=== accum_sequencer ===
**accum_sequencer: register map, names as in the netlist**

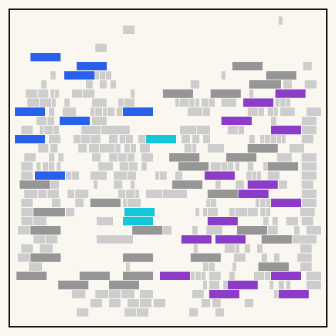
**accum_sequencer: local utilization**

9 x 9 tiles, from white (low) to dark blue (high), 0 to 100% covered.
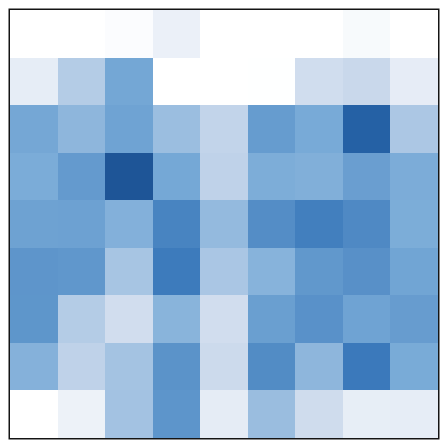
[src/rtl/accum_seq_pkg.sv]
// Shared definitions for the AdderAccumulator sequencer: output_sel mux codes,
// settle bound, the main FSM state encoding and the readback phase encoding.
package accum_seq_pkg;

    localparam int MUX_SEL_W = 3;

    localparam logic [MUX_SEL_W-1:0] MUX_SEL_REGISTER_1     = 3'd0;
    localparam logic [MUX_SEL_W-1:0] MUX_SEL_REGISTER_2_LSB = 3'd1;
    localparam logic [MUX_SEL_W-1:0] MUX_SEL_REGISTER_2_MSB = 3'd2;
    localparam logic [MUX_SEL_W-1:0] MUX_SEL_COUNTER_CARRY  = 3'd3;

    localparam int SETTLE_MAX = 3;

    // The three read steps share one FSM state; the readback block sequences them.
    typedef enum logic [2:0] {
        ST_IDLE  = 3'd0,
        ST_CLEAR = 3'd1,
        ST_FETCH = 3'd2,
        ST_LOAD  = 3'd3,
        ST_ADD   = 3'd4,
        ST_READ  = 3'd5,
        ST_DONE  = 3'd6
    } seq_state_e;

    typedef enum logic [1:0] {
        PH_LSB   = 2'd0,
        PH_MSB   = 2'd1,
        PH_CARRY = 2'd2
    } rd_phase_e;

    function automatic logic [MUX_SEL_W-1:0] phase_sel(input rd_phase_e ph);
        logic [MUX_SEL_W-1:0] sel;
        sel = MUX_SEL_REGISTER_2_LSB;
        case (ph)
            PH_MSB:   sel = MUX_SEL_REGISTER_2_MSB;
            PH_CARRY: sel = MUX_SEL_COUNTER_CARRY;
            default:  sel = MUX_SEL_REGISTER_2_LSB;
        endcase
        return sel;
    endfunction

endpackage

[src/rtl/accum_readback.sv]
// Readback sequencer: steps output_sel through sum LSB, sum MSB and carry count,
// holding each for SETTLE+1 cycles and capturing data_out on the last one.
module accum_readback
    import accum_seq_pkg::*;
#(
    parameter int DATA_W = 8,
    parameter int SEL_W  = MUX_SEL_W,
    parameter int SETTLE = 1
) (
    input  logic                clock,
    input  logic                reset,
    input  logic                clear,
    input  logic                reading,
    input  logic [DATA_W-1:0]   acc_data_out,
    output logic                read_done,
    output logic [SEL_W-1:0]    acc_output_sel,
    output logic [2*DATA_W-1:0] result,
    output logic [DATA_W-1:0]   result_carry
);

    localparam int         SETTLE_EFF  = (SETTLE > SETTLE_MAX) ? SETTLE_MAX : SETTLE;
    localparam logic [1:0] SETTLE_LAST = 2'(SETTLE_EFF);

    rd_phase_e             phase_q, phase_d;
    logic [1:0]            cnt_q, cnt_d;
    logic [SEL_W-1:0]      sel_q, sel_d;
    logic [2*DATA_W-1:0]   result_q, result_d;
    logic [DATA_W-1:0]     carry_q, carry_d;
    logic                  last;

    // NOTE: every always_comb output gets a default first so no path can infer a latch.
    always_comb begin
        phase_d   = phase_q;
        cnt_d     = cnt_q;
        result_d  = result_q;
        carry_d   = carry_q;
        last      = reading && (cnt_q == SETTLE_LAST);
        read_done = last && (phase_q == PH_CARRY);

        if (clear) begin
            result_d = '0;
            carry_d  = '0;
        end

        if (!reading) begin
            cnt_d   = '0;
            phase_d = PH_LSB;
        end else if (last) begin
            cnt_d = '0;
            unique case (phase_q)
                PH_LSB: begin
                    result_d[DATA_W-1:0] = acc_data_out;
                    phase_d              = PH_MSB;
                end
                PH_MSB: begin
                    result_d[2*DATA_W-1:DATA_W] = acc_data_out;
                    phase_d                     = PH_CARRY;
                end
                PH_CARRY: begin
                    carry_d = acc_data_out;
                    phase_d = PH_LSB;
                end
                default: phase_d = PH_LSB;
            endcase
        end else begin
            cnt_d = cnt_q + 2'd1;
        end

        // Select is registered from the next phase so it is already valid on phase entry.
        sel_d = SEL_W'(phase_sel(phase_d));
    end

    // NOTE: state is updated with non-blocking assignments so all flops see pre-edge values.
    always_ff @(posedge clock or negedge reset) begin
        if (!reset) begin
            phase_q  <= PH_LSB;
            cnt_q    <= '0;
            sel_q    <= SEL_W'(MUX_SEL_REGISTER_2_LSB);
            result_q <= '0;
            carry_q  <= '0;
        end else begin
            phase_q  <= phase_d;
            cnt_q    <= cnt_d;
            sel_q    <= sel_d;
            result_q <= result_d;
            carry_q  <= carry_d;
        end
    end

    assign acc_output_sel = sel_q;
    assign result         = result_q;
    assign result_carry   = carry_q;

endmodule

[src/rtl/accum_sequencer.sv]
// Upstream controller for AdderAccumulator: accepts an operand burst, clears the
// accumulator, issues load/add pairs per operand, then reads back sum and carry.
module accum_sequencer
    import accum_seq_pkg::*;
#(
    parameter int DATA_W = 8,
    parameter int LEN_W  = 8,
    parameter int SEL_W  = MUX_SEL_W,
    parameter int SETTLE = 1
) (
    input  logic                clock,
    input  logic                reset,
    input  logic                start,
    input  logic [LEN_W-1:0]    burst_len,
    input  logic                in_valid,
    input  logic [DATA_W-1:0]   in_data,
    output logic                in_ready,
    output logic                acc_reset,
    output logic                acc_load,
    output logic                acc_add,
    output logic [DATA_W-1:0]   acc_data,
    output logic [SEL_W-1:0]    acc_output_sel,
    input  logic [DATA_W-1:0]   acc_data_out,
    output logic                busy,
    output logic                done,
    output logic [2*DATA_W-1:0] result,
    output logic [DATA_W-1:0]   result_carry
);

    seq_state_e        state_q, state_d;
    logic [LEN_W-1:0]  rem_q, rem_d;
    logic [DATA_W-1:0] acc_data_q, acc_data_d;
    logic              in_ready_q, in_ready_d;
    logic              acc_reset_q, acc_reset_d;
    logic              acc_load_q, acc_load_d;
    logic              acc_add_q, acc_add_d;
    logic              busy_q, busy_d;
    logic              done_q, done_d;
    logic              read_done;

    accum_readback #(
        .DATA_W (DATA_W),
        .SEL_W  (SEL_W),
        .SETTLE (SETTLE)
    ) u_readback (
        .clock          (clock),
        .reset          (reset),
        .clear          (state_q == ST_CLEAR),
        .reading        (state_q == ST_READ),
        .acc_data_out   (acc_data_out),
        .read_done      (read_done),
        .acc_output_sel (acc_output_sel),
        .result         (result),
        .result_carry   (result_carry)
    );

    always_comb begin
        state_d    = state_q;
        rem_d      = rem_q;
        acc_data_d = acc_data_q;

        unique case (state_q)
            ST_IDLE: begin
                if (start) begin
                    rem_d   = burst_len;
                    state_d = ST_CLEAR;
                end
            end
            ST_CLEAR: state_d = (rem_q == '0) ? ST_READ : ST_FETCH;
            ST_FETCH: begin
                if (in_valid && in_ready_q) begin
                    acc_data_d = in_data;
                    state_d    = ST_LOAD;
                end
            end
            ST_LOAD: state_d = ST_ADD;
            ST_ADD: begin
                if (rem_q != '0) begin
                    rem_d = rem_q - LEN_W'(1);
                end
                state_d = (rem_q <= LEN_W'(1)) ? ST_READ : ST_FETCH;
            end
            ST_READ: begin
                if (read_done) begin
                    state_d = ST_DONE;
                end
            end
            ST_DONE: state_d = ST_IDLE;
            default: state_d = ST_IDLE;
        endcase

        // Outputs decode the next state so each registered output lines up with its state.
        in_ready_d  = (state_d == ST_FETCH);
        acc_reset_d = (state_d == ST_IDLE) || (state_d == ST_CLEAR);
        acc_load_d  = (state_d == ST_LOAD);
        acc_add_d   = (state_d == ST_ADD);
        busy_d      = (state_d != ST_IDLE);
        done_d      = (state_d == ST_DONE);
    end

    always_ff @(posedge clock or negedge reset) begin
        if (!reset) begin
            state_q     <= ST_IDLE;
            rem_q       <= '0;
            acc_data_q  <= '0;
            in_ready_q  <= 1'b0;
            acc_reset_q <= 1'b1;
            acc_load_q  <= 1'b0;
            acc_add_q   <= 1'b0;
            busy_q      <= 1'b0;
            done_q      <= 1'b0;
        end else begin
            state_q     <= state_d;
            rem_q       <= rem_d;
            acc_data_q  <= acc_data_d;
            in_ready_q  <= in_ready_d;
            acc_reset_q <= acc_reset_d;
            acc_load_q  <= acc_load_d;
            acc_add_q   <= acc_add_d;
            busy_q      <= busy_d;
            done_q      <= done_d;
        end
    end

    assign in_ready  = in_ready_q;
    assign acc_reset = acc_reset_q;
    assign acc_load  = acc_load_q;
    assign acc_add   = acc_add_q;
    assign acc_data  = acc_data_q;
    assign busy      = busy_q;
    assign done      = done_q;

endmodule
[config.mk]
export PLATFORM = sky130hd
export DESIGN_NAME = accum_sequencer
export DESIGN_NICKNAME = d
export VERILOG_FILES = /design/src/rtl/accum_seq_pkg.sv /design/src/rtl/accum_readback.sv /design/src/rtl/accum_sequencer.sv
export SDC_FILE = /design/constraint.sdc
export NUM_CORES = 1
export LEC_CHECK = 0
export CAP_MARGIN = 20
export CORE_UTILIZATION = 30
export CTS_CLUSTER_DIAMETER = 150
export DETAILED_ROUTE_END_ITERATION = 10
export REMOVE_ABC_BUFFERS = 1
export SYNTH_ARGS = -nofsm -noshare
export SYNTH_HDL_FRONTEND = slang
export SYNTH_SLANG_ARGS = --single-unit
[constraint.sdc]
create_clock -name clock -period 1.9 [get_ports clock]
set_input_delay 0.38 -clock clock [delete_from_list [all_inputs] [get_ports clock]]
set_output_delay 0.38 -clock clock [all_outputs]
set_load 0.05 [all_outputs]
==> results.ini <==
[pwr]
p_clk_uw=790

[synth]
top_cell_area_share_pct=51.9
yosysChipArea_um2=2550
ys_types=50

[outcome]
status=finished, final reports clean

[worst_setup_path]
worst-setup-path-type=reg -> out
cp-start-kind=register

[timing]
slew_violations=0
period_needed_ns=1.86
fmax_mhz=539
hold_slack_ns=0.0480

[route]
vias=1975
drt_first_iter_violations=52
dr_wl_met3_um=390

[clocking]
worstSkewPairLatency_ns=0.31

[layout]
buffer_area_share_pct=21.8
seq_area_um2=1380

[grt]
busiest_layer=met2

[placement]
portBuffers=67

Notes on 'register map, names as in the netlist' of accum_sequencer above:
Key: cyan = `state_q` [sequential cells 3]; purple = `u_readback.result` [sequential cells 16]; blue = `rem_q` [sequential cells 8]
Another 28 sequential cells are not colored.

Notes on 'local utilization' of accum_sequencer above:
2.5% of the tiles are over 75% full. The fullest tile reaches 85%. The emptiest ninth of the die: top center. The mean over all tiles is 38%. 14% of the tiles are nearly empty.
Finished Core Util: 42.5%
Core Area: 8220 um^2
Core Util at FP: 31.1%


=== regfile_wb_port ===
### config.mk
export PLATFORM = sky130hd
export DESIGN_NAME = regfile_wb_port
export DESIGN_NICKNAME = d
export VERILOG_FILES = /design/src/rtl/regfile_wb_port.sv
export SDC_FILE = /design/constraint.sdc
export NUM_CORES = 1
export LEC_CHECK = 0
export CAP_MARGIN = 10
export CORE_MARGIN = 4
export CORE_UTILIZATION = 35
export DETAILED_ROUTE_END_ITERATION = 8
export PLACE_DENSITY = 0.6
export SLEW_MARGIN = 20
export SYNTH_ARGS = -nofsm -noshare
export SYNTH_HDL_FRONTEND = slang
export SYNTH_SLANG_ARGS = --single-unit
### constraint.sdc
create_clock -name clk -period 13.1 [get_ports clk]
set_clock_uncertainty 0.2 [all_clocks]
set_input_delay 2.62 -clock clk [delete_from_list [all_inputs] [get_ports clk]]
set_output_delay 2.62 -clock clk [all_outputs]
set_load 0.02 [all_outputs]
### src/rtl/regfile_wb_port.sv
// rtl/regfile_wb_port.sv - write-buffered register file port with read forwarding
//
// Buffers writeback requests in a small FIFO and drains them into the
// R0-R14 array one per cycle. The two read ports forward from pending
// buffered writes, youngest first. R15 is never stored. Reads of R15
// return the externally supplied PC+8 value.
//
// Ports:
//   clk, reset        clock, synchronous active-high reset
//   wb_valid/wb_ready writeback handshake; WA3/WD3 sampled on accept
//   wr_stall          array write port busy, holds off the drain
//   RA1/RA2 -> RD1/RD2 combinational read ports
//   R15               PC+8 value returned for address 15
//   wb_pending        buffer holds at least one entry
//   wb_drop           one-cycle pulse after an accepted write to R15

module regfile_wb_port #(
  parameter int DATA_W = 32,
  parameter int ADDR_W = 4,
  parameter int DEPTH  = 2
) (
  input  logic              clk,
  input  logic              reset,
  input  logic              wb_valid,
  output logic              wb_ready,
  input  logic [ADDR_W-1:0] WA3,
  input  logic [DATA_W-1:0] WD3,
  input  logic              wr_stall,
  input  logic [ADDR_W-1:0] RA1,
  input  logic [ADDR_W-1:0] RA2,
  input  logic [DATA_W-1:0] R15,
  output logic [DATA_W-1:0] RD1,
  output logic [DATA_W-1:0] RD2,
  output logic              wb_pending,
  output logic              wb_drop
);

  localparam int NREG  = (1 << ADDR_W) - 1;
  localparam int PTR_W = (DEPTH > 1) ? $clog2(DEPTH) : 1;
  localparam int CNT_W = $clog2(DEPTH + 1);

  localparam logic [ADDR_W-1:0] PC_ADDR  = '1;
  localparam logic [PTR_W-1:0]  LAST_PTR = PTR_W'(DEPTH - 1);
  localparam logic [CNT_W-1:0]  FULL_CNT = CNT_W'(DEPTH);

  logic [DATA_W-1:0] regs     [NREG];
  logic [ADDR_W-1:0] buf_addr [DEPTH];
  logic [DATA_W-1:0] buf_data [DEPTH];
  logic [PTR_W-1:0]  rd_ptr, wr_ptr;
  logic [CNT_W-1:0]  count;

  logic accept, is_pc, enq, drain;

  assign wb_ready   = (count < FULL_CNT);
  assign wb_pending = (count != '0);
  assign accept     = wb_valid && wb_ready;
  assign is_pc      = (WA3 == PC_ADDR);
  assign enq        = accept && !is_pc;
  assign drain      = wb_pending && !wr_stall;

  function automatic logic [PTR_W-1:0] next_ptr(input logic [PTR_W-1:0] p);
    return (p == LAST_PTR) ? '0 : p + PTR_W'(1);
  endfunction

  // Walk the buffer oldest to youngest so the youngest match is the one
  // left in v. Entries beyond count are stale and ignored.
  function automatic logic [DATA_W-1:0] read_port(input logic [ADDR_W-1:0] a);
    logic [DATA_W-1:0] v;
    logic [PTR_W-1:0]  idx;
    if (a == PC_ADDR) return R15;
    v   = regs[a];
    idx = rd_ptr;
    for (int i = 0; i < DEPTH; i++) begin
      if (i < int'(count) && buf_addr[idx] == a) v = buf_data[idx];
      idx = next_ptr(idx);
    end
    return v;
  endfunction

  always_comb begin
    RD1 = read_port(RA1);
    RD2 = read_port(RA2);
  end

  always_ff @(posedge clk) begin
    if (reset) begin
      for (int i = 0; i < NREG; i++) regs[i] <= '0;
      count   <= '0;
      rd_ptr  <= '0;
      wr_ptr  <= '0;
      wb_drop <= 1'b0;
    end else begin
      wb_drop <= accept && is_pc;
      if (enq) begin
        buf_addr[wr_ptr] <= WA3;
        buf_data[wr_ptr] <= WD3;
        wr_ptr           <= next_ptr(wr_ptr);
      end
      // Buffered addresses are never R15, so the index stays in range.
      if (drain) begin
        regs[buf_addr[rd_ptr]] <= buf_data[rd_ptr];
        rd_ptr                 <= next_ptr(rd_ptr);
      end
      case ({enq, drain})
        2'b10:   count <= count + CNT_W'(1);
        2'b01:   count <= count - CNT_W'(1);
        default: count <= count;
      endcase
    end
  end

endmodule

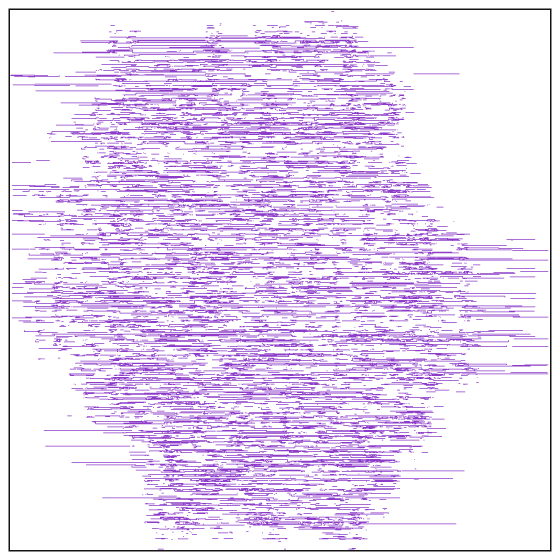
**Above:** regfile_wb_port (metal 1).
The wires run mostly horizontal. The layer carries 42.2 mm of wire.

==> results.ini <==
[clocking]
h-tree-depth=3

[floorplanning]
io_pins=147

[grt]
grt_remaining_overflow=0
grt_use_met3_pct=4.21

[worst_setup_path]
worst_r2r_path_depth=9
path_depth=9

[route]
wirelength_um=112000
wl_met1_um=42200
post_drt_wl_per_cell_um=30.7
highest_layer=met4

[layout]
final_cells=3657

[pwr]
power_mw=5.16
swShare_pct=29.3

[placement]
portBuffers=146
pre_cts_slack_ns=3.60
gp_congestion=0.817
hpwl_um=62200

[timing]
setup_tns_ns=0
hold_slack_ns=0.336

[synth]
yosysTopAreaCell=edfxtp_1

[outcome]
status=finished, final reports clean


=== dense_1_engine ===
**dense_1_engine: register map, names as in the netlist**

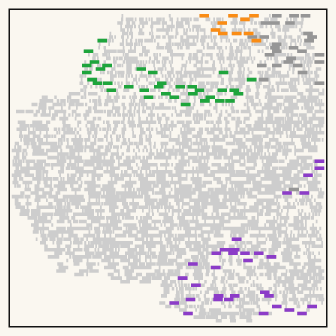
**dense_1_engine: local utilization**

24 x 24 tiles, from white (low) to dark blue (high), 0 to 100% covered.
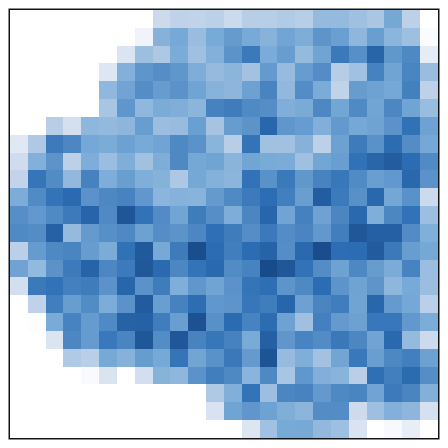
## config.mk

```make
export PLATFORM = sky130hd
export DESIGN_NAME = dense_1_engine
export DESIGN_NICKNAME = d
export VERILOG_FILES = /design/src/rtl/dense_1_engine.sv
export SDC_FILE = /design/constraint.sdc
export NUM_CORES = 2
export LEC_CHECK = 0
export ABC_AREA = 1
export CAP_MARGIN = 20
export CORE_UTILIZATION = 47
export CTS_CLUSTER_SIZE = 12
export DETAILED_ROUTE_END_ITERATION = 16
export DONT_BUFFER_PORTS = 1
export HOLD_SLACK_MARGIN = 0.12
export PLACE_DENSITY_LB_ADDON = 0.2
export RECOVER_POWER = 100
export SYNTH_ARGS = -nofsm -noshare
export SYNTH_HDL_FRONTEND = slang
export SYNTH_SLANG_ARGS = --single-unit
```

## constraint.sdc

```tcl
create_clock -name clk -period 9.8 [get_ports clk]
set_input_delay 2.45 -clock clk [delete_from_list [all_inputs] [get_ports clk]]
set_output_delay 2.45 -clock clk [all_outputs]
set_load 0.05 [all_outputs]
```

## src/rtl/dense_1_engine.sv

```systemverilog
// -----------------------------------------------------------------------------
// dense_1_engine
//
// Sequential multiply-accumulate engine for the first fully connected layer of
// the quantized CNN. It reads each weight/activation pair in turn from the
// dense-1 weight memory and the flattened feature buffer. For each output
// neuron it accumulates the zero-point-corrected products, requantizes the sum
// to 8 bits, and then offers the result downstream over a valid/ready
// handshake.
//
// Ports
//   clk        : clock, all logic on the rising edge
//   rst_n      : synchronous active-low reset
//   start      : one-cycle request to process a full layer (ignored unless idle)
//   busy       : layer in progress
//   done       : one-cycle pulse after the last neuron is accepted
//   w_en       : weight memory read enable
//   w_addr     : weight memory read address (n*NUM_IN + k, counted, not multiplied)
//   w_rdata    : signed weight, valid one cycle after w_en
//   act_en     : activation buffer read enable
//   act_addr   : activation index k
//   act_rdata  : unsigned activation, valid one cycle after act_en
//   out_valid  : out_data/out_idx valid
//   out_ready  : downstream accepts when high together with out_valid
//   out_idx    : neuron index n
//   out_data   : requantized unsigned neuron value
// -----------------------------------------------------------------------------
module dense_1_engine #(
    parameter int          NUM_IN            = 169,
    parameter int          NUM_OUT           = 3,
    parameter int          addressWidthDense = 10,
    parameter int          ACT_AW            = 8,
    parameter int          dataWidthDense    = 8,
    parameter int          ACC_W             = 32,
    parameter logic [31:0] Q_MULT            = 32'd2014687024,
    parameter int          Q_SHIFT           = 31,
    parameter int          offset_ent        = 1,
    parameter int          offset_sor        = -1
) (
    input  logic                         clk,
    input  logic                         rst_n,
    input  logic                         start,
    output logic                         busy,
    output logic                         done,
    output logic                         w_en,
    output logic [addressWidthDense-1:0] w_addr,
    input  logic [dataWidthDense-1:0]    w_rdata,
    output logic                         act_en,
    output logic [ACT_AW-1:0]            act_addr,
    input  logic [dataWidthDense-1:0]    act_rdata,
    output logic                         out_valid,
    input  logic                         out_ready,
    output logic [1:0]                   out_idx,
    output logic [dataWidthDense-1:0]    out_data
);

    localparam int                 AXW      = dataWidthDense + 2;      // offset activation width
    localparam int                 PW       = AXW + dataWidthDense;    // product width
    localparam logic [ACT_AW-1:0]  K_LAST   = ACT_AW'(NUM_IN - 1);
    localparam logic [1:0]         N_LAST   = 2'(NUM_OUT - 1);
    localparam logic signed [63:0] RND_HALF = 64'sd1 <<< (Q_SHIFT - 1);
    localparam logic signed [63:0] OUT_MAX  = 64'sd255;

    typedef enum logic [2:0] {
        IDLE  = 3'd0,
        RUN   = 3'd1,
        DRAIN = 3'd2,
        QUANT = 3'd3,
        SAT   = 3'd4,
        OUT   = 3'd5
    } state_t;

    state_t                   state_r;
    logic [ACT_AW-1:0]        k_r;
    logic [1:0]               n_r;
    logic                     vld_r;
    logic signed [ACC_W-1:0]  acc_r;
    logic signed [63:0]       prod_r;

    logic signed [AXW-1:0]    act_ext_s;
    logic signed [PW-1:0]     mac_s;
    logic signed [ACC_W-1:0]  mac_ext_s;
    logic signed [63:0]       acc64_s;
    logic signed [63:0]       mul_s;
    logic signed [63:0]       rnd_s;
    logic signed [63:0]       v_s;
    logic [dataWidthDense-1:0] sat_s;

    // Clamp a signed requantized value into the unsigned output range.
    function automatic logic [dataWidthDense-1:0] sat_u(input logic signed [63:0] v);
        logic [dataWidthDense-1:0] r;
        if (v < 64'sd0) begin
            r = {dataWidthDense{1'b0}};
        end else if (v > OUT_MAX) begin
            r = {dataWidthDense{1'b1}};
        end else begin
            r = v[dataWidthDense-1:0];
        end
        return r;
    endfunction

    // Datapath: offset activation, MAC product, requant multiply, round/shift, clamp.
    always_comb begin
        // Activation is unsigned; two guard bits keep 255 + zero-point positive.
        act_ext_s = $signed({2'b00, act_rdata}) + $signed(AXW'(offset_ent));
        mac_s     = $signed({{dataWidthDense{act_ext_s[AXW-1]}}, act_ext_s})
                  * $signed({{AXW{w_rdata[dataWidthDense-1]}}, w_rdata});
        mac_ext_s = $signed({{(ACC_W-PW){mac_s[PW-1]}}, mac_s});
        acc64_s   = $signed({{(64-ACC_W){acc_r[ACC_W-1]}}, acc_r});
        // Multiplier is unsigned 32-bit, so zero-extend before the signed multiply.
        mul_s     = acc64_s * $signed({32'd0, Q_MULT});
        rnd_s     = (prod_r + RND_HALF) >>> Q_SHIFT;
        v_s       = rnd_s + 64'(offset_sor);
        sat_s     = sat_u(v_s);
    end

    // Control FSM, address counters, accumulator and registered outputs.
    always_ff @(posedge clk) begin
        if (!rst_n) begin
            state_r   <= IDLE;
            k_r       <= {ACT_AW{1'b0}};
            n_r       <= 2'd0;
            vld_r     <= 1'b0;
            acc_r     <= {ACC_W{1'b0}};
            prod_r    <= 64'sd0;
            busy      <= 1'b0;
            done      <= 1'b0;
            w_en      <= 1'b0;
            w_addr    <= {addressWidthDense{1'b0}};
            act_en    <= 1'b0;
            act_addr  <= {ACT_AW{1'b0}};
            out_valid <= 1'b0;
            out_idx   <= 2'd0;
            out_data  <= {dataWidthDense{1'b0}};
        end else begin
            done  <= 1'b0;
            // Read data arrives one cycle after the enable; this flag tracks it.
            vld_r <= w_en;
            if (vld_r) begin
                acc_r <= acc_r + mac_ext_s;
            end

            case (state_r)
                IDLE: begin
                    if (start) begin
                        state_r  <= RUN;
                        busy     <= 1'b1;
                        acc_r    <= {ACC_W{1'b0}};
                        k_r      <= {ACT_AW{1'b0}};
                        n_r      <= 2'd0;
                        w_addr   <= {addressWidthDense{1'b0}};
                        act_addr <= {ACT_AW{1'b0}};
                        w_en     <= 1'b1;
                        act_en   <= 1'b1;
                    end
                end
                RUN: begin
                    // k_r is the index currently on the address bus.
                    if (k_r == K_LAST) begin
                        w_en    <= 1'b0;
                        act_en  <= 1'b0;
                        state_r <= DRAIN;
                    end else begin
                        k_r      <= k_r + ACT_AW'(1);
                        act_addr <= k_r + ACT_AW'(1);
                        w_addr   <= w_addr + addressWidthDense'(1);
                    end
                end
                DRAIN: begin
                    state_r <= QUANT;
                end
                QUANT: begin
                    prod_r  <= mul_s;
                    state_r <= SAT;
                end
                SAT: begin
                    out_data  <= sat_s;
                    out_idx   <= n_r;
                    out_valid <= 1'b1;
                    state_r   <= OUT;
                end
                OUT: begin
                    if (out_ready) begin
                        out_valid <= 1'b0;
                        if (n_r == N_LAST) begin
                            done    <= 1'b1;
                            busy    <= 1'b0;
                            state_r <= IDLE;
                        end else begin
                            // Weight counter simply continues into the next row.
                            n_r      <= n_r + 2'd1;
                            acc_r    <= {ACC_W{1'b0}};
                            k_r      <= {ACT_AW{1'b0}};
                            act_addr <= {ACT_AW{1'b0}};
                            w_addr   <= w_addr + addressWidthDense'(1);
                            w_en     <= 1'b1;
                            act_en   <= 1'b1;
                            state_r  <= RUN;
                        end
                    end
                end
                default: begin
                    state_r <= IDLE;
                end
            endcase
        end
    end

endmodule

```

==> results.ini <==
[outcome]
status=complete, but fails checks
violations=capacitance limit, slew limit

[placement]
placed_cell_area_um2=28200

[synth]
ys_cells=3390
common_cells=inv_1 (877), nand2_1 (480), fa_1 (454)

[timing]
slew_violations=47
worstMarginPinSlew_ns=1.61
rsz0062_at_grt=false

[grt]
met1_usage_pct=33.9

[layout]
fin_nets=4266
seq_share_pct=7.33
fill_cells=5573

[flow_run]
cap_violations=1

[clocking]
post_cts_resized=0

[pwr]
power_switching_mw=3.36

[floorplanning]
rows=87

About 'register map, names as in the netlist' of dense_1_engine:
Key: green = `prod_r` [sequential cells 34]; orange = `w_addr` [sequential cells 10]; purple = `acc_r` [sequential cells 32]

About 'local utilization' of dense_1_engine:
The emptiest ninth of the die: upper left. The fullest tile reaches 89%. 9.2% of the tiles are over 75% full. 16% of the tiles are nearly empty.


=== alu_result_fifo ===
**alu_result_fifo: cell outlines without signal wires**

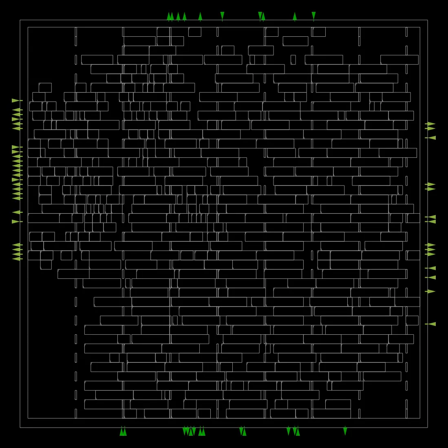
**alu_result_fifo: register map, names as in the netlist**

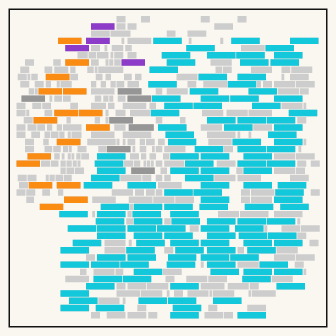
### config.mk
export PLATFORM = sky130hd
export DESIGN_NAME = alu_result_fifo
export DESIGN_NICKNAME = d
export VERILOG_FILES = /design/src/rtl/alu_result_fifo.sv
export SDC_FILE = /design/constraint.sdc
export NUM_CORES = 1
export LEC_CHECK = 0
export CORE_MARGIN = 2
export CORE_UTILIZATION = 50
export CTS_CLUSTER_DIAMETER = 30
export DETAILED_ROUTE_END_ITERATION = 6
export PLACE_DENSITY = 0.74
export SYNTH_ARGS = -nofsm -noshare
export SYNTH_HDL_FRONTEND = slang
export SYNTH_SLANG_ARGS = --single-unit
### constraint.sdc
create_clock -name clk -period 3.24 [get_ports clk]
set_input_delay 0.648 -clock clk [delete_from_list [all_inputs] [get_ports clk]]
set_output_delay 0.648 -clock clk [all_outputs]
set_load 0.05 [all_outputs]
### src/rtl/alu_result_fifo.sv
// First-word-fall-through FIFO that buffers ALU {flag, result} pairs for a downstream consumer.
// It also tracks dropped writes in a sticky overflow bit and counts accepted writes that carry flags.
module alu_result_fifo #(
    parameter int DEPTH  = 8,
    parameter int DATA_W = 8,
    parameter int FLAG_W = 9
) (
    input  logic                     clk,
    input  logic                     reset,
    input  logic                     wr_en,
    input  logic [DATA_W-1:0]        out,
    input  logic [FLAG_W-1:0]        flag,
    input  logic                     rd_ready,
    input  logic                     clr_ovf,
    output logic                     rd_valid,
    output logic [DATA_W-1:0]        rd_data,
    output logic [FLAG_W-1:0]        rd_flag,
    output logic [$clog2(DEPTH):0]   count,
    output logic                     full,
    output logic                     overflow,
    output logic [15:0]              flag_evt_cnt
);

    localparam int AW = $clog2(DEPTH);
    localparam int CW = AW + 1;
    localparam int EW = DATA_W + FLAG_W;

    logic [EW-1:0] mem_q [DEPTH];

    logic [AW-1:0] wr_ptr_q, wr_ptr_d;
    logic [AW-1:0] rd_ptr_q, rd_ptr_d;
    logic [CW-1:0] count_q, count_d;
    logic          ovf_q, ovf_d;
    logic [15:0]   evt_q, evt_d;

    logic          empty_s;
    logic          full_s;
    logic          pop_s;
    logic          push_s;
    logic          drop_s;
    logic [EW-1:0] head_s;

    assign empty_s = (count_q == '0);
    assign full_s  = (count_q == CW'(DEPTH));
    assign pop_s   = !empty_s && rd_ready;
    // A full FIFO still takes a write when the head leaves on the same edge.
    assign push_s  = wr_en && (!full_s || pop_s);
    assign drop_s  = wr_en && !push_s;
    assign head_s  = mem_q[rd_ptr_q];

    always_comb begin
        wr_ptr_d = wr_ptr_q;
        rd_ptr_d = rd_ptr_q;
        count_d  = count_q;
        ovf_d    = ovf_q;
        evt_d    = evt_q;

        if (push_s) begin
            wr_ptr_d = wr_ptr_q + AW'(1);
        end
        if (pop_s) begin
            rd_ptr_d = rd_ptr_q + AW'(1);
        end

        case ({push_s, pop_s})
            2'b10:   count_d = count_q + CW'(1);
            2'b01:   count_d = count_q - CW'(1);
            default: count_d = count_q;
        endcase

        // A drop on the clearing edge wins so that the loss is never hidden.
        if (drop_s) begin
            ovf_d = 1'b1;
        end else if (clr_ovf) begin
            ovf_d = 1'b0;
        end

        if (push_s && (flag != '0) && (evt_q != 16'hFFFF)) begin
            evt_d = evt_q + 16'd1;
        end
    end

    always_ff @(posedge clk or posedge reset) begin
        if (reset) begin
            wr_ptr_q <= '0;
            rd_ptr_q <= '0;
            count_q  <= '0;
            ovf_q    <= 1'b0;
            evt_q    <= '0;
        end else begin
            wr_ptr_q <= wr_ptr_d;
            rd_ptr_q <= rd_ptr_d;
            count_q  <= count_d;
            ovf_q    <= ovf_d;
            evt_q    <= evt_d;
        end
    end

    // Storage is left uncleared; count gates visibility of stale entries.
    always_ff @(posedge clk) begin
        if (push_s) begin
            mem_q[wr_ptr_q] <= {flag, out};
        end
    end

    assign rd_valid     = !empty_s;
    assign rd_data      = empty_s ? '0 : head_s[DATA_W-1:0];
    assign rd_flag      = empty_s ? '0 : head_s[EW-1:DATA_W];
    assign count        = count_q;
    assign full         = full_s;
    assign overflow     = ovf_q;
    assign flag_evt_cnt = evt_q;

endmodule

==> results.ini <==
[placement]
gp_congestion=0.794

[clocking]
cts_buffer_depth=2
h-tree-depth=4
post_cts_resized=0
postCtsHoldBufs=0

[route]
highest_layer=met4
wl_met1_um=5290
remaining_drc_errors=0
dr.pass1.iters=4
post_drt_via_cell_ratio=5.55
vias=3483

[timing]
setup_violations=0
slew_headroom_pct=65.9
hold_viol=0

[layout]
seq_cells=163
n_antenna_cell=0
buffer_area_share_pct=11.5
logic_gates=167
num-nonclk-inverters=7
regMostFlops=mem_q

[synth]
synthCells=350
ys_types=43
most_common_cell=edfxtp_1
yosysChipArea_um2=6620
synth.area.top_cells=edfxtp_1 (62%), mux4_2 (12%), dfrtp_1 (10%)
ys_sh_simple_pct=6.37
ys_cells=350
common_cells=edfxtp_1 (136), mux4_2 (34), dfrtp_1 (27)
synthesis.area_um2=6620
async_flop_share_pct=16.6

[grt]
busiest_layer=met2
grt_remaining_overflow=0
grtUsageMet2_pct=33.0

[pwr]
vdd_ir_drop_max_v=0.000526
powerDensity_nw_per_um2=1050
p_seq_share_pct=32.9

[outcome]
status=finished, final reports clean

[hold_path]
min_to=rd_ptr_q[2]$_DFFE_PP0P_
hold_depth=1

[worst_setup_path]
cp_max_fo=6
r2r_setup_slack_ns=1.02

[floorplanning]
fp_util_pct=50.6
rows=42

[flow_run]
tool_warnings=26

## Picture notes: 'cell outlines without signal wires' of alu_result_fifo
Finished Core Util: 64.4%
Layout fillers: 873

## Picture notes: 'register map, names as in the netlist' of alu_result_fifo
Key: orange = `flag_evt_cnt` [sequential cells 16]; cyan = `mem_q` [sequential cells 136]; purple = `count` [sequential cells 4]
Another 7 sequential cells are not colored.


=== video_timing_flat ===
**video_timing_flat: register map, names as in the netlist**

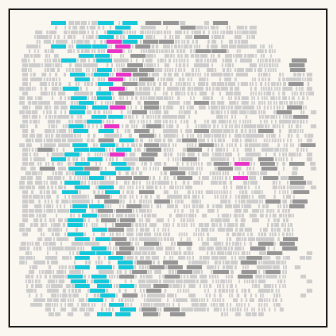
**video_timing_flat: local utilization**

18 x 18 tiles, from white (low) to dark blue (high), 0 to 100% covered.
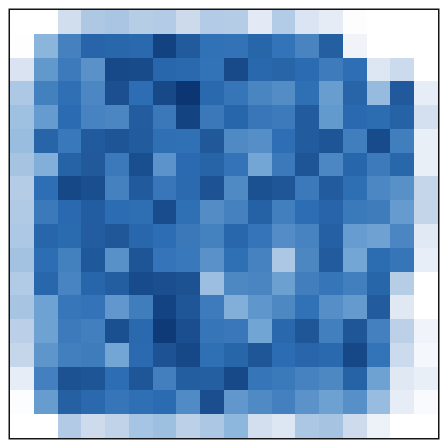
[src/rtl/video_timing_pkg.sv]
// Shared constants for the video timing generator: counter width, standard
// mode timings and the sync polarity encoding.
package video_timing_pkg;

  localparam int CNT_W_DEF = 11;

  typedef enum logic {
    POL_LOW  = 1'b0,
    POL_HIGH = 1'b1
  } sync_pol_e;

  // 640x480 @ 60 Hz
  localparam int unsigned VGA_H_VIS  = 640;
  localparam int unsigned VGA_H_FP   = 16;
  localparam int unsigned VGA_H_SYNC = 96;
  localparam int unsigned VGA_H_BP   = 48;
  localparam int unsigned VGA_V_VIS  = 480;
  localparam int unsigned VGA_V_FP   = 10;
  localparam int unsigned VGA_V_SYNC = 2;
  localparam int unsigned VGA_V_BP   = 33;

  // 800x600 @ 60 Hz
  localparam int unsigned SVGA_H_VIS  = 800;
  localparam int unsigned SVGA_H_FP   = 40;
  localparam int unsigned SVGA_H_SYNC = 128;
  localparam int unsigned SVGA_H_BP   = 88;
  localparam int unsigned SVGA_V_VIS  = 600;
  localparam int unsigned SVGA_V_FP   = 1;
  localparam int unsigned SVGA_V_SYNC = 4;
  localparam int unsigned SVGA_V_BP   = 23;

  // Drives the sync pin to its active level when asserted, else inactive.
  function automatic logic sync_level(input logic pol, input logic assert_sync);
    return assert_sync ? pol : ~pol;
  endfunction

endpackage

[src/rtl/video_timing_if.sv]
// Configuration and timing-output bundle of the video timing generator.
interface video_timing_if #(
  parameter int CNT_W = video_timing_pkg::CNT_W_DEF
) ();
  import video_timing_pkg::*;

  logic             ce;
  logic             cfg_load;
  logic [CNT_W-1:0] cfg_h_vis;
  logic [CNT_W-1:0] cfg_h_fp;
  logic [CNT_W-1:0] cfg_h_sync;
  logic [CNT_W-1:0] cfg_h_bp;
  logic [CNT_W-1:0] cfg_v_vis;
  logic [CNT_W-1:0] cfg_v_fp;
  logic [CNT_W-1:0] cfg_v_sync;
  logic [CNT_W-1:0] cfg_v_bp;
  logic             cfg_hs_pol;
  logic             cfg_vs_pol;

  logic [CNT_W-1:0] h_cnt;
  logic [CNT_W-1:0] v_cnt;
  logic             h_sync;
  logic             v_sync;
  logic             blank;
  logic             active;
  logic             line_start;
  logic             frame_start;
  logic             cfg_pending;
  logic             cfg_err;

  modport master (
    output ce, cfg_load,
    output cfg_h_vis, cfg_h_fp, cfg_h_sync, cfg_h_bp,
    output cfg_v_vis, cfg_v_fp, cfg_v_sync, cfg_v_bp,
    output cfg_hs_pol, cfg_vs_pol,
    input  h_cnt, v_cnt, h_sync, v_sync, blank, active,
    input  line_start, frame_start, cfg_pending, cfg_err
  );

  modport slave (
    input  ce, cfg_load,
    input  cfg_h_vis, cfg_h_fp, cfg_h_sync, cfg_h_bp,
    input  cfg_v_vis, cfg_v_fp, cfg_v_sync, cfg_v_bp,
    input  cfg_hs_pol, cfg_vs_pol,
    output h_cnt, v_cnt, h_sync, v_sync, blank, active,
    output line_start, frame_start, cfg_pending, cfg_err
  );

endinterface

[src/rtl/timing_axis.sv]
// One timing axis: position counter, active timing registers and the
// registered sync decode, all computed from the next position so they align.
module timing_axis
  import video_timing_pkg::*;
#(
  parameter int          CNT_W = CNT_W_DEF,
  parameter int unsigned VIS   = VGA_H_VIS,
  parameter int unsigned FP    = VGA_H_FP,
  parameter int unsigned SYNC  = VGA_H_SYNC,
  parameter int unsigned BP    = VGA_H_BP,
  parameter bit          POL   = POL_LOW
) (
  input  logic             clk,
  input  logic             rst,
  input  logic             step,
  input  logic             swap,
  input  logic [CNT_W-1:0] new_vis,
  input  logic [CNT_W-1:0] new_fp,
  input  logic [CNT_W-1:0] new_sync,
  input  logic [CNT_W-1:0] new_bp,
  input  logic             new_pol,
  output logic [CNT_W-1:0] cnt,
  output logic             sync,
  output logic             last,
  output logic             blank_nxt,
  output logic             zero_nxt
);

  localparam int SW = CNT_W + 2;

  logic [CNT_W-1:0] cnt_reg;
  logic             sync_reg;
  logic [CNT_W-1:0] vis_reg;
  logic [CNT_W-1:0] fp_reg;
  logic [CNT_W-1:0] sync_len_reg;
  logic [CNT_W-1:0] bp_reg;
  logic             pol_reg;

  logic [CNT_W-1:0] cnt_next;
  logic [CNT_W-1:0] vis_next;
  logic [CNT_W-1:0] fp_next;
  logic [CNT_W-1:0] sync_len_next;
  logic             pol_next;
  logic [SW-1:0]    tot_cur;
  logic [SW-1:0]    sync_start;
  logic [SW-1:0]    sync_end;
  logic             sync_on;

  assign tot_cur = SW'(vis_reg) + SW'(fp_reg) + SW'(sync_len_reg) + SW'(bp_reg);
  assign last    = (SW'(cnt_reg) == (tot_cur - SW'(1)));

  // A swap only happens on the frame-end edge, so the counter restarts
  // and the first pixel is decoded against the incoming timing.
  always_comb begin
    vis_next      = swap ? new_vis  : vis_reg;
    fp_next       = swap ? new_fp   : fp_reg;
    sync_len_next = swap ? new_sync : sync_len_reg;
    pol_next      = swap ? new_pol  : pol_reg;
    if (swap) begin
      cnt_next = '0;
    end else if (step) begin
      cnt_next = last ? '0 : cnt_reg + CNT_W'(1);
    end else begin
      cnt_next = cnt_reg;
    end
    sync_start = SW'(vis_next) + SW'(fp_next);
    sync_end   = sync_start + SW'(sync_len_next);
    sync_on    = (SW'(cnt_next) >= sync_start) && (SW'(cnt_next) < sync_end);
    blank_nxt  = (cnt_next >= vis_next);
    zero_nxt   = (cnt_next == '0);
  end

  always_ff @(posedge clk or posedge rst) begin
    if (rst) begin
      cnt_reg      <= '0;
      sync_reg     <= ~POL;
      vis_reg      <= CNT_W'(VIS);
      fp_reg       <= CNT_W'(FP);
      sync_len_reg <= CNT_W'(SYNC);
      bp_reg       <= CNT_W'(BP);
      pol_reg      <= POL;
    end else begin
      cnt_reg  <= cnt_next;
      sync_reg <= sync_level(pol_next, sync_on);
      if (swap) begin
        vis_reg      <= new_vis;
        fp_reg       <= new_fp;
        sync_len_reg <= new_sync;
        bp_reg       <= new_bp;
        pol_reg      <= new_pol;
      end
    end
  end

  assign cnt  = cnt_reg;
  assign sync = sync_reg;

endmodule

[src/rtl/video_timing.sv]
// Programmable raster timing generator with a shadowed configuration that
// is swapped in atomically at the end of a frame.
module video_timing
  import video_timing_pkg::*;
#(
  parameter int          CNT_W  = CNT_W_DEF,
  parameter int unsigned H_VIS  = VGA_H_VIS,
  parameter int unsigned H_FP   = VGA_H_FP,
  parameter int unsigned H_SYNC = VGA_H_SYNC,
  parameter int unsigned H_BP   = VGA_H_BP,
  parameter int unsigned V_VIS  = VGA_V_VIS,
  parameter int unsigned V_FP   = VGA_V_FP,
  parameter int unsigned V_SYNC = VGA_V_SYNC,
  parameter int unsigned V_BP   = VGA_V_BP,
  parameter bit          HS_POL = POL_LOW,
  parameter bit          VS_POL = POL_LOW
) (
  input  logic          clk,
  input  logic          rst,
  video_timing_if.slave bus
);

  localparam int SW = CNT_W + 2;
  localparam logic [SW-1:0] TOT_MAX = SW'((64'd1 << CNT_W) - 64'd1);
  localparam int unsigned FIELD_RST [8] = '{H_VIS, H_FP, H_SYNC, H_BP,
                                             V_VIS, V_FP, V_SYNC, V_BP};

  logic [CNT_W-1:0] cfg_field [8];
  logic [7:0]       field_nz;
  logic [SW-1:0]    h_tot_in;
  logic [SW-1:0]    v_tot_in;
  logic             load_ok;

  logic [CNT_W-1:0] shadow_reg [8];
  logic             sh_hs_pol_reg;
  logic             sh_vs_pol_reg;
  logic             pending_reg;
  logic             err_reg;
  logic             blank_reg;
  logic             active_reg;
  logic             line_start_reg;
  logic             frame_start_reg;

  logic [CNT_W-1:0] h_cnt;
  logic [CNT_W-1:0] v_cnt;
  logic             h_sync;
  logic             v_sync;
  logic             h_last;
  logic             v_last;
  logic             h_blank_nxt;
  logic             v_blank_nxt;
  logic             h_zero_nxt;
  logic             v_zero_nxt;
  logic             frame_end;
  logic             apply;

  assign cfg_field[0] = bus.cfg_h_vis;
  assign cfg_field[1] = bus.cfg_h_fp;
  assign cfg_field[2] = bus.cfg_h_sync;
  assign cfg_field[3] = bus.cfg_h_bp;
  assign cfg_field[4] = bus.cfg_v_vis;
  assign cfg_field[5] = bus.cfg_v_fp;
  assign cfg_field[6] = bus.cfg_v_sync;
  assign cfg_field[7] = bus.cfg_v_bp;

  generate
    for (genvar gi = 0; gi < 8; gi++) begin : g_nz
      assign field_nz[gi] = |cfg_field[gi];
    end
  endgenerate

  // Totals are widened so an overflowing sum is seen rather than wrapped.
  assign h_tot_in = SW'(bus.cfg_h_vis) + SW'(bus.cfg_h_fp) + SW'(bus.cfg_h_sync) + SW'(bus.cfg_h_bp);
  assign v_tot_in = SW'(bus.cfg_v_vis) + SW'(bus.cfg_v_fp) + SW'(bus.cfg_v_sync) + SW'(bus.cfg_v_bp);
  assign load_ok  = bus.cfg_load && (&field_nz) && (h_tot_in <= TOT_MAX) && (v_tot_in <= TOT_MAX);

  assign frame_end = bus.ce && h_last && v_last;
  assign apply     = frame_end && pending_reg;

  timing_axis #(
    .CNT_W(CNT_W), .VIS(H_VIS), .FP(H_FP), .SYNC(H_SYNC), .BP(H_BP), .POL(HS_POL)
  ) u_h_axis (
    .clk       (clk),
    .rst       (rst),
    .step      (bus.ce),
    .swap      (apply),
    .new_vis   (shadow_reg[0]),
    .new_fp    (shadow_reg[1]),
    .new_sync  (shadow_reg[2]),
    .new_bp    (shadow_reg[3]),
    .new_pol   (sh_hs_pol_reg),
    .cnt       (h_cnt),
    .sync      (h_sync),
    .last      (h_last),
    .blank_nxt (h_blank_nxt),
    .zero_nxt  (h_zero_nxt)
  );

  timing_axis #(
    .CNT_W(CNT_W), .VIS(V_VIS), .FP(V_FP), .SYNC(V_SYNC), .BP(V_BP), .POL(VS_POL)
  ) u_v_axis (
    .clk       (clk),
    .rst       (rst),
    .step      (bus.ce && h_last),
    .swap      (apply),
    .new_vis   (shadow_reg[4]),
    .new_fp    (shadow_reg[5]),
    .new_sync  (shadow_reg[6]),
    .new_bp    (shadow_reg[7]),
    .new_pol   (sh_vs_pol_reg),
    .cnt       (v_cnt),
    .sync      (v_sync),
    .last      (v_last),
    .blank_nxt (v_blank_nxt),
    .zero_nxt  (v_zero_nxt)
  );

  // The apply uses the shadow as it stood before this edge, so a load
  // landing on the frame-end edge waits for the following frame.
  always_ff @(posedge clk or posedge rst) begin
    if (rst) begin
      for (int i = 0; i < 8; i++) begin
        shadow_reg[i] <= CNT_W'(FIELD_RST[i]);
      end
      sh_hs_pol_reg   <= HS_POL;
      sh_vs_pol_reg   <= VS_POL;
      pending_reg     <= 1'b0;
      err_reg         <= 1'b0;
      blank_reg       <= 1'b0;
      active_reg      <= 1'b1;
      line_start_reg  <= 1'b1;
      frame_start_reg <= 1'b1;
    end else begin
      if (load_ok) begin
        for (int i = 0; i < 8; i++) begin
          shadow_reg[i] <= cfg_field[i];
        end
        sh_hs_pol_reg <= bus.cfg_hs_pol;
        sh_vs_pol_reg <= bus.cfg_vs_pol;
      end
      pending_reg     <= load_ok || (pending_reg && !apply);
      err_reg         <= bus.cfg_load && !load_ok;
      blank_reg       <= h_blank_nxt || v_blank_nxt;
      active_reg      <= !(h_blank_nxt || v_blank_nxt);
      line_start_reg  <= h_zero_nxt;
      frame_start_reg <= h_zero_nxt && v_zero_nxt;
    end
  end

  assign bus.h_cnt       = h_cnt;
  assign bus.v_cnt       = v_cnt;
  assign bus.h_sync      = h_sync;
  assign bus.v_sync      = v_sync;
  assign bus.blank       = blank_reg;
  assign bus.active      = active_reg;
  assign bus.line_start  = line_start_reg;
  assign bus.frame_start = frame_start_reg;
  assign bus.cfg_pending = pending_reg;
  assign bus.cfg_err     = err_reg;

endmodule

[src/flat_wrapper.sv]
// flat-port wrapper written by rule: the top's interface ports become plain ports
module video_timing_flat import video_timing_pkg::*;
#(
  parameter int          CNT_W  = CNT_W_DEF,
  parameter int unsigned H_VIS  = VGA_H_VIS,
  parameter int unsigned H_FP   = VGA_H_FP,
  parameter int unsigned H_SYNC = VGA_H_SYNC,
  parameter int unsigned H_BP   = VGA_H_BP,
  parameter int unsigned V_VIS  = VGA_V_VIS,
  parameter int unsigned V_FP   = VGA_V_FP,
  parameter int unsigned V_SYNC = VGA_V_SYNC,
  parameter int unsigned V_BP   = VGA_V_BP,
  parameter bit          HS_POL = POL_LOW,
  parameter bit          VS_POL = POL_LOW
)
  (clk, rst, bus_ce, bus_cfg_load, bus_cfg_h_vis, bus_cfg_h_fp, bus_cfg_h_sync, bus_cfg_h_bp, bus_cfg_v_vis, bus_cfg_v_fp, bus_cfg_v_sync, bus_cfg_v_bp, bus_cfg_hs_pol, bus_cfg_vs_pol, bus_h_cnt, bus_v_cnt, bus_h_sync, bus_v_sync, bus_blank, bus_active, bus_line_start, bus_frame_start, bus_cfg_pending, bus_cfg_err);
  video_timing_if #(.CNT_W(CNT_W)) bus_i ();
  input  logic clk;
  input  logic rst;
  input wire logic [$bits(bus_i.ce)-1:0] bus_ce;
  input wire logic [$bits(bus_i.cfg_load)-1:0] bus_cfg_load;
  input wire logic [$bits(bus_i.cfg_h_vis)-1:0] bus_cfg_h_vis;
  input wire logic [$bits(bus_i.cfg_h_fp)-1:0] bus_cfg_h_fp;
  input wire logic [$bits(bus_i.cfg_h_sync)-1:0] bus_cfg_h_sync;
  input wire logic [$bits(bus_i.cfg_h_bp)-1:0] bus_cfg_h_bp;
  input wire logic [$bits(bus_i.cfg_v_vis)-1:0] bus_cfg_v_vis;
  input wire logic [$bits(bus_i.cfg_v_fp)-1:0] bus_cfg_v_fp;
  input wire logic [$bits(bus_i.cfg_v_sync)-1:0] bus_cfg_v_sync;
  input wire logic [$bits(bus_i.cfg_v_bp)-1:0] bus_cfg_v_bp;
  input wire logic [$bits(bus_i.cfg_hs_pol)-1:0] bus_cfg_hs_pol;
  input wire logic [$bits(bus_i.cfg_vs_pol)-1:0] bus_cfg_vs_pol;
  output wire logic [$bits(bus_i.h_cnt)-1:0] bus_h_cnt;
  output wire logic [$bits(bus_i.v_cnt)-1:0] bus_v_cnt;
  output wire logic [$bits(bus_i.h_sync)-1:0] bus_h_sync;
  output wire logic [$bits(bus_i.v_sync)-1:0] bus_v_sync;
  output wire logic [$bits(bus_i.blank)-1:0] bus_blank;
  output wire logic [$bits(bus_i.active)-1:0] bus_active;
  output wire logic [$bits(bus_i.line_start)-1:0] bus_line_start;
  output wire logic [$bits(bus_i.frame_start)-1:0] bus_frame_start;
  output wire logic [$bits(bus_i.cfg_pending)-1:0] bus_cfg_pending;
  output wire logic [$bits(bus_i.cfg_err)-1:0] bus_cfg_err;
  assign bus_i.ce = bus_ce;
  assign bus_i.cfg_load = bus_cfg_load;
  assign bus_i.cfg_h_vis = bus_cfg_h_vis;
  assign bus_i.cfg_h_fp = bus_cfg_h_fp;
  assign bus_i.cfg_h_sync = bus_cfg_h_sync;
  assign bus_i.cfg_h_bp = bus_cfg_h_bp;
  assign bus_i.cfg_v_vis = bus_cfg_v_vis;
  assign bus_i.cfg_v_fp = bus_cfg_v_fp;
  assign bus_i.cfg_v_sync = bus_cfg_v_sync;
  assign bus_i.cfg_v_bp = bus_cfg_v_bp;
  assign bus_i.cfg_hs_pol = bus_cfg_hs_pol;
  assign bus_i.cfg_vs_pol = bus_cfg_vs_pol;
  assign bus_h_cnt = bus_i.h_cnt;
  assign bus_v_cnt = bus_i.v_cnt;
  assign bus_h_sync = bus_i.h_sync;
  assign bus_v_sync = bus_i.v_sync;
  assign bus_blank = bus_i.blank;
  assign bus_active = bus_i.active;
  assign bus_line_start = bus_i.line_start;
  assign bus_frame_start = bus_i.frame_start;
  assign bus_cfg_pending = bus_i.cfg_pending;
  assign bus_cfg_err = bus_i.cfg_err;
  video_timing #(.CNT_W(CNT_W), .H_VIS(H_VIS), .H_FP(H_FP), .H_SYNC(H_SYNC), .H_BP(H_BP), .V_VIS(V_VIS), .V_FP(V_FP), .V_SYNC(V_SYNC), .V_BP(V_BP), .HS_POL(HS_POL), .VS_POL(VS_POL)) u_core (.clk(clk), .rst(rst), .bus(bus_i));
endmodule
[config.mk]
export PLATFORM = sky130hd
export DESIGN_NAME = video_timing_flat
export DESIGN_NICKNAME = d
export VERILOG_FILES = /design/src/rtl/video_timing_pkg.sv /design/src/rtl/video_timing_if.sv /design/src/rtl/timing_axis.sv /design/src/rtl/video_timing.sv /design/src/flat_wrapper.sv
export SDC_FILE = /design/constraint.sdc
export NUM_CORES = 1
export LEC_CHECK = 0
export ABC_AREA = 1
export CAP_MARGIN = 20
export CORE_MARGIN = 5
export CORE_UTILIZATION = 60
export DETAILED_ROUTE_END_ITERATION = 10
export PLACE_DENSITY = 0.81
export SLEW_MARGIN = 10
export SYNTH_ARGS = -nofsm -noshare
export SYNTH_HDL_FRONTEND = slang
export SYNTH_SLANG_ARGS = --single-unit
[constraint.sdc]
create_clock -name clk -period 15.5 [get_ports clk]
set_input_delay 3.1 -clock clk [delete_from_list [all_inputs] [get_ports clk]]
set_output_delay 3.1 -clock clk [all_outputs]
set_load 0.005 [all_outputs]
==> results.ini <==
[timing]
setup_tns_ns=0
worstMarginPinSlew_ns=0.978
fmax_mhz=100
slew_headroom_pct=34.8
rsz0062_at_grt=false
setup_violations=0
period_used_pct=64.5
finClkSkew_ns=0.0208

[grt]
grt_remaining_overflow=0
grt_max_degree=98

[clocking]
path_clk_slew_ns=0.07
h-tree-depth=1
worstSkewPairLatency_ns=0.53
cts_buffer_depth=3
root_buffer=clkbuf_16
cts_buffers=24
post_cts_resized=0

[layout]
drive_gt1_share_pct=5.12
n_clock_buffer=31
buffers=131
area_dominant_class=logic gates
num-nonclk-inverters=443
seq_area_um2=5300
clkCellAreaFrac_pct=4.39
final_cells=2949

[outcome]
status=finished, final reports clean

[floorplanning]
io_pins=124
taps=390

[route]
highest_layer=met4
remaining_drc_errors=0
vias=16400
post_drt_wl_per_cell_um=16.8

[synth]
synthCells=2433
ys_sh_simple_pct=24.2
ys_cells=2433
top_cell_area_share_pct=24.1
syn-num-nets=2802

[pwr]
vdd_ir_drop_max_v=0.0000681
pwr-share-comb_pct=29.2
power_mw=2.02
power_leader=registers

[worst_setup_path]
path_depth=56

[placement]
portBuffers=123

[hold_path]
hold_depth=2

About 'register map, names as in the netlist' of video_timing_flat:
Key: magenta = `u_core.u_h_axis.bp_reg` [sequential cells 11]; cyan = `u_core.shadow_reg` [sequential cells 88, where a column on the left]

About 'local utilization' of video_timing_flat:
The mean over all tiles is 60%. The fullest tile reaches 97%. 5.6% of the tiles are nearly empty. 35% of the tiles are over 75% full.
Core Util at FP: 60.7%
Core Area: 29600 um^2
Finished Core Util: 69.1%


=== prbs_tx_gen ===
**prbs_tx_gen: local utilization**

12 x 9 tiles, from white (low) to dark blue (high), 0 to 100% covered.
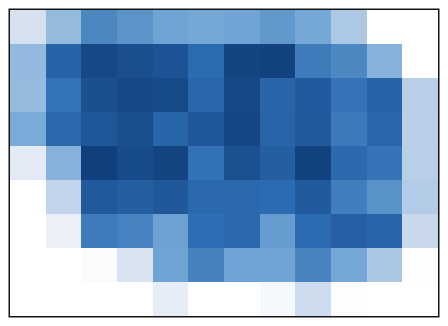
**prbs_tx_gen: cell outlines without signal wires**

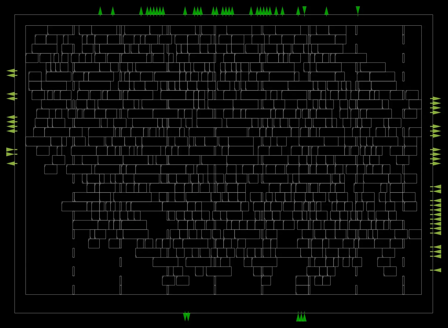
--- src/rtl/prbs_pkg.sv ---
// PRBS9 constants shared by the transmit generator and the receive-side checker.
// Polynomial x^9 + x^5 + 1; taps are state bit indices of a left-shifting 9-bit LFSR.
package prbs_pkg;

    localparam int          PRBS9_TAP_HI  = 8;
    localparam int          PRBS9_TAP_LO  = 4;
    localparam int          PRBS9_LEN     = 511;
    localparam logic [8:0]  PRBS9_SEED    = 9'h1AA;

    // An all-zero seed would lock the LFSR, so it is swapped for all-ones.
    function automatic logic [8:0] prbs9_legal_seed(input logic [8:0] seed);
        return (seed == 9'h000) ? 9'h1FF : seed;
    endfunction

endpackage

--- src/rtl/prbs9_lfsr.sv ---
// PRBS9 LFSR: loads the legal seed on reset/load, advances one step per i_adv.
// Latency: state updates the cycle after i_adv; no backpressure, the caller paces it.
module prbs9_lfsr
    import prbs_pkg::*;
#(
    parameter logic [8:0] SEED = PRBS9_SEED
) (
    input  logic       clk,
    input  logic       i_reset,
    input  logic       i_load,
    input  logic       i_adv,
    output logic [8:0] o_state,
    output logic       o_bit
);

    localparam logic [8:0] LOAD_VAL = prbs9_legal_seed(SEED);

    logic [8:0] state_q;
    logic [8:0] state_d;

    always_comb begin
        state_d = {state_q[7:0], state_q[PRBS9_TAP_HI] ^ state_q[PRBS9_TAP_LO]};
    end

    always_ff @(posedge clk) begin
        if (i_reset || i_load) begin
            state_q <= LOAD_VAL;
        end else if (i_adv) begin
            state_q <= state_d;
        end
    end

    assign o_state = state_q;
    assign o_bit   = state_q[8];

endmodule

--- src/rtl/prbs_tx_gen.sv ---
// Transmit PRBS9 source with period flag, periodic error injection and saturating counters.
// Latency: bit k appears one clk after strobe k and holds; no backpressure, paced by i_ctrl.
module prbs_tx_gen
    import prbs_pkg::*;
#(
    parameter logic [8:0] SEED         = PRBS9_SEED,
    parameter int         PRBS_LEN     = PRBS9_LEN,
    parameter int         CNT_BITS     = 32,
    parameter int         ERR_CNT_BITS = 16
) (
    input  logic                    clk,
    input  logic                    i_reset,
    input  logic                    i_en_tx,
    input  logic                    i_ctrl,
    input  logic                    i_err_inj_en,
    input  logic [ERR_CNT_BITS-1:0] i_err_period,
    output logic                    o_bit,
    output logic                    o_seq_start,
    output logic                    o_err_injected,
    output logic [CNT_BITS-1:0]     o_tx_bits,
    output logic [ERR_CNT_BITS-1:0] o_err_count
);

    localparam int PH_W = $clog2(PRBS_LEN);

    logic                    clr;
    logic                    lfsr_bit;
    logic [8:0]              lfsr_state;
    logic                    lfsr_stuck;
    logic                    inj_arm;
    logic                    inj;

    logic [PH_W-1:0]         phase_q,    phase_d;
    logic [ERR_CNT_BITS-1:0] err_cnt_q,  err_cnt_d;
    logic                    bit_q,      bit_d;
    logic                    seq_q,      seq_d;
    logic                    injd_q,     injd_d;
    logic [CNT_BITS-1:0]     tx_bits_q,  tx_bits_d;
    logic [ERR_CNT_BITS-1:0] err_tot_q,  err_tot_d;

    assign clr = i_reset | ~i_en_tx;

    // Zero state cannot occur from a legal seed; reloading guards against upsets.
    assign lfsr_stuck = (lfsr_state == 9'h000);

    prbs9_lfsr #(
        .SEED    (SEED)
    ) u_lfsr (
        .clk     (clk),
        .i_reset (i_reset),
        .i_load  (~i_en_tx | lfsr_stuck),
        .i_adv   (i_ctrl),
        .o_state (lfsr_state),
        .o_bit   (lfsr_bit)
    );

    // Exact-match compare: shrinking the period below err_cnt defers injection until wrap.
    assign inj_arm = i_err_inj_en && (i_err_period != '0);
    assign inj     = inj_arm && (err_cnt_q == (i_err_period - ERR_CNT_BITS'(1)));

    always_comb begin
        phase_d   = phase_q;
        err_cnt_d = err_cnt_q;
        bit_d     = bit_q;
        seq_d     = seq_q;
        injd_d    = injd_q;
        tx_bits_d = tx_bits_q;
        err_tot_d = err_tot_q;
        if (i_ctrl) begin
            bit_d   = lfsr_bit ^ inj;
            injd_d  = inj;
            seq_d   = (phase_q == '0);
            phase_d = (phase_q == PH_W'(PRBS_LEN - 1)) ? '0 : phase_q + PH_W'(1);
            if (tx_bits_q != '1) begin
                tx_bits_d = tx_bits_q + CNT_BITS'(1);
            end
            if (inj) begin
                err_cnt_d = '0;
                if (err_tot_q != '1) begin
                    err_tot_d = err_tot_q + ERR_CNT_BITS'(1);
                end
            end else if (inj_arm) begin
                err_cnt_d = err_cnt_q + ERR_CNT_BITS'(1);
            end else begin
                err_cnt_d = '0;
            end
        end
    end

    always_ff @(posedge clk) begin
        if (clr) begin
            phase_q   <= '0;
            err_cnt_q <= '0;
            bit_q     <= 1'b0;
            seq_q     <= 1'b0;
            injd_q    <= 1'b0;
            tx_bits_q <= '0;
            err_tot_q <= '0;
        end else begin
            phase_q   <= phase_d;
            err_cnt_q <= err_cnt_d;
            bit_q     <= bit_d;
            seq_q     <= seq_d;
            injd_q    <= injd_d;
            tx_bits_q <= tx_bits_d;
            err_tot_q <= err_tot_d;
        end
    end

    assign o_bit          = bit_q;
    assign o_seq_start    = seq_q;
    assign o_err_injected = injd_q;
    assign o_tx_bits      = tx_bits_q;
    assign o_err_count    = err_tot_q;

endmodule

--- config.mk ---
export PLATFORM = sky130hd
export DESIGN_NAME = prbs_tx_gen
export DESIGN_NICKNAME = d
export VERILOG_FILES = /design/src/rtl/prbs_pkg.sv /design/src/rtl/prbs9_lfsr.sv /design/src/rtl/prbs_tx_gen.sv
export SDC_FILE = /design/constraint.sdc
export NUM_CORES = 1
export LEC_CHECK = 0
export ABC_CLOCK_PERIOD_IN_PS = 4500
export CAP_MARGIN = 15
export CORE_ASPECT_RATIO = 0.7
export CORE_MARGIN = 3
export CORE_UTILIZATION = 51
export CTS_CLUSTER_DIAMETER = 120
export DETAILED_ROUTE_END_ITERATION = 6
export PLACE_DENSITY = 0.88
export SYNTH_ARGS = -nofsm -noshare
export SYNTH_HDL_FRONTEND = slang
export SYNTH_HIERARCHICAL = 1
export SYNTH_SLANG_ARGS = --single-unit
--- constraint.sdc ---
create_clock -name clk -period 4.5 [get_ports clk]
set_clock_uncertainty 0.15 [all_clocks]
set_input_delay 0.675 -clock clk [delete_from_list [all_inputs] [get_ports clk]]
set_output_delay 0.675 -clock clk [all_outputs]
set_load 0.01 [all_outputs]
==> results.ini <==
[outcome]
status=finished, final reports clean

[grt]
grt_use_total_pct=23.5
grt_remaining_overflow=0

[pwr]
power_leader=registers
p_int_mw=1.26
power_frac_clock_pct=45.8

[synth]
async_flop_share_pct=0
xor_share_pct=11.6
ys_warn_count=6

[layout]
n_antenna_cell=0
num-nonclk-inverters=14
fin_nets=670
drive_gt1_share_pct=6.36
logic_area_um2=2900

[timing]
fmax_mhz=247
hold_viol=0

[clocking]
root_buffer=clkbuf_16
cts.sinks=85

[worst_setup_path]
worst_r2r_path_depth=9
path_depth=12

[route]
post_drt_via_cell_ratio=5.83
drt_first_iter_violations=394
vias=4487

[floorplanning]
die-area_um2=10700

## Picture notes: 'local utilization' of prbs_tx_gen
The emptiest ninth of the die: lower left. 39% of the tiles are over 75% full. The densest ninth of the die: center.
Core Area: 9140 um^2
Core Util at FP: 52.9%
Finished Core Util: 64.5%

## Picture notes: 'cell outlines without signal wires' of prbs_tx_gen
sequential share of cell area: 28.8%
tap cells: 124
flip-flops: 85
Layout Cells excl Fill: 769
row count: 29


=== mult_pipe_cfg_flat ===
<file path="src/rtl/mult_pipe_cfg_pkg.sv">
// mult_pipe_cfg shared definitions.
// Mode encodings and digit-count helpers.
package mult_pipe_cfg_pkg;

  localparam logic [1:0] MODE_EXACT  = 2'd0;
  localparam logic [1:0] MODE_CLR2   = 2'd1;
  localparam logic [1:0] MODE_CLR4   = 2'd2;
  localparam logic [1:0] MODE_CLR4_C = 2'd3;

  function automatic int q_of(input int w);
    return w / 4;
  endfunction

  function automatic int p_of(input int w);
    return q_of(w) * q_of(w);
  endfunction

endpackage

</file>
<file path="src/rtl/mult_pipe_cfg_if.sv">
// mult_pipe_cfg operand/result/config bus.
// master drives operands and config, slave is the multiplier.
interface mult_pipe_cfg_if
  import mult_pipe_cfg_pkg::*;
#(
  parameter int W = 8
);

  localparam int P = p_of(W);

  logic [W-1:0]   A;
  logic [W-1:0]   B;
  logic           in_valid;
  logic           in_ready;
  logic           cfg_we;
  logic [2*P-1:0] cfg_data;
  logic [2*W-1:0] R;
  logic           out_valid;
  logic           out_ready;

  modport master (
    output A, B, in_valid, cfg_we, cfg_data, out_ready,
    input  in_ready, R, out_valid
  );

  modport slave (
    input  A, B, in_valid, cfg_we, cfg_data, out_ready,
    output in_ready, R, out_valid
  );

endinterface

</file>
<file path="src/rtl/mult_pipe_cfg_lm4.sv">
// lm4_cfg: 4x4 digit multiplier with
// configurable low-bit approximation.
module lm4_cfg
  import mult_pipe_cfg_pkg::*;
(
  input  logic [3:0] a,
  input  logic [3:0] b,
  input  logic [1:0] mode,
  output logic [7:0] p
);

  logic [7:0] ex;

  assign ex = {4'b0000, a} * {4'b0000, b};

  // apply the selected low-bit modification
  always_comb begin
    p = ex;
    unique case (mode)
      MODE_EXACT:  p = ex;
      MODE_CLR2:   p = {ex[7:2], 2'b00};
      MODE_CLR4:   p = {ex[7:4], 4'b0000};
      MODE_CLR4_C: p = {ex[7:4], 4'b1000};
    endcase
  end

endmodule

</file>
<file path="src/rtl/mult_pipe_cfg.sv">
// mult_pipe_cfg: 3-stage configurable
// approximate multiplier with stall.
module mult_pipe_cfg
  import mult_pipe_cfg_pkg::*;
#(
  parameter int W = 8
) (
  input logic          clk,
  input logic          rst,
  mult_pipe_cfg_if.slave bus
);

  localparam int Q = q_of(W);
  localparam int P = p_of(W);

  logic [2*P-1:0] mode_reg;
  logic           adv;

  logic           v1;
  logic [W-1:0]   a1;
  logic [W-1:0]   b1;
  logic [2*P-1:0] m1;

  logic [7:0]     sp [P];
  logic [7:0]     pp [P];
  logic           v2;

  logic [2*W-1:0] sum;
  logic [2*W-1:0] r_q;
  logic           ov_q;

  assign adv          = !ov_q || bus.out_ready;
  assign bus.in_ready = adv;
  assign bus.R        = r_q;
  assign bus.out_valid = ov_q;

  // mode register; writes land even while stalled
  always_ff @(posedge clk) begin
    if (rst)
      mode_reg <= '0;
    else if (bus.cfg_we)
      mode_reg <= bus.cfg_data;
  end

  // S1: capture operands with the current mode
  always_ff @(posedge clk) begin
    if (rst) begin
      v1 <= 1'b0;
    end else if (adv) begin
      v1 <= bus.in_valid;
      a1 <= bus.A;
      b1 <= bus.B;
      m1 <= mode_reg;
    end
  end

  for (genvar gi = 0; gi < Q; gi++) begin : g_i
    for (genvar gj = 0; gj < Q; gj++) begin : g_j
      lm4_cfg u_lm4 (
        .a    (a1[4*gi +: 4]),
        .b    (b1[4*gj +: 4]),
        .mode (m1[2*(gi*Q+gj) +: 2]),
        .p    (sp[gi*Q+gj])
      );
    end
  end

  // S2: register all sub-products
  always_ff @(posedge clk) begin
    if (rst) begin
      v2 <= 1'b0;
    end else if (adv) begin
      v2 <= v1;
      pp <= sp;
    end
  end

  // weighted sum of the sub-products
  always_comb begin
    sum = '0;
    for (int i = 0; i < Q; i++)
      for (int j = 0; j < Q; j++)
        sum = sum + ((2*W)'(pp[i*Q+j]) << (4*(i+j)));
  end

  // S3: result register, held under stall
  always_ff @(posedge clk) begin
    if (rst) begin
      ov_q <= 1'b0;
      r_q  <= '0;
    end else if (adv) begin
      ov_q <= v2;
      if (v2)
        r_q <= sum;
    end
  end

endmodule
</file>
<file path="src/flat_wrapper.sv">
// flat-port wrapper written by rule: the top's interface ports become plain ports
module mult_pipe_cfg_flat import mult_pipe_cfg_pkg::*;
#(
  parameter int W = 8
)
  (clk, rst, bus_A, bus_B, bus_in_valid, bus_cfg_we, bus_cfg_data, bus_out_ready, bus_in_ready, bus_R, bus_out_valid);
  mult_pipe_cfg_if #(.W(W)) bus_i ();
  input logic clk;
  input logic rst;
  input wire logic [$bits(bus_i.A)-1:0] bus_A;
  input wire logic [$bits(bus_i.B)-1:0] bus_B;
  input wire logic [$bits(bus_i.in_valid)-1:0] bus_in_valid;
  input wire logic [$bits(bus_i.cfg_we)-1:0] bus_cfg_we;
  input wire logic [$bits(bus_i.cfg_data)-1:0] bus_cfg_data;
  input wire logic [$bits(bus_i.out_ready)-1:0] bus_out_ready;
  output wire logic [$bits(bus_i.in_ready)-1:0] bus_in_ready;
  output wire logic [$bits(bus_i.R)-1:0] bus_R;
  output wire logic [$bits(bus_i.out_valid)-1:0] bus_out_valid;
  assign bus_i.A = bus_A;
  assign bus_i.B = bus_B;
  assign bus_i.in_valid = bus_in_valid;
  assign bus_i.cfg_we = bus_cfg_we;
  assign bus_i.cfg_data = bus_cfg_data;
  assign bus_i.out_ready = bus_out_ready;
  assign bus_in_ready = bus_i.in_ready;
  assign bus_R = bus_i.R;
  assign bus_out_valid = bus_i.out_valid;
  mult_pipe_cfg #(.W(W)) u_core (.clk(clk), .rst(rst), .bus(bus_i));
endmodule
</file>
<file path="config.mk">
export PLATFORM = sky130hd
export DESIGN_NAME = mult_pipe_cfg_flat
export DESIGN_NICKNAME = d
export VERILOG_FILES = /design/src/rtl/mult_pipe_cfg_pkg.sv /design/src/rtl/mult_pipe_cfg_if.sv /design/src/rtl/mult_pipe_cfg_lm4.sv /design/src/rtl/mult_pipe_cfg.sv /design/src/flat_wrapper.sv
export SDC_FILE = /design/constraint.sdc
export NUM_CORES = 1
export LEC_CHECK = 0
export ABC_AREA = 1
export CAP_MARGIN = 20
export CORE_MARGIN = 2
export CORE_UTILIZATION = 55
export CTS_BUF_LIST = sky130_fd_sc_hd__clkbuf_8 sky130_fd_sc_hd__clkbuf_16
export DETAILED_ROUTE_END_ITERATION = 12
export HOLD_SLACK_MARGIN = 0.03
export PLACE_DENSITY = 0.76
export SLEW_MARGIN = 20
export SYNTH_ARGS = -nofsm -noshare
export SYNTH_HDL_FRONTEND = slang
export SYNTH_SLANG_ARGS = --single-unit
</file>
<file path="constraint.sdc">
create_clock -name clk -period 8.9 [get_ports clk]
set_input_delay 1.335 -clock clk [delete_from_list [all_inputs] [get_ports clk]]
set_output_delay 1.335 -clock clk [all_outputs]
set_load 0.01 [all_outputs]
</file>
==> results.ini <==
[route]
post_drt_wl_per_cell_um=11.6
dr.pass1.iters=5
wirelength_um=9340

[worst_setup_path]
cpPeakStageDelay_ns=0.49
path_depth=4
cp_num_buf_inv=3
cp-startpoint=bus_out_ready
cp-start-kind=primary input
critPathSlowestCell=clkdlybuf4s50_1

[hold_path]
hp-start=u_core.mode_reg[5]$_SDFFE_PP0P_
hold_depth=0

[flow_run]
tool_warnings=26

[layout]
comb_area_share_pct=43.6
buffers=48
logic_gates=396

[clocking]
postCtsHoldBufs=0
cts_setup_buffers=0
worstSkewPairLatency_ns=0.36

[synth]
common_cells=nand2_1 (154), inv_1 (122), ha_1 (66)
synth_seq_share_pct=40.3
synth_adder_area_share_pct=23.0
ys.flop_type=edfxtp_1

[placement]
gp_congestion=0.802

[pwr]
leakagePower_nw=3.23
vdd_ir_drop_max_v=0.000101

[timing]
hold_viol=0
hold_slack_ns=0.443
setup_violations=0
slew_headroom_pct=54.9
layout_setup_ws_ns=4.97

[grt]
first_global_vias=3747
antenna_found_initial=0

[outcome]
status=finished, final reports clean

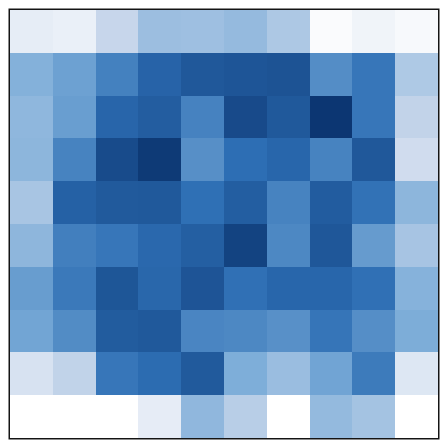
**Above:** mult_pipe_cfg_flat (local utilization).
10 x 10 tiles, from white (low) to dark blue (high), 0 to 100% covered.
5.0% of the tiles are nearly empty. The fullest tile reaches 97%. The emptiest ninth of the die: lower left. The mean over all tiles is 57%. 31% of the tiles are over 75% full. The densest ninth of the die: center.
Core Util at FP: 56.6%
Core Area: 9730 um^2

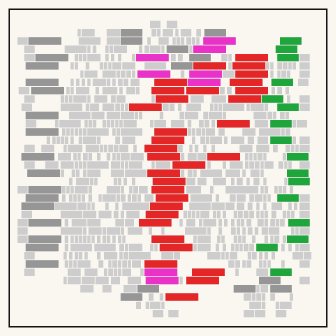
**Above:** mult_pipe_cfg_flat (register map, names as in the netlist).
Key: green = `u_core.bus.R` [sequential cells 16]; magenta = `u_core.m1` [sequential cells 8]; red = `u_core.pp` [sequential cells 32]
Another 27 sequential cells are not colored.
P_seq: 481 uW
sequential share of cell area: 35.2%
Finished Core Util: 64.8%
register area: 2220 um^2


=== uart_load_sequencer ===
**uart_load_sequencer: metal 1**

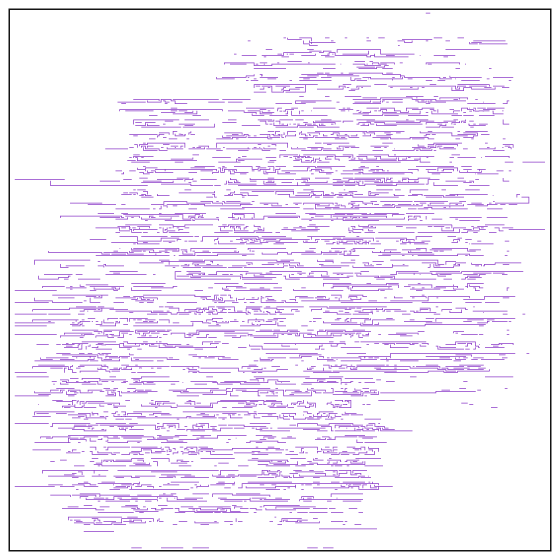
**uart_load_sequencer: local utilization**

13 x 13 tiles, from white (low) to dark blue (high), 0 to 100% covered.
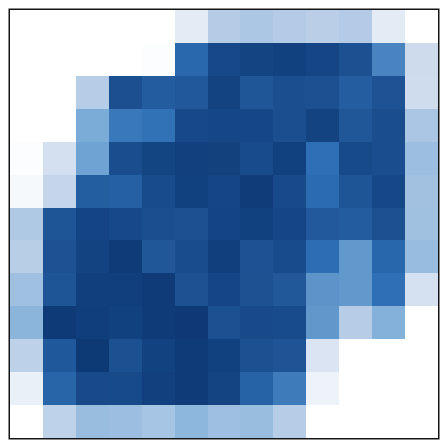
**uart_load_sequencer: met2 routing**

Cells faint in the background.
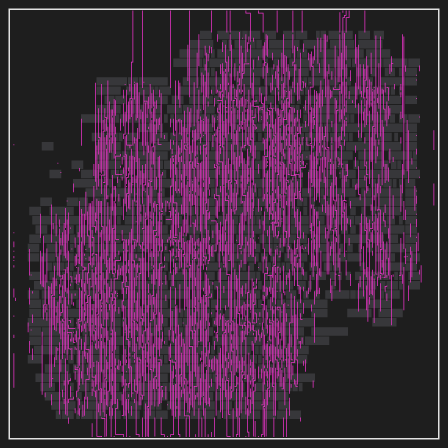
**src/rtl/uart_load_pkg.sv**
```systemverilog
// Shared widths, FSM state encodings and ASCII constants for the UART hex loader.
package uart_load_pkg;

    localparam int unsigned ADDR_W  = 18;
    localparam int unsigned DATA_W  = 32;
    localparam int unsigned WCNT_W  = 19;
    localparam int unsigned ERR_W   = 8;
    localparam int unsigned NIBC_W  = 4;
    localparam int unsigned STATE_W = 3;

    localparam logic [STATE_W-1:0] ST_IDLE   = 3'd0;
    localparam logic [STATE_W-1:0] ST_RECV   = 3'd1;
    localparam logic [STATE_W-1:0] ST_SKIP   = 3'd2;
    localparam logic [STATE_W-1:0] ST_WRITE0 = 3'd3;
    localparam logic [STATE_W-1:0] ST_WRITE1 = 3'd4;
    localparam logic [STATE_W-1:0] ST_DONE   = 3'd5;

    localparam logic [7:0] ASC_SP = 8'h20;
    localparam logic [7:0] ASC_CR = 8'h0d;
    localparam logic [7:0] ASC_LF = 8'h0a;

    localparam logic [NIBC_W-1:0] NIB_PER_WORD = 4'd8;
    localparam logic [ERR_W-1:0]  ERR_MAX      = 8'hff;

endpackage

```
**src/rtl/hex_ascii_decode.sv**
```systemverilog
// Combinational ASCII hex digit decoder: '0'-'9', 'A'-'F', 'a'-'f' to a nibble.
module hex_ascii_decode (
    input  logic [7:0] ch,
    output logic [3:0] nibble_c,
    output logic       is_hex_c
);

    always_comb begin
        nibble_c = 4'd0;
        is_hex_c = 1'b0;
        if (ch >= 8'h30 && ch <= 8'h39) begin
            nibble_c = ch[3:0];
            is_hex_c = 1'b1;
        end else if ((ch >= 8'h41 && ch <= 8'h46) || (ch >= 8'h61 && ch <= 8'h66)) begin
            // Letters sit at 0x?1..0x?6 in both cases, so +9 gives 10..15.
            nibble_c = ch[3:0] + 4'd9;
            is_hex_c = 1'b1;
        end
    end

endmodule

```
**src/rtl/uart_load_sequencer.sv**
```systemverilog
// Assembles ASCII hex lines from the UART into 32-bit words and writes them to SRAM port s1.
// Optional byte echo to the UART transmitter is built when UART_LOAD_ECHO_EN is defined.
module uart_load_sequencer
    import uart_load_pkg::*;
#(
    parameter logic [ADDR_W-1:0] P_MAX_ADDR = 18'h3ffff
) (
    input  logic              clk,
    input  logic              reset,
    input  logic              load_kick,
    output logic              load_done,
    output logic              s1_WE,
    output logic [ADDR_W-1:0] s1_Addr,
    output logic [DATA_W-1:0] s1_WD,
    input  logic              rs_rx_valid,
    input  logic [7:0]        rs_rx_data,
    output logic [ADDR_W-1:0] last_addr,
    output logic [WCNT_W-1:0] word_count,
    output logic [ERR_W-1:0]  err_count
`ifdef UART_LOAD_ECHO_EN
    ,
    output logic              rs_tx_start,
    output logic [7:0]        rs_tx_data,
    input  logic              rs_tx_status
`endif
);

    logic [STATE_W-1:0] state, state_nxt;
    logic               kick_q;
    logic [NIBC_W-1:0]  nib_cnt, nib_cnt_nxt;
    logic [DATA_W-1:0]  asm_word, asm_word_nxt;
    logic               we_nxt;
    logic [ADDR_W-1:0]  addr_nxt;
    logic [DATA_W-1:0]  wd_nxt;
    logic               done_nxt;
    logic [ADDR_W-1:0]  last_nxt;
    logic [WCNT_W-1:0]  wcnt_nxt;
    logic [ERR_W-1:0]   err_nxt;
    logic [ERR_W-1:0]   err_inc_c;
    logic [3:0]         nibble_c;
    logic               is_hex_c;
    logic               kick_rise_c;
`ifdef UART_LOAD_ECHO_EN
    logic               tx_start_nxt;
    logic [7:0]         tx_data_nxt;
`endif

    hex_ascii_decode u_hex (
        .ch       (rs_rx_data),
        .nibble_c (nibble_c),
        .is_hex_c (is_hex_c)
    );

    assign kick_rise_c = load_kick & ~kick_q;
    assign err_inc_c   = (err_count == ERR_MAX) ? err_count : err_count + 8'd1;

    // Next-state and next-output computation.
    always_comb begin
        state_nxt    = state;
        nib_cnt_nxt  = nib_cnt;
        asm_word_nxt = asm_word;
        we_nxt       = s1_WE;
        addr_nxt     = s1_Addr;
        wd_nxt       = s1_WD;
        done_nxt     = load_done;
        last_nxt     = last_addr;
        wcnt_nxt     = word_count;
        err_nxt      = err_count;
`ifdef UART_LOAD_ECHO_EN
        tx_start_nxt = 1'b0;
        tx_data_nxt  = rs_tx_data;
`endif

        case (state)
            ST_IDLE, ST_DONE: begin
                if (kick_rise_c) begin
                    addr_nxt     = '0;
                    wcnt_nxt     = '0;
                    err_nxt      = '0;
                    nib_cnt_nxt  = '0;
                    asm_word_nxt = '0;
                    done_nxt     = 1'b0;
                    state_nxt    = ST_RECV;
                end
            end
            ST_RECV: begin
                if (rs_rx_valid) begin
                    if (is_hex_c) begin
                        if (nib_cnt == NIB_PER_WORD) begin
                            err_nxt   = err_inc_c;
                            state_nxt = ST_SKIP;
                        end else begin
                            asm_word_nxt[{nib_cnt[2:0], 2'b00} +: 4] = nibble_c;
                            nib_cnt_nxt = nib_cnt + 4'd1;
                        end
                    end else if (rs_rx_data == ASC_SP || rs_rx_data == ASC_CR) begin
                        state_nxt = ST_RECV;
                    end else if (rs_rx_data == ASC_LF) begin
                        if (nib_cnt == NIB_PER_WORD) begin
                            wd_nxt    = asm_word;
                            we_nxt    = 1'b0;
                            state_nxt = ST_WRITE0;
                        end else if (nib_cnt == 4'd0) begin
                            done_nxt  = 1'b1;
                            state_nxt = ST_DONE;
                        end else begin
                            err_nxt     = err_inc_c;
                            nib_cnt_nxt = '0;
                        end
                    end else begin
                        err_nxt   = err_inc_c;
                        state_nxt = ST_SKIP;
                    end
                end
            end
            ST_SKIP: begin
                if (rs_rx_valid && rs_rx_data == ASC_LF) begin
                    nib_cnt_nxt = '0;
                    state_nxt   = ST_RECV;
                end
            end
            ST_WRITE0: begin
                we_nxt    = 1'b1;
                state_nxt = ST_WRITE1;
            end
            ST_WRITE1: begin
                last_nxt    = s1_Addr;
                wcnt_nxt    = word_count + 19'd1;
                nib_cnt_nxt = '0;
                if (s1_Addr == P_MAX_ADDR) begin
                    done_nxt  = 1'b1;
                    state_nxt = ST_DONE;
                end else begin
                    addr_nxt  = s1_Addr + 18'd1;
                    state_nxt = ST_RECV;
                end
            end
            default: state_nxt = ST_IDLE;
        endcase

`ifdef UART_LOAD_ECHO_EN
        // Echo is best-effort: a busy transmitter simply drops the byte.
        if ((state == ST_RECV || state == ST_SKIP) && rs_rx_valid && !rs_tx_status) begin
            tx_start_nxt = 1'b1;
            tx_data_nxt  = rs_rx_data;
        end
`endif
    end

    // State and output registers.
    always_ff @(posedge clk) begin
        if (reset) begin
            state      <= ST_IDLE;
            kick_q     <= 1'b0;
            nib_cnt    <= '0;
            asm_word   <= '0;
            s1_WE      <= 1'b1;
            s1_Addr    <= '0;
            s1_WD      <= '0;
            load_done  <= 1'b0;
            last_addr  <= '0;
            word_count <= '0;
            err_count  <= '0;
`ifdef UART_LOAD_ECHO_EN
            rs_tx_start <= 1'b0;
            rs_tx_data  <= '0;
`endif
        end else begin
            state      <= state_nxt;
            kick_q     <= load_kick;
            nib_cnt    <= nib_cnt_nxt;
            asm_word   <= asm_word_nxt;
            s1_WE      <= we_nxt;
            s1_Addr    <= addr_nxt;
            s1_WD      <= wd_nxt;
            load_done  <= done_nxt;
            last_addr  <= last_nxt;
            word_count <= wcnt_nxt;
            err_count  <= err_nxt;
`ifdef UART_LOAD_ECHO_EN
            rs_tx_start <= tx_start_nxt;
            rs_tx_data  <= tx_data_nxt;
`endif
        end
    end

endmodule

```
**config.mk**
```make
export PLATFORM = sky130hd
export DESIGN_NAME = uart_load_sequencer
export DESIGN_NICKNAME = d
export VERILOG_FILES = /design/src/rtl/uart_load_pkg.sv /design/src/rtl/hex_ascii_decode.sv /design/src/rtl/uart_load_sequencer.sv
export SDC_FILE = /design/constraint.sdc
export NUM_CORES = 1
export LEC_CHECK = 0
export ABC_AREA = 1
export CAP_MARGIN = 20
export CORE_MARGIN = 5
export CORE_UTILIZATION = 50
export CTS_BUF_LIST = sky130_fd_sc_hd__clkbuf_8
export CTS_CLUSTER_DIAMETER = 100
export DETAILED_ROUTE_END_ITERATION = 8
export PLACE_DENSITY = 0.9
export SETUP_SLACK_MARGIN = 0.4
export SLEW_MARGIN = 0
export SYNTH_ARGS = -nofsm -noshare
export SYNTH_HDL_FRONTEND = slang
export SYNTH_SLANG_ARGS = --single-unit
```
**constraint.sdc**
```tcl
create_clock -name clk -period 2.1 [get_ports clk]
set_input_delay 0.21 -clock clk [delete_from_list [all_inputs] [get_ports clk]]
set_output_delay 0.21 -clock clk [all_outputs]
set_load 0.005 [all_outputs]
```
==> results.ini <==
[outcome]
status=finished, final reports clean

[route]
drt_first_iter_violations=859
ant_nets=0

[placement]
portBuffers=108
hpwl_um=13000

[timing]
hold_slack_ns=0.271
setup_tns_ns=0

[synth]
ys_sh_simple_pct=30.9
xor_share_pct=1.70
ys_types=38
ys_ff=137

[hold_path]
min-delay-path-class=in -> reg
min_to=last_addr[9]$_SDFFE_PP0P_

[worst_setup_path]
arrival_ns=2.23
r2r-start=nib_cnt[0]$_SDFFE_PP0P_
required_ns=2.48

[pwr]
leakagePower_nw=3.59
power_switching_mw=2.83
p_int_mw=4.88

[grt]
first_global_vias=6681
grtUsageMet2_pct=39.1
busiest_layer=met2

[layout]
num-nonclk-inverters=117
seq_share_pct=29.2

About 'metal 1' of uart_load_sequencer:
1108 nets have wire on it. The longest straight run is 31.7 um. The layer holds 37% of the routed length. The layer carries 8540 um of wire. The wires run mostly horizontal.
routed vias: 7758
drt total wl: 23100 um

About 'local utilization' of uart_load_sequencer:
The densest ninth of the die: center. 54% of the tiles are over 75% full. The fullest tile reaches 97%. The mean over all tiles is 59%.

About 'met2 routing' of uart_load_sequencer:
The wires run mostly vertical. The layer carries 11100 um of wire. The longest straight run is 40.5 um. 1023 nets have wire on it. The layer holds 48% of the routed length.


=== dbp ===
**dbp: met2 routing**

Cells faint in the background.
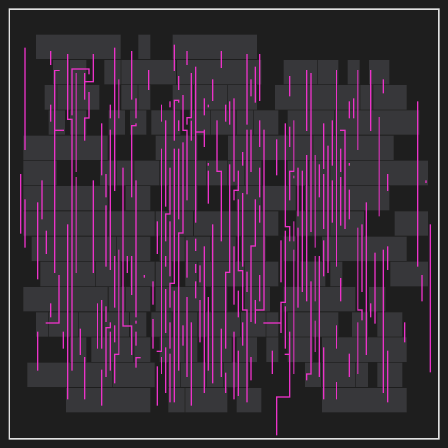
**dbp: metal 1**

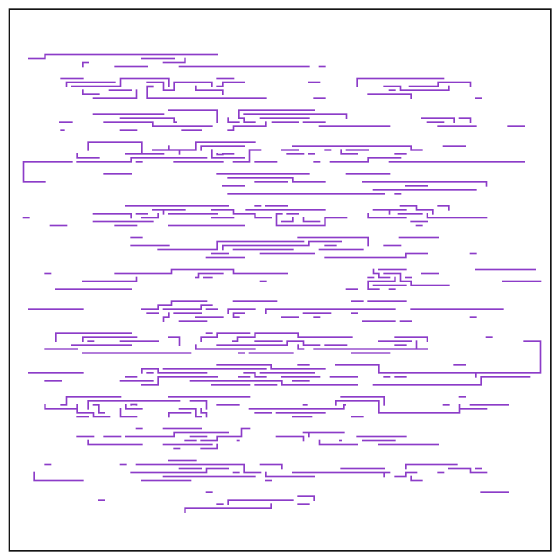
===== config.mk =====
export PLATFORM = sky130hd
export DESIGN_NAME = dbp
export DESIGN_NICKNAME = d
export VERILOG_FILES = /design/src/rtl/dbp.sv
export SDC_FILE = /design/constraint.sdc
export NUM_CORES = 1
export LEC_CHECK = 0
export CAP_MARGIN = 15
export CORE_UTILIZATION = 55
export CTS_BUF_LIST = sky130_fd_sc_hd__clkbuf_4 sky130_fd_sc_hd__clkbuf_8 sky130_fd_sc_hd__clkbuf_16
export CTS_CLUSTER_DIAMETER = 150
export CTS_CLUSTER_SIZE = 20
export DETAILED_ROUTE_END_ITERATION = 7
export DONT_BUFFER_PORTS = 1
export GPL_ROUTABILITY_DRIVEN = 0
export PLACE_DENSITY = 0.71
export SLEW_MARGIN = 20
export SYNTH_ARGS = -nofsm -noshare
export SYNTH_HDL_FRONTEND = slang
export SYNTH_SLANG_ARGS = --single-unit

===== constraint.sdc =====
create_clock -name dbp_clk -period 2.1 [get_ports dbp_clk]
set_clock_uncertainty 0.2 [all_clocks]
set_input_delay 0.315 -clock dbp_clk [delete_from_list [all_inputs] [get_ports dbp_clk]]
set_output_delay 0.315 -clock dbp_clk [all_outputs]
set_load 0.03 [all_outputs]

===== src/rtl/dbp.sv =====
// Debounce-and-pulse front end for a bouncing push-button.
// Two-flop synchroniser, debounce FSM on both edges, single-cycle enable
// pulses on accepted press plus optional auto-repeat while held.
module dbp #(
    parameter int DB_CYCLES     = 4,
    parameter int REPEAT_EN     = 1,
    parameter int REPEAT_DELAY  = 10,
    parameter int REPEAT_PERIOD = 5
) (
    input  logic dbp_clk,
    input  logic dbp_rst_n,
    input  logic dbp_btn,
    output logic dbp_pulse,
    output logic dbp_level,
    output logic dbp_busy
);

    localparam int MAX_A = (DB_CYCLES > REPEAT_DELAY) ? DB_CYCLES : REPEAT_DELAY;
    localparam int MAX_P = (MAX_A > REPEAT_PERIOD) ? MAX_A : REPEAT_PERIOD;
    localparam int CW    = $clog2(MAX_P) + 1;

    localparam logic [CW-1:0] DB_LAST    = CW'(DB_CYCLES - 1);
    localparam logic [CW-1:0] DELAY_LAST = CW'(REPEAT_DELAY - 1);
    localparam logic [CW-1:0] PER_LAST   = CW'(REPEAT_PERIOD - 1);

    typedef enum logic [1:0] {
        IDLE       = 2'd0,
        PRESS_DB   = 2'd1,
        HELD       = 2'd2,
        RELEASE_DB = 2'd3
    } state_t;

    logic          r_sync1, r_sync2;
    state_t        r_state, w_state_nx;
    logic [CW-1:0] r_db_cnt, w_db_nx;
    logic [CW-1:0] r_rep_cnt, w_rep_nx;
    logic          r_first, w_first_nx;
    logic          r_pulse, w_pulse_nx;
    logic          r_level, w_level_nx;
    logic          r_busy;
    logic          w_s;
    logic [CW-1:0] w_thr;

    assign w_s   = r_sync2;
    // First repeat after a fresh press waits the long delay, later ones the period.
    assign w_thr = r_first ? DELAY_LAST : PER_LAST;

    // Two-flop synchroniser for the asynchronous button input.
    always_ff @(posedge dbp_clk or negedge dbp_rst_n) begin
        if (!dbp_rst_n) begin
            r_sync1 <= 1'b0;
            r_sync2 <= 1'b0;
        end else begin
            r_sync1 <= dbp_btn;
            r_sync2 <= r_sync1;
        end
    end

    // State, counters and registered outputs.
    always_ff @(posedge dbp_clk or negedge dbp_rst_n) begin
        if (!dbp_rst_n) begin
            r_state   <= IDLE;
            r_db_cnt  <= '0;
            r_rep_cnt <= '0;
            r_first   <= 1'b0;
            r_pulse   <= 1'b0;
            r_level   <= 1'b0;
            r_busy    <= 1'b0;
        end else begin
            r_state   <= w_state_nx;
            r_db_cnt  <= w_db_nx;
            r_rep_cnt <= w_rep_nx;
            r_first   <= w_first_nx;
            r_pulse   <= w_pulse_nx;
            r_level   <= w_level_nx;
            r_busy    <= (w_state_nx != IDLE);
        end
    end

    // Next-state and next-output logic; counters clear at their threshold so they never wrap.
    always_comb begin
        w_state_nx = r_state;
        w_db_nx    = r_db_cnt;
        w_rep_nx   = r_rep_cnt;
        w_first_nx = r_first;
        w_pulse_nx = 1'b0;
        w_level_nx = r_level;
        case (r_state)
            IDLE: begin
                if (w_s) begin
                    w_state_nx = PRESS_DB;
                    w_db_nx    = '0;
                end
            end
            PRESS_DB: begin
                if (!w_s) begin
                    w_state_nx = IDLE;
                end else if (r_db_cnt == DB_LAST) begin
                    w_state_nx = HELD;
                    w_pulse_nx = 1'b1;
                    w_level_nx = 1'b1;
                    w_rep_nx   = '0;
                    w_first_nx = 1'b1;
                end else begin
                    w_db_nx = r_db_cnt + 1'b1;
                end
            end
            HELD: begin
                if (!w_s) begin
                    w_state_nx = RELEASE_DB;
                    w_db_nx    = '0;
                end else if (REPEAT_EN != 0) begin
                    if (r_rep_cnt == w_thr) begin
                        w_pulse_nx = 1'b1;
                        w_rep_nx   = '0;
                        w_first_nx = 1'b0;
                    end else begin
                        w_rep_nx = r_rep_cnt + 1'b1;
                    end
                end
            end
            RELEASE_DB: begin
                // A high sample here is release bounce: back to HELD, repeat count frozen.
                if (w_s) begin
                    w_state_nx = HELD;
                end else if (r_db_cnt == DB_LAST) begin
                    w_state_nx = IDLE;
                    w_level_nx = 1'b0;
                end else begin
                    w_db_nx = r_db_cnt + 1'b1;
                end
            end
            default: begin
                w_state_nx = IDLE;
            end
        endcase
    end

    assign dbp_pulse = r_pulse;
    assign dbp_level = r_level;
    assign dbp_busy  = r_busy;

endmodule


==> results.ini <==
[outcome]
status=finished, final reports clean

[grt]
grt_pass1_wl_um=3580
grt_max_degree=19
antenna_found_initial=0

[synth]
synth_seq_share_pct=42.1
ys.flop_type=dfrtp_1
synthCells=107
ys_ff=18

[route]
drt_first_iter_violations=16
wirelength_um=2460

[layout]
seq_area_um2=450
area_dominant_class=logic gates
final_cells=154
n_antenna_cell=0
clkCellAreaFrac_pct=2.71
logic_gates=78
reg_top3=r_db_cnt (5), r_rep_cnt (5), r_state (2)
fill_cells=128

[worst_setup_path]
cpPeakStageDelay_ns=0.62
cp-start-kind=register
critPathSlowestCell=or4_1
worst_r2r_path_depth=5
r2r-start=r_state[0]$_DFF_PN0_
endpoint_kind=register

[placement]
dp_cells=142
hpwl_um=1570
pre_cts_slack_ns=-0.0351

[pwr]
swShare_pct=40.5
power_leader=combinational logic
pg_seq_uw=502
vdd_ir_drop_max_v=0.00102

[hold_path]
hold_depth=0

[timing]
slew_violations=0
layout_setup_ws_ns=0.00479
setup_violations=0
hold_viol=0
setup_tns_ns=0

[clocking]
path_clk_slew_ns=0.11
root_buffer=clkbuf_4
worstSkewPairLatency_ns=0.29

[flow_run]
tool_warnings=31

[floorplanning]
die_w_um=46.1
die.size.y_um=46.1
taps=25
fp_util_pct=60.1

## Picture notes: 'met2 routing' of dbp
The wires run mostly vertical. 115 nets have wire on it. The layer holds 51% of the routed length. The longest straight run is 27.0 um. The layer carries 1240 um of wire.

## Picture notes: 'metal 1' of dbp
The wires run mostly horizontal. The layer carries 1080 um of wire.


=== audio_sample_bridge_flat ===
**audio_sample_bridge_flat: local utilization**

23 x 23 tiles, from white (low) to dark blue (high), 0 to 100% covered.
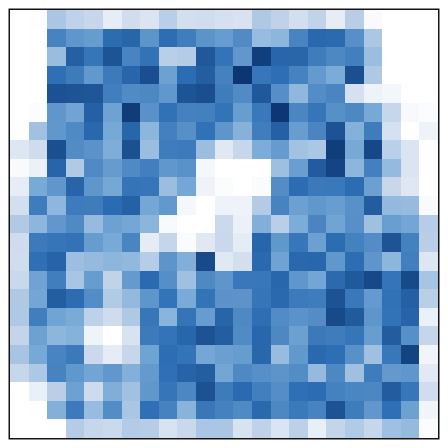
**audio_sample_bridge_flat: metal 1**

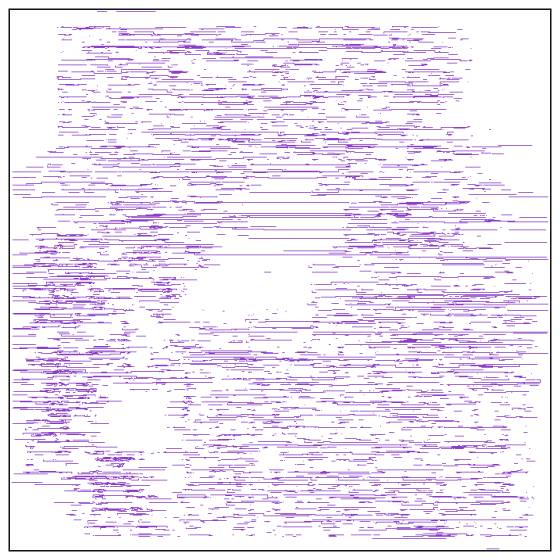
### src/rtl/audio_sample_bridge_pkg.sv
// Shared constants and types for the audio sample bridge.
// Build option: AUDIO_BRIDGE_DROP_OLDEST_EN (see top level).
package audio_bridge_pkg;

    localparam int AUDIO_DW         = 32;
    localparam int AUDIO_FIFO_DEPTH = 8;
    localparam int AUDIO_CNT_W      = 16;

    typedef logic [AUDIO_DW-1:0] sample_t;

endpackage

### src/rtl/audio_sample_bridge_if.sv
// Codec stream, core access and status bundle for one audio channel.
// slave = bridge side, master = codec/core side.
interface audio_sample_bridge_if
    import audio_bridge_pkg::*;
#(
    parameter int DW    = AUDIO_DW,
    parameter int DEPTH = AUDIO_FIFO_DEPTH,
    parameter int CW    = AUDIO_CNT_W
);
    localparam int LW = $clog2(DEPTH) + 1;

    logic [DW-1:0] adc_data;
    logic          adc_valid;
    logic          adc_ready;
    logic          cpu_rd;
    logic [DW-1:0] cpu_rd_data;
    logic          cpu_rd_avail;
    logic [LW-1:0] adc_level;
    logic          cpu_wr;
    logic [DW-1:0] cpu_wr_data;
    logic          cpu_wr_full;
    logic [DW-1:0] dac_data;
    logic          dac_valid;
    logic          dac_ready;
    logic [CW-1:0] overrun_cnt;
    logic [CW-1:0] underrun_cnt;
    logic [CW-1:0] drop_cnt;

    modport slave (
        input  adc_data, adc_valid, cpu_rd,
        input  cpu_wr, cpu_wr_data, dac_ready,
        output adc_ready, cpu_rd_data, cpu_rd_avail,
        output adc_level, cpu_wr_full,
        output dac_data, dac_valid,
        output overrun_cnt, underrun_cnt, drop_cnt
    );

    modport master (
        output adc_data, adc_valid, cpu_rd,
        output cpu_wr, cpu_wr_data, dac_ready,
        input  adc_ready, cpu_rd_data, cpu_rd_avail,
        input  adc_level, cpu_wr_full,
        input  dac_data, dac_valid,
        input  overrun_cnt, underrun_cnt, drop_cnt
    );

endinterface

### src/rtl/audio_sample_bridge_fifo.sv
// First-word fall-through FIFO with occupancy counter.
// Caller may push while full only when popping in the same cycle.
module sample_fifo
    import audio_bridge_pkg::*;
#(
    parameter int DW    = AUDIO_DW,
    parameter int DEPTH = AUDIO_FIFO_DEPTH
) (
    input  logic                       clock,
    input  logic                       reset,
    input  logic                       i_push,
    input  logic                       i_pop,
    input  logic [DW-1:0]              i_din,
    output logic [DW-1:0]              o_dout,
    output logic                       o_full,
    output logic                       o_empty,
    output logic [$clog2(DEPTH):0]     o_level
);
    localparam int PW = $clog2(DEPTH);
    localparam int LW = PW + 1;
    localparam logic [LW-1:0] FULL_LVL = LW'(DEPTH);

    logic [DW-1:0] r_mem [DEPTH];
    logic [PW-1:0] r_wr_ptr;
    logic [PW-1:0] r_rd_ptr;
    logic [LW-1:0] r_count;

    always_ff @(posedge clock) begin
        if (i_push) begin
            r_mem[r_wr_ptr] <= i_din;
        end
    end

    always_ff @(posedge clock) begin
        if (reset) begin
            r_wr_ptr <= '0;
            r_rd_ptr <= '0;
            r_count  <= '0;
        end else begin
            if (i_push) r_wr_ptr <= r_wr_ptr + 1'b1;
            if (i_pop)  r_rd_ptr <= r_rd_ptr + 1'b1;
            unique case ({i_push, i_pop})
                2'b10:   r_count <= r_count + 1'b1;
                2'b01:   r_count <= r_count - 1'b1;
                default: r_count <= r_count;
            endcase
        end
    end

    assign o_dout  = r_mem[r_rd_ptr];
    assign o_full  = (r_count == FULL_LVL);
    assign o_empty = (r_count == '0);
    assign o_level = r_count;

endmodule

### src/rtl/audio_sample_bridge.sv
// Per-channel codec <-> core sample bridge with error counters.
// Define AUDIO_BRIDGE_DROP_OLDEST_EN to overwrite the oldest ADC sample instead of stalling.
module audio_sample_bridge
    import audio_bridge_pkg::*;
#(
    parameter int DW    = AUDIO_DW,
    parameter int DEPTH = AUDIO_FIFO_DEPTH,
    parameter int CW    = AUDIO_CNT_W
) (
    input  logic                  clock,
    input  logic                  reset,
    audio_sample_bridge_if.slave  bus
);
    localparam int LW = $clog2(DEPTH) + 1;
    localparam logic [CW-1:0] CNT_MAX = '1;

    logic          w_adc_push;
    logic          w_adc_pop;
    logic          w_adc_full;
    logic          w_adc_empty;
    logic [LW-1:0] w_adc_level;
    logic [DW-1:0] w_adc_head;
    logic          w_adc_ready;

    logic          w_dac_push;
    logic          w_dac_pop;
    logic          w_dac_full;
    logic          w_dac_empty;
    logic [LW-1:0] w_dac_level;
    logic [DW-1:0] w_dac_head;

    logic          w_ovr_inc;
    logic          w_und_inc;
    logic          w_drp_inc;

    logic [CW-1:0] r_overrun_cnt;
    logic [CW-1:0] r_underrun_cnt;
    logic [CW-1:0] r_drop_cnt;

    assign w_und_inc = bus.cpu_rd && w_adc_empty;

`ifdef AUDIO_BRIDGE_DROP_OLDEST_EN
    logic w_overwrite;
    // A core read in the same cycle frees the slot, so that case is no overrun.
    assign w_overwrite = bus.adc_valid && w_adc_full && !bus.cpu_rd;
    assign w_adc_ready = 1'b1;
    assign w_adc_push  = bus.adc_valid;
    assign w_adc_pop   = (bus.cpu_rd && !w_adc_empty) || w_overwrite;
    assign w_ovr_inc   = w_overwrite;
`else
    assign w_adc_ready = !w_adc_full;
    assign w_adc_push  = bus.adc_valid && w_adc_ready;
    assign w_adc_pop   = bus.cpu_rd && !w_adc_empty;
    assign w_ovr_inc   = bus.adc_valid && !w_adc_ready;
`endif

    assign w_dac_push = bus.cpu_wr && !w_dac_full;
    assign w_drp_inc  = bus.cpu_wr && w_dac_full;
    assign w_dac_pop  = !w_dac_empty && bus.dac_ready;

    sample_fifo #(
        .DW    (DW),
        .DEPTH (DEPTH)
    ) u_adc_fifo (
        .clock   (clock),
        .reset   (reset),
        .i_push  (w_adc_push),
        .i_pop   (w_adc_pop),
        .i_din   (bus.adc_data),
        .o_dout  (w_adc_head),
        .o_full  (w_adc_full),
        .o_empty (w_adc_empty),
        .o_level (w_adc_level)
    );

    sample_fifo #(
        .DW    (DW),
        .DEPTH (DEPTH)
    ) u_dac_fifo (
        .clock   (clock),
        .reset   (reset),
        .i_push  (w_dac_push),
        .i_pop   (w_dac_pop),
        .i_din   (bus.cpu_wr_data),
        .o_dout  (w_dac_head),
        .o_full  (w_dac_full),
        .o_empty (w_dac_empty),
        .o_level (w_dac_level)
    );

    always_ff @(posedge clock) begin
        if (reset) begin
            r_overrun_cnt  <= '0;
            r_underrun_cnt <= '0;
            r_drop_cnt     <= '0;
        end else begin
            if (w_ovr_inc && r_overrun_cnt != CNT_MAX)
                r_overrun_cnt <= r_overrun_cnt + 1'b1;
            if (w_und_inc && r_underrun_cnt != CNT_MAX)
                r_underrun_cnt <= r_underrun_cnt + 1'b1;
            if (w_drp_inc && r_drop_cnt != CNT_MAX)
                r_drop_cnt <= r_drop_cnt + 1'b1;
        end
    end

    assign bus.adc_ready    = w_adc_ready;
    assign bus.cpu_rd_data  = w_adc_head;
    assign bus.cpu_rd_avail = !w_adc_empty;
    assign bus.adc_level    = w_adc_level;
    assign bus.cpu_wr_full  = w_dac_full;
    assign bus.dac_data     = w_dac_head;
    assign bus.dac_valid    = !w_dac_empty;
    assign bus.overrun_cnt  = r_overrun_cnt;
    assign bus.underrun_cnt = r_underrun_cnt;
    assign bus.drop_cnt     = r_drop_cnt;

    // DAC occupancy is not exported; full/empty are enough for the core.
    logic w_unused;
    assign w_unused = ^w_dac_level;

endmodule

### src/flat_wrapper.sv
// flat-port wrapper written by rule: the top's interface ports become plain ports
module audio_sample_bridge_flat import audio_bridge_pkg::*;
#(
    parameter int DW    = AUDIO_DW,
    parameter int DEPTH = AUDIO_FIFO_DEPTH,
    parameter int CW    = AUDIO_CNT_W
)
  (clock, reset, bus_adc_data, bus_adc_valid, bus_cpu_rd, bus_cpu_wr, bus_cpu_wr_data, bus_dac_ready, bus_adc_ready, bus_cpu_rd_data, bus_cpu_rd_avail, bus_adc_level, bus_cpu_wr_full, bus_dac_data, bus_dac_valid, bus_overrun_cnt, bus_underrun_cnt, bus_drop_cnt);
  audio_sample_bridge_if #(.DW(DW), .DEPTH(DEPTH), .CW(CW)) bus_i ();
  input  logic clock;
  input  logic reset;
  input wire logic [$bits(bus_i.adc_data)-1:0] bus_adc_data;
  input wire logic [$bits(bus_i.adc_valid)-1:0] bus_adc_valid;
  input wire logic [$bits(bus_i.cpu_rd)-1:0] bus_cpu_rd;
  input wire logic [$bits(bus_i.cpu_wr)-1:0] bus_cpu_wr;
  input wire logic [$bits(bus_i.cpu_wr_data)-1:0] bus_cpu_wr_data;
  input wire logic [$bits(bus_i.dac_ready)-1:0] bus_dac_ready;
  output wire logic [$bits(bus_i.adc_ready)-1:0] bus_adc_ready;
  output wire logic [$bits(bus_i.cpu_rd_data)-1:0] bus_cpu_rd_data;
  output wire logic [$bits(bus_i.cpu_rd_avail)-1:0] bus_cpu_rd_avail;
  output wire logic [$bits(bus_i.adc_level)-1:0] bus_adc_level;
  output wire logic [$bits(bus_i.cpu_wr_full)-1:0] bus_cpu_wr_full;
  output wire logic [$bits(bus_i.dac_data)-1:0] bus_dac_data;
  output wire logic [$bits(bus_i.dac_valid)-1:0] bus_dac_valid;
  output wire logic [$bits(bus_i.overrun_cnt)-1:0] bus_overrun_cnt;
  output wire logic [$bits(bus_i.underrun_cnt)-1:0] bus_underrun_cnt;
  output wire logic [$bits(bus_i.drop_cnt)-1:0] bus_drop_cnt;
  assign bus_i.adc_data = bus_adc_data;
  assign bus_i.adc_valid = bus_adc_valid;
  assign bus_i.cpu_rd = bus_cpu_rd;
  assign bus_i.cpu_wr = bus_cpu_wr;
  assign bus_i.cpu_wr_data = bus_cpu_wr_data;
  assign bus_i.dac_ready = bus_dac_ready;
  assign bus_adc_ready = bus_i.adc_ready;
  assign bus_cpu_rd_data = bus_i.cpu_rd_data;
  assign bus_cpu_rd_avail = bus_i.cpu_rd_avail;
  assign bus_adc_level = bus_i.adc_level;
  assign bus_cpu_wr_full = bus_i.cpu_wr_full;
  assign bus_dac_data = bus_i.dac_data;
  assign bus_dac_valid = bus_i.dac_valid;
  assign bus_overrun_cnt = bus_i.overrun_cnt;
  assign bus_underrun_cnt = bus_i.underrun_cnt;
  assign bus_drop_cnt = bus_i.drop_cnt;
  audio_sample_bridge #(.DW(DW), .DEPTH(DEPTH), .CW(CW)) u_core (.clock(clock), .reset(reset), .bus(bus_i));
endmodule
### config.mk
export PLATFORM = sky130hd
export DESIGN_NAME = audio_sample_bridge_flat
export DESIGN_NICKNAME = d
export VERILOG_FILES = /design/src/rtl/audio_sample_bridge_pkg.sv /design/src/rtl/audio_sample_bridge_if.sv /design/src/rtl/audio_sample_bridge_fifo.sv /design/src/rtl/audio_sample_bridge.sv /design/src/flat_wrapper.sv
export SDC_FILE = /design/constraint.sdc
export NUM_CORES = 1
export LEC_CHECK = 0
export CAP_MARGIN = 30
export CORE_MARGIN = 4
export CORE_UTILIZATION = 45
export DETAILED_ROUTE_END_ITERATION = 10
export PLACE_DENSITY = 0.62
export SLEW_MARGIN = 5
export SYNTH_ARGS = -nofsm -noshare
export SYNTH_HDL_FRONTEND = slang
export SYNTH_HIERARCHICAL = 1
export SYNTH_SLANG_ARGS = --single-unit
### constraint.sdc
create_clock -name clock -period 7.5 [get_ports clock]
set_input_delay 1.5 -clock clock [delete_from_list [all_inputs] [get_ports clock]]
set_output_delay 1.5 -clock clock [all_outputs]
set_load 0.02 [all_outputs]
==> results.ini <==
[outcome]
status=finished, final reports clean

[layout]
seq_cells=586
clkCellAreaFrac_pct=6.85
final_cells=2107
lay_top_cells=edfxtp_1 (512), clkdlybuf4s50_1 (188), mux4_1 (80)

[synth]
async_flop_share_pct=0
common_cells=edfxtp_1 (512), mux4_1 (80), nor2_1 (79)
synth-compound-area-share_pct=1.11
top_cell_area_share_pct=66.4
ys_sh_simple_pct=4.64
yosysTopAreaCell=edfxtp_1
mux_area_share_pct=17.4

[placement]
hpwl_um=26000

[timing]
rsz0062_at_grt=false
setup_violations=0
hold_viol=0

[route]
ant_nets=0
post_drt_via_cell_ratio=5.46
dr.pass1.iters=4
post_drt_wl_per_cell_um=21.9

[clocking]
post_cts_resized=0

[pwr]
p_int_mw=6.29

[worst_setup_path]
cp_num_buf_inv=2
cpPeakStageDelay_ns=0.70
required_ns=6.00
critPathSlowestCell=dfxtp_4

[floorplanning]
die_w_um=235

## Picture notes: 'local utilization' of audio_sample_bridge_flat
16% of the tiles are over 75% full. 8.9% of the tiles are nearly empty. The fullest tile reaches 97%. The mean over all tiles is 49%.
Finished Core Util: 55.2%
Core Area: 50500 um^2
Core Util at FP: 45.9%

## Picture notes: 'metal 1' of audio_sample_bridge_flat
The wires run mostly horizontal. 1405 nets have wire on it.


=== bit_reverse_stream ===
**bit_reverse_stream: cell outlines without signal wires**

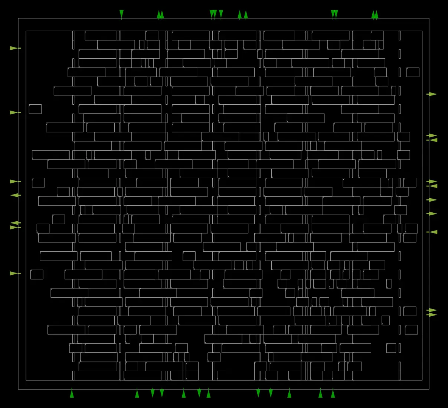
**bit_reverse_stream: metal 1**

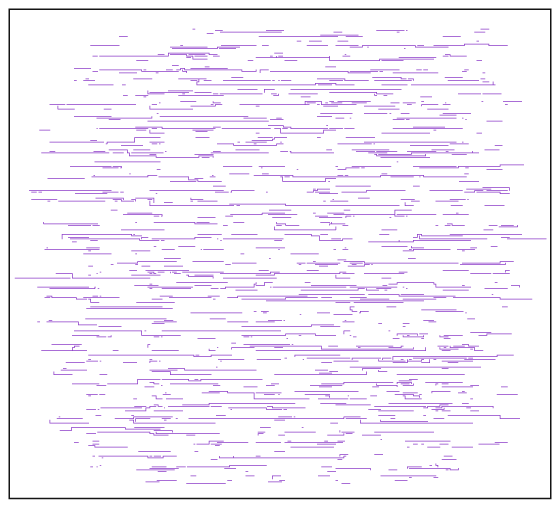
**bit_reverse_stream: local utilization**

12 x 11 tiles, from white (low) to dark blue (high), 0 to 100% covered.
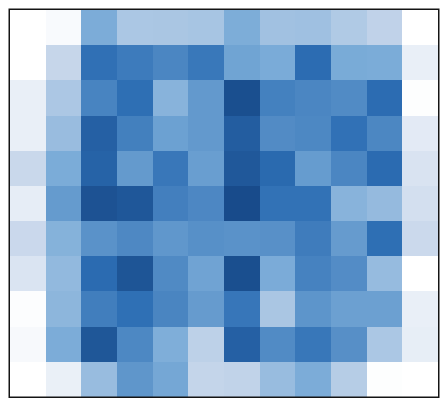
==> src/rtl/bit_reverse_stream.sv <==
// Streaming bit-reverse reorder buffer: D coefficients arrive in natural order and leave in bit-reversed index order.
// Latency: first output is valid the cycle after the D-th input is accepted; an unstalled frame takes 2*D cycles.
// Backpressure: in_ready drops for the whole drain phase; out_ready low holds out_data/out_last stable.
// Optional frame checking (in_last input, sticky frame_err output) is built when BIT_REVERSE_STREAM_FRAME_CHECK_EN is defined.
module bit_reverse_stream #(
  parameter int N     = 17,
  parameter int D     = 8,
  parameter int LOG_D = 3
) (
  input  logic         clk,
  input  logic         rst_n,
  input  logic         in_valid,
  output logic         in_ready,
  input  logic [N-1:0] in_data,
  output logic         out_valid,
  input  logic         out_ready,
  output logic [N-1:0] out_data,
  output logic         out_last
`ifdef BIT_REVERSE_STREAM_FRAME_CHECK_EN
  ,
  input  logic         in_last,
  output logic         frame_err
`endif
);

  typedef enum logic {FILL, DRAIN} state_t;

  localparam logic [LOG_D-1:0] LAST_IDX = LOG_D'(D - 1);

  state_t           state;
  logic [LOG_D-1:0] wr_cnt;
  logic [LOG_D-1:0] rd_cnt;
  logic [LOG_D-1:0] rd_rev;
  logic [N-1:0]     mem [D];

  logic in_fire;
  logic out_fire;

  // Handshake flags are pure decodes of the phase register, so no path runs from in_valid/out_ready.
  always_comb begin
    in_ready  = (state == FILL);
    out_valid = (state == DRAIN);
    out_last  = (state == DRAIN) && (rd_cnt == LAST_IDX);
    in_fire   = in_valid && in_ready;
    out_fire  = out_valid && out_ready;
  end

  // Reverse the read index bits to pick the bit-reversed slot.
  always_comb begin
    rd_rev = '0;
    for (int i = 0; i < LOG_D; i++) begin
      rd_rev[i] = rd_cnt[LOG_D-1-i];
    end
  end

  // Output data is zero outside drain so idle cycles never expose stale buffer contents.
  always_comb begin
    out_data = '0;
    if (state == DRAIN) begin
      out_data = mem[rd_rev];
    end
  end

  // Coefficient storage is write-only during fill and carries no reset.
  always_ff @(posedge clk) begin
    if (in_fire) begin
      mem[wr_cnt] <= in_data;
    end
  end

  // Phase sequencer: counters wrap only at frame boundaries, which also flips the phase.
  always_ff @(posedge clk or negedge rst_n) begin
    if (!rst_n) begin
      state  <= FILL;
      wr_cnt <= '0;
      rd_cnt <= '0;
    end else begin
      case (state)
        FILL: begin
          if (in_fire) begin
            wr_cnt <= wr_cnt + 1'b1;
            if (wr_cnt == LAST_IDX) begin
              wr_cnt <= '0;
              state  <= DRAIN;
            end
          end
        end
        DRAIN: begin
          if (out_fire) begin
            rd_cnt <= rd_cnt + 1'b1;
            if (out_last) begin
              rd_cnt <= '0;
              state  <= FILL;
            end
          end
        end
        default: state <= FILL;
      endcase
    end
  end

`ifdef BIT_REVERSE_STREAM_FRAME_CHECK_EN
  // Sticky flag for in_last disagreeing with the beat position; data path is unaffected.
  always_ff @(posedge clk or negedge rst_n) begin
    if (!rst_n) begin
      frame_err <= 1'b0;
    end else if (in_fire && (in_last != (wr_cnt == LAST_IDX))) begin
      frame_err <= 1'b1;
    end
  end
`endif

endmodule

==> config.mk <==
export PLATFORM = sky130hd
export DESIGN_NAME = bit_reverse_stream
export DESIGN_NICKNAME = d
export VERILOG_FILES = /design/src/rtl/bit_reverse_stream.sv
export SDC_FILE = /design/constraint.sdc
export NUM_CORES = 1
export LEC_CHECK = 0
export CAP_MARGIN = 20
export CELL_PAD_IN_SITES_DETAIL_PLACEMENT = 1
export CELL_PAD_IN_SITES_GLOBAL_PLACEMENT = 2
export CORE_ASPECT_RATIO = 0.9
export CORE_MARGIN = 2
export CORE_UTILIZATION = 45
export DETAILED_ROUTE_END_ITERATION = 8
export PLACE_DENSITY = 0.76
export SKIP_CTS_REPAIR_TIMING = 1
export SYNTH_ARGS = -nofsm -noshare
export SYNTH_HDL_FRONTEND = slang
export SYNTH_SLANG_ARGS = --single-unit
==> constraint.sdc <==
create_clock -name clk -period 8.09 [get_ports clk]
set_clock_uncertainty 0.1 [all_clocks]
set_input_delay 2.427 -clock clk [delete_from_list [all_inputs] [get_ports clk]]
set_output_delay 2.427 -clock clk [all_outputs]
set_load 0.1 [all_outputs]
==> results.ini <==
[pwr]
pwr-share-comb_pct=38.5
power_leader=combinational logic
power_mw=2.77
p_seq_share_pct=34.9
comb_power_mw=1.07
power_frac_clock_pct=26.6

[worst_setup_path]
cp_num_buf_inv=2
crit_end=out_data[16]
arrival_ns=3.41
critPathSlowestCell=clkdlybuf4s50_1
cp-startpoint=rd_cnt[2]$_DFFE_PN0P_

[synth]
synth-compound-area-share_pct=0.424
syn-num-nets=281
ys_cells=256
ys_types=27
synth_adder_area_share_pct=0.893
synth.area.top_cells=edfxtp_1 (73%), mux4_2 (12%), dfrtp_1 (3.1%)
ys_ff=143
top_cell_area_share_pct=72.9
xor_share_pct=0
async_flop_share_pct=4.90
avgSynthCellArea_um2=21.9
ys.flop_type=edfxtp_1
synthCells=256

[route]
post_drt_via_cell_ratio=5.38
wl_met1_um=4780

[outcome]
status=finished, final reports clean

[layout]
final_common_cell=edfxtp_1
fill_cells=1060
buffer_area_share_pct=7.13
fin_area_um2=6770
regMostFlops=mem
lay_top_cells=edfxtp_1 (136), clkdlybuf4s50_1 (40), mux4_2 (29)

[hold_path]
hold_depth=1

[clocking]
worstSkewPairLatency_ns=0.41

[timing]
hold_viol=0

[grt]
grt_use_total_pct=17.8
met1_usage_pct=23.5

Notes on 'cell outlines without signal wires' of bit_reverse_stream above:
Finished Core Util: 55.8%
tap cells: 160
Core Area: 12100 um^2
flip-flops: 143

Notes on 'metal 1' of bit_reverse_stream above:
316 nets have wire on it. The longest straight run is 38.2 um.

Notes on 'local utilization' of bit_reverse_stream above:
The mean over all tiles is 49%. The densest ninth of the die: center. The fullest tile reaches 89%. 6.8% of the tiles are nearly empty. 13% of the tiles are over 75% full.


=== bit_serial_alu_seq ===
**bit_serial_alu_seq: register map, names as in the netlist**

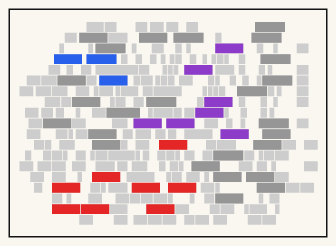
<file path="src/rtl/bit_serial_alu_seq.sv">
// Bit-serial ALU sequencer: streams operands LSB-first through an external 1-bit slice.
// Optional zero flag output enabled by defining BIT_SERIAL_ALU_ZERO_FLAG_EN.
module bit_serial_alu_seq #(
    parameter int WIDTH = 8
) (
    input  logic             clk,
    input  logic             reset,
    input  logic             start,
    input  logic [WIDTH-1:0] a,
    input  logic [WIDTH-1:0] b,
    input  logic [2:0]       op,
    input  logic             borrow_in,
    output logic             op1,
    output logic             op2,
    output logic             cin,
    output logic [2:0]       opsel,
    input  logic             result,
    input  logic             cout,
    output logic             busy,
    output logic             done,
    output logic [WIDTH-1:0] y,
`ifdef BIT_SERIAL_ALU_ZERO_FLAG_EN
    output logic             zero,
`endif
    output logic             carry_out
);

    localparam int CW = $clog2(WIDTH);
    localparam logic [CW-1:0] LAST = CW'(WIDTH - 1);

    typedef enum logic [1:0] {IDLE, RUN, DONE} state_t;

    state_t           state;
    logic [WIDTH-1:0] a_sh;
    logic [WIDTH-1:0] b_sh;
    logic [WIDTH-1:0] y_sh;
    logic [WIDTH-1:0] y_next;
    logic [2:0]       op_q;
    logic             carry_q;
    logic [CW-1:0]    cnt;
    logic             init_carry;
`ifdef BIT_SERIAL_ALU_ZERO_FLAG_EN
    logic             zero_q;
`endif

    always_comb begin
        init_carry = 1'b0;
        case (op)
            3'b011:  init_carry = borrow_in;
            3'b101:  init_carry = 1'b1;
            default: init_carry = 1'b0;
        endcase
    end

    // Slice interface is quiet outside RUN; busy is high exactly in RUN.
    assign op1    = busy ? a_sh[0] : 1'b0;
    assign op2    = busy ? b_sh[0] : 1'b0;
    assign cin    = busy ? carry_q : 1'b0;
    assign opsel  = busy ? op_q    : 3'b000;
    assign y_next = {result, y_sh[WIDTH-1:1]};

    always_ff @(posedge clk) begin
        if (reset) begin
            state     <= IDLE;
            busy      <= 1'b0;
            done      <= 1'b0;
            y         <= '0;
            carry_out <= 1'b0;
            carry_q   <= 1'b0;
            cnt       <= '0;
            a_sh      <= '0;
            b_sh      <= '0;
            y_sh      <= '0;
            op_q      <= 3'b000;
`ifdef BIT_SERIAL_ALU_ZERO_FLAG_EN
            zero_q    <= 1'b0;
            zero      <= 1'b0;
`endif
        end else begin
            done <= 1'b0;
            case (state)
                IDLE: begin
                    if (start) begin
                        a_sh    <= a;
                        b_sh    <= b;
                        op_q    <= op;
                        cnt     <= '0;
                        carry_q <= init_carry;
                        busy    <= 1'b1;
                        state   <= RUN;
`ifdef BIT_SERIAL_ALU_ZERO_FLAG_EN
                        zero_q  <= 1'b1;
`endif
                    end
                end
                RUN: begin
                    y_sh    <= y_next;
                    carry_q <= cout;
                    a_sh    <= a_sh >> 1;
                    b_sh    <= b_sh >> 1;
                    cnt     <= cnt + CW'(1);
`ifdef BIT_SERIAL_ALU_ZERO_FLAG_EN
                    zero_q  <= zero_q & ~result;
`endif
                    // The final bit is folded in directly so y is valid on entry to DONE.
                    if (cnt == LAST) begin
                        state     <= DONE;
                        busy      <= 1'b0;
                        done      <= 1'b1;
                        y         <= y_next;
                        carry_out <= cout;
`ifdef BIT_SERIAL_ALU_ZERO_FLAG_EN
                        zero      <= zero_q & ~result;
`endif
                    end
                end
                DONE:    state <= IDLE;
                default: state <= IDLE;
            endcase
        end
    end

endmodule

</file>
<file path="config.mk">
export PLATFORM = sky130hd
export DESIGN_NAME = bit_serial_alu_seq
export DESIGN_NICKNAME = d
export VERILOG_FILES = /design/src/rtl/bit_serial_alu_seq.sv
export SDC_FILE = /design/constraint.sdc
export NUM_CORES = 1
export LEC_CHECK = 0
export CAP_MARGIN = 30
export CORE_ASPECT_RATIO = 0.7
export CORE_MARGIN = 2
export CORE_UTILIZATION = 44
export DETAILED_ROUTE_END_ITERATION = 16
export PLACE_DENSITY = 0.75
export SLEW_MARGIN = 5
export SYNTH_ARGS = -nofsm -noshare
export SYNTH_HDL_FRONTEND = slang
export SYNTH_SLANG_ARGS = --single-unit
</file>
<file path="constraint.sdc">
create_clock -name clk -period 1.4 [get_ports clk]
set_input_delay 0.35 -clock clk [delete_from_list [all_inputs] [get_ports clk]]
set_output_delay 0.35 -clock clk [all_outputs]
set_load 0.005 [all_outputs]
</file>
==> results.ini <==
[synth]
ys_sh_simple_pct=19.4
xor_share_pct=0
ys_ff=43

[timing]
hold_viol=0
worstMarginPinSlew_ns=0.305

[outcome]
status=finished, final reports clean

[grt]
met1_usage_pct=25.1

[clocking]
cts_tree=built
root_buffer=clkbuf_8

[route]
dr.pass1.iters=4

[worst_setup_path]
cp_num_buf_inv=2
cp_top_family=flip-flops

[pwr]
pg_seq_mw=1.32

[layout]
num-nonclk-inverters=1

[placement]
placed_cell_area_um2=2290

Notes on 'register map, names as in the netlist' of bit_serial_alu_seq above:
Key: purple = `y_sh` [sequential cells 7]; red = `a_sh` [sequential cells 8]; blue = `cnt` [sequential cells 3]
Another 25 sequential cells are not colored.



==> layout pictures side by side <==
Metal 1.
picture 1
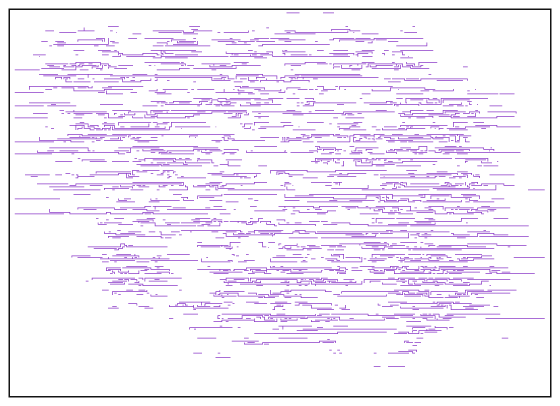
picture 2
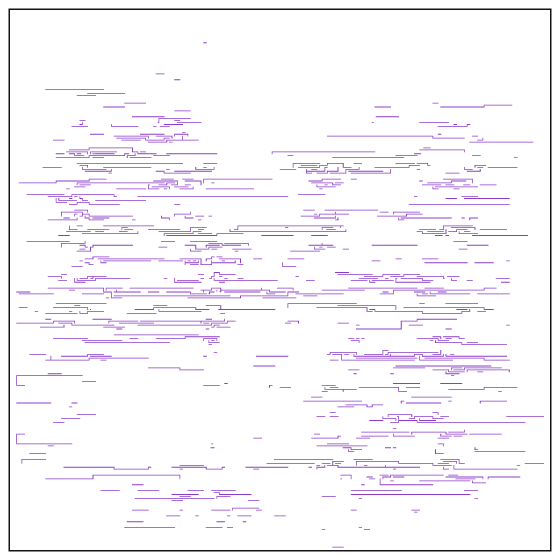
picture 3
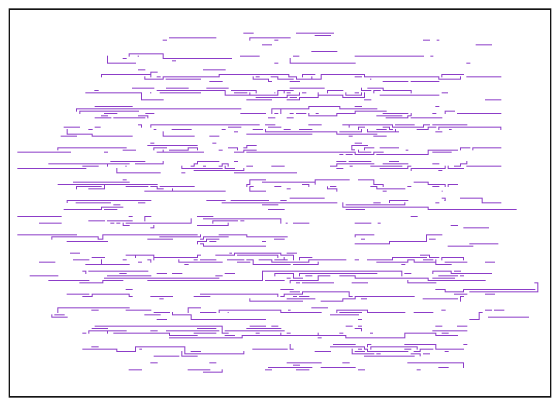
picture 4
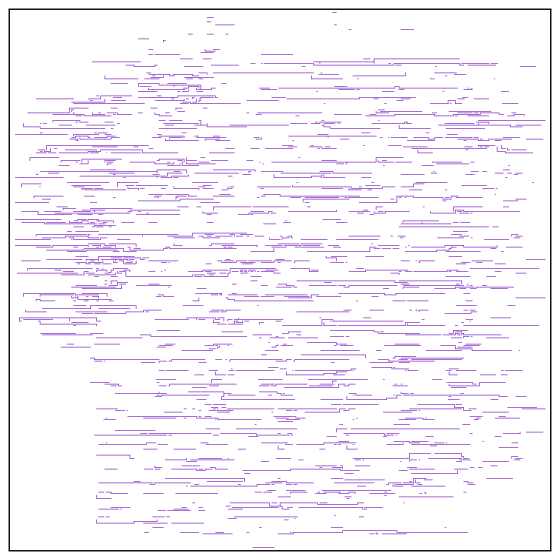
picture 5
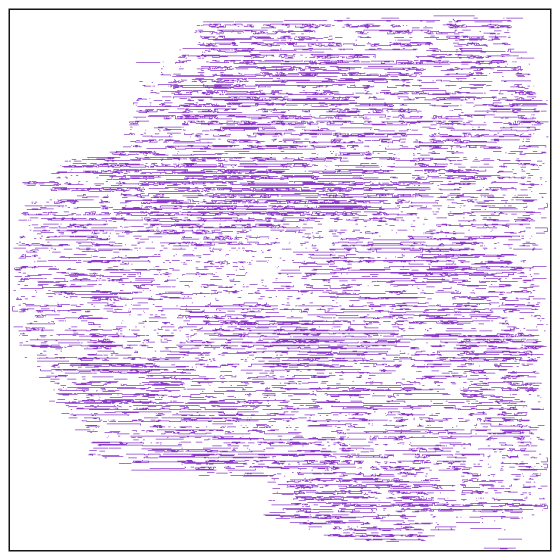
picture 6
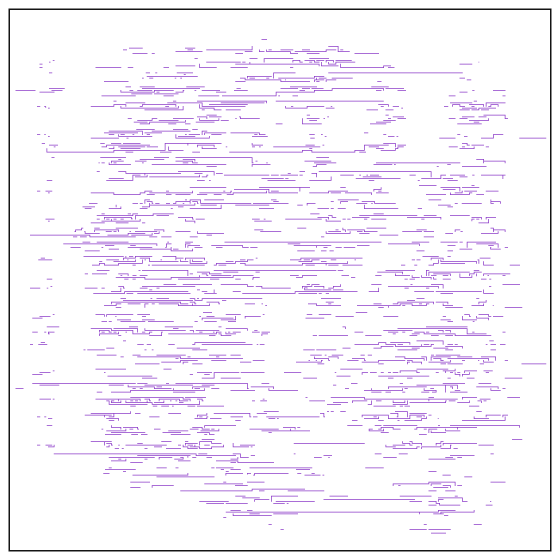
mult_pipe_cfg_flat: picture 6
dense_1_engine: picture 5
bit_serial_alu_seq: picture 3
accum_sequencer: picture 2
prbs_tx_gen: picture 1
alu_result_fifo: picture 4

Key to picture 2:
287 nets have wire on it. The longest straight run is 26.2 um. The layer carries 2640 um of wire. The wires run mostly horizontal.


==> notes/layouts.md <==
Pictures saved along the way, in no particular order.

Local utilization.
panel A
8 x 6 tiles, from white (low) to dark blue (high), 0 to 100% covered.
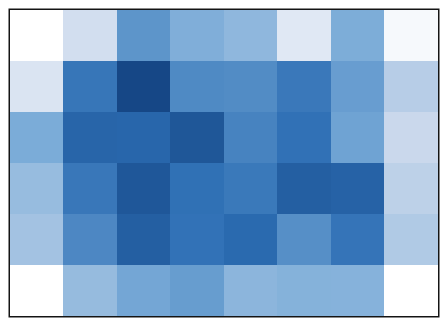
panel B
30 x 30 tiles, from white (low) to dark blue (high), 0 to 100% covered.
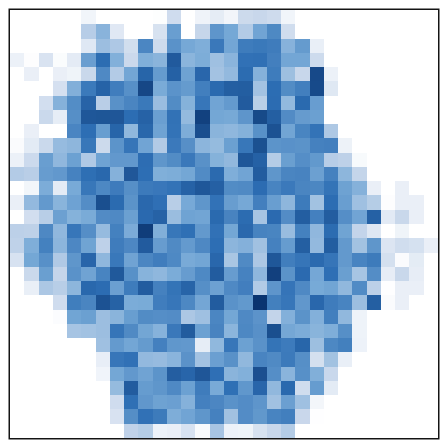
panel C
12 x 12 tiles, from white (low) to dark blue (high), 0 to 100% covered.
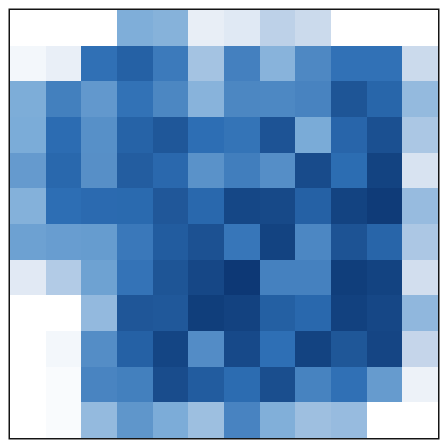
panel D
9 x 9 tiles, from white (low) to dark blue (high), 0 to 100% covered.
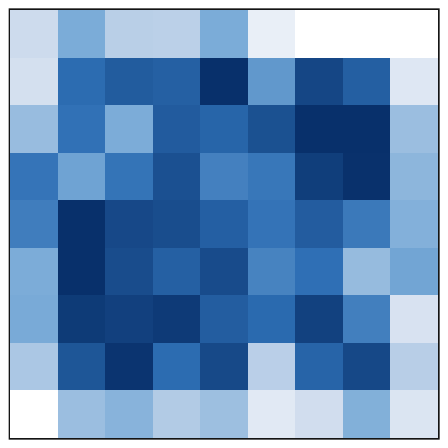
| from | picture |
|---|---|
| regfile_wb_port | panel B |
| dbp | panel D |
| bit_serial_alu_seq | panel A |
| alu_result_fifo | panel C |

Key to panel C:
37% of the tiles are over 75% full. The mean over all tiles is 58%. The emptiest ninth of the die: lower left. The fullest tile reaches 97%.

Power and IR drop assume default switching activity.
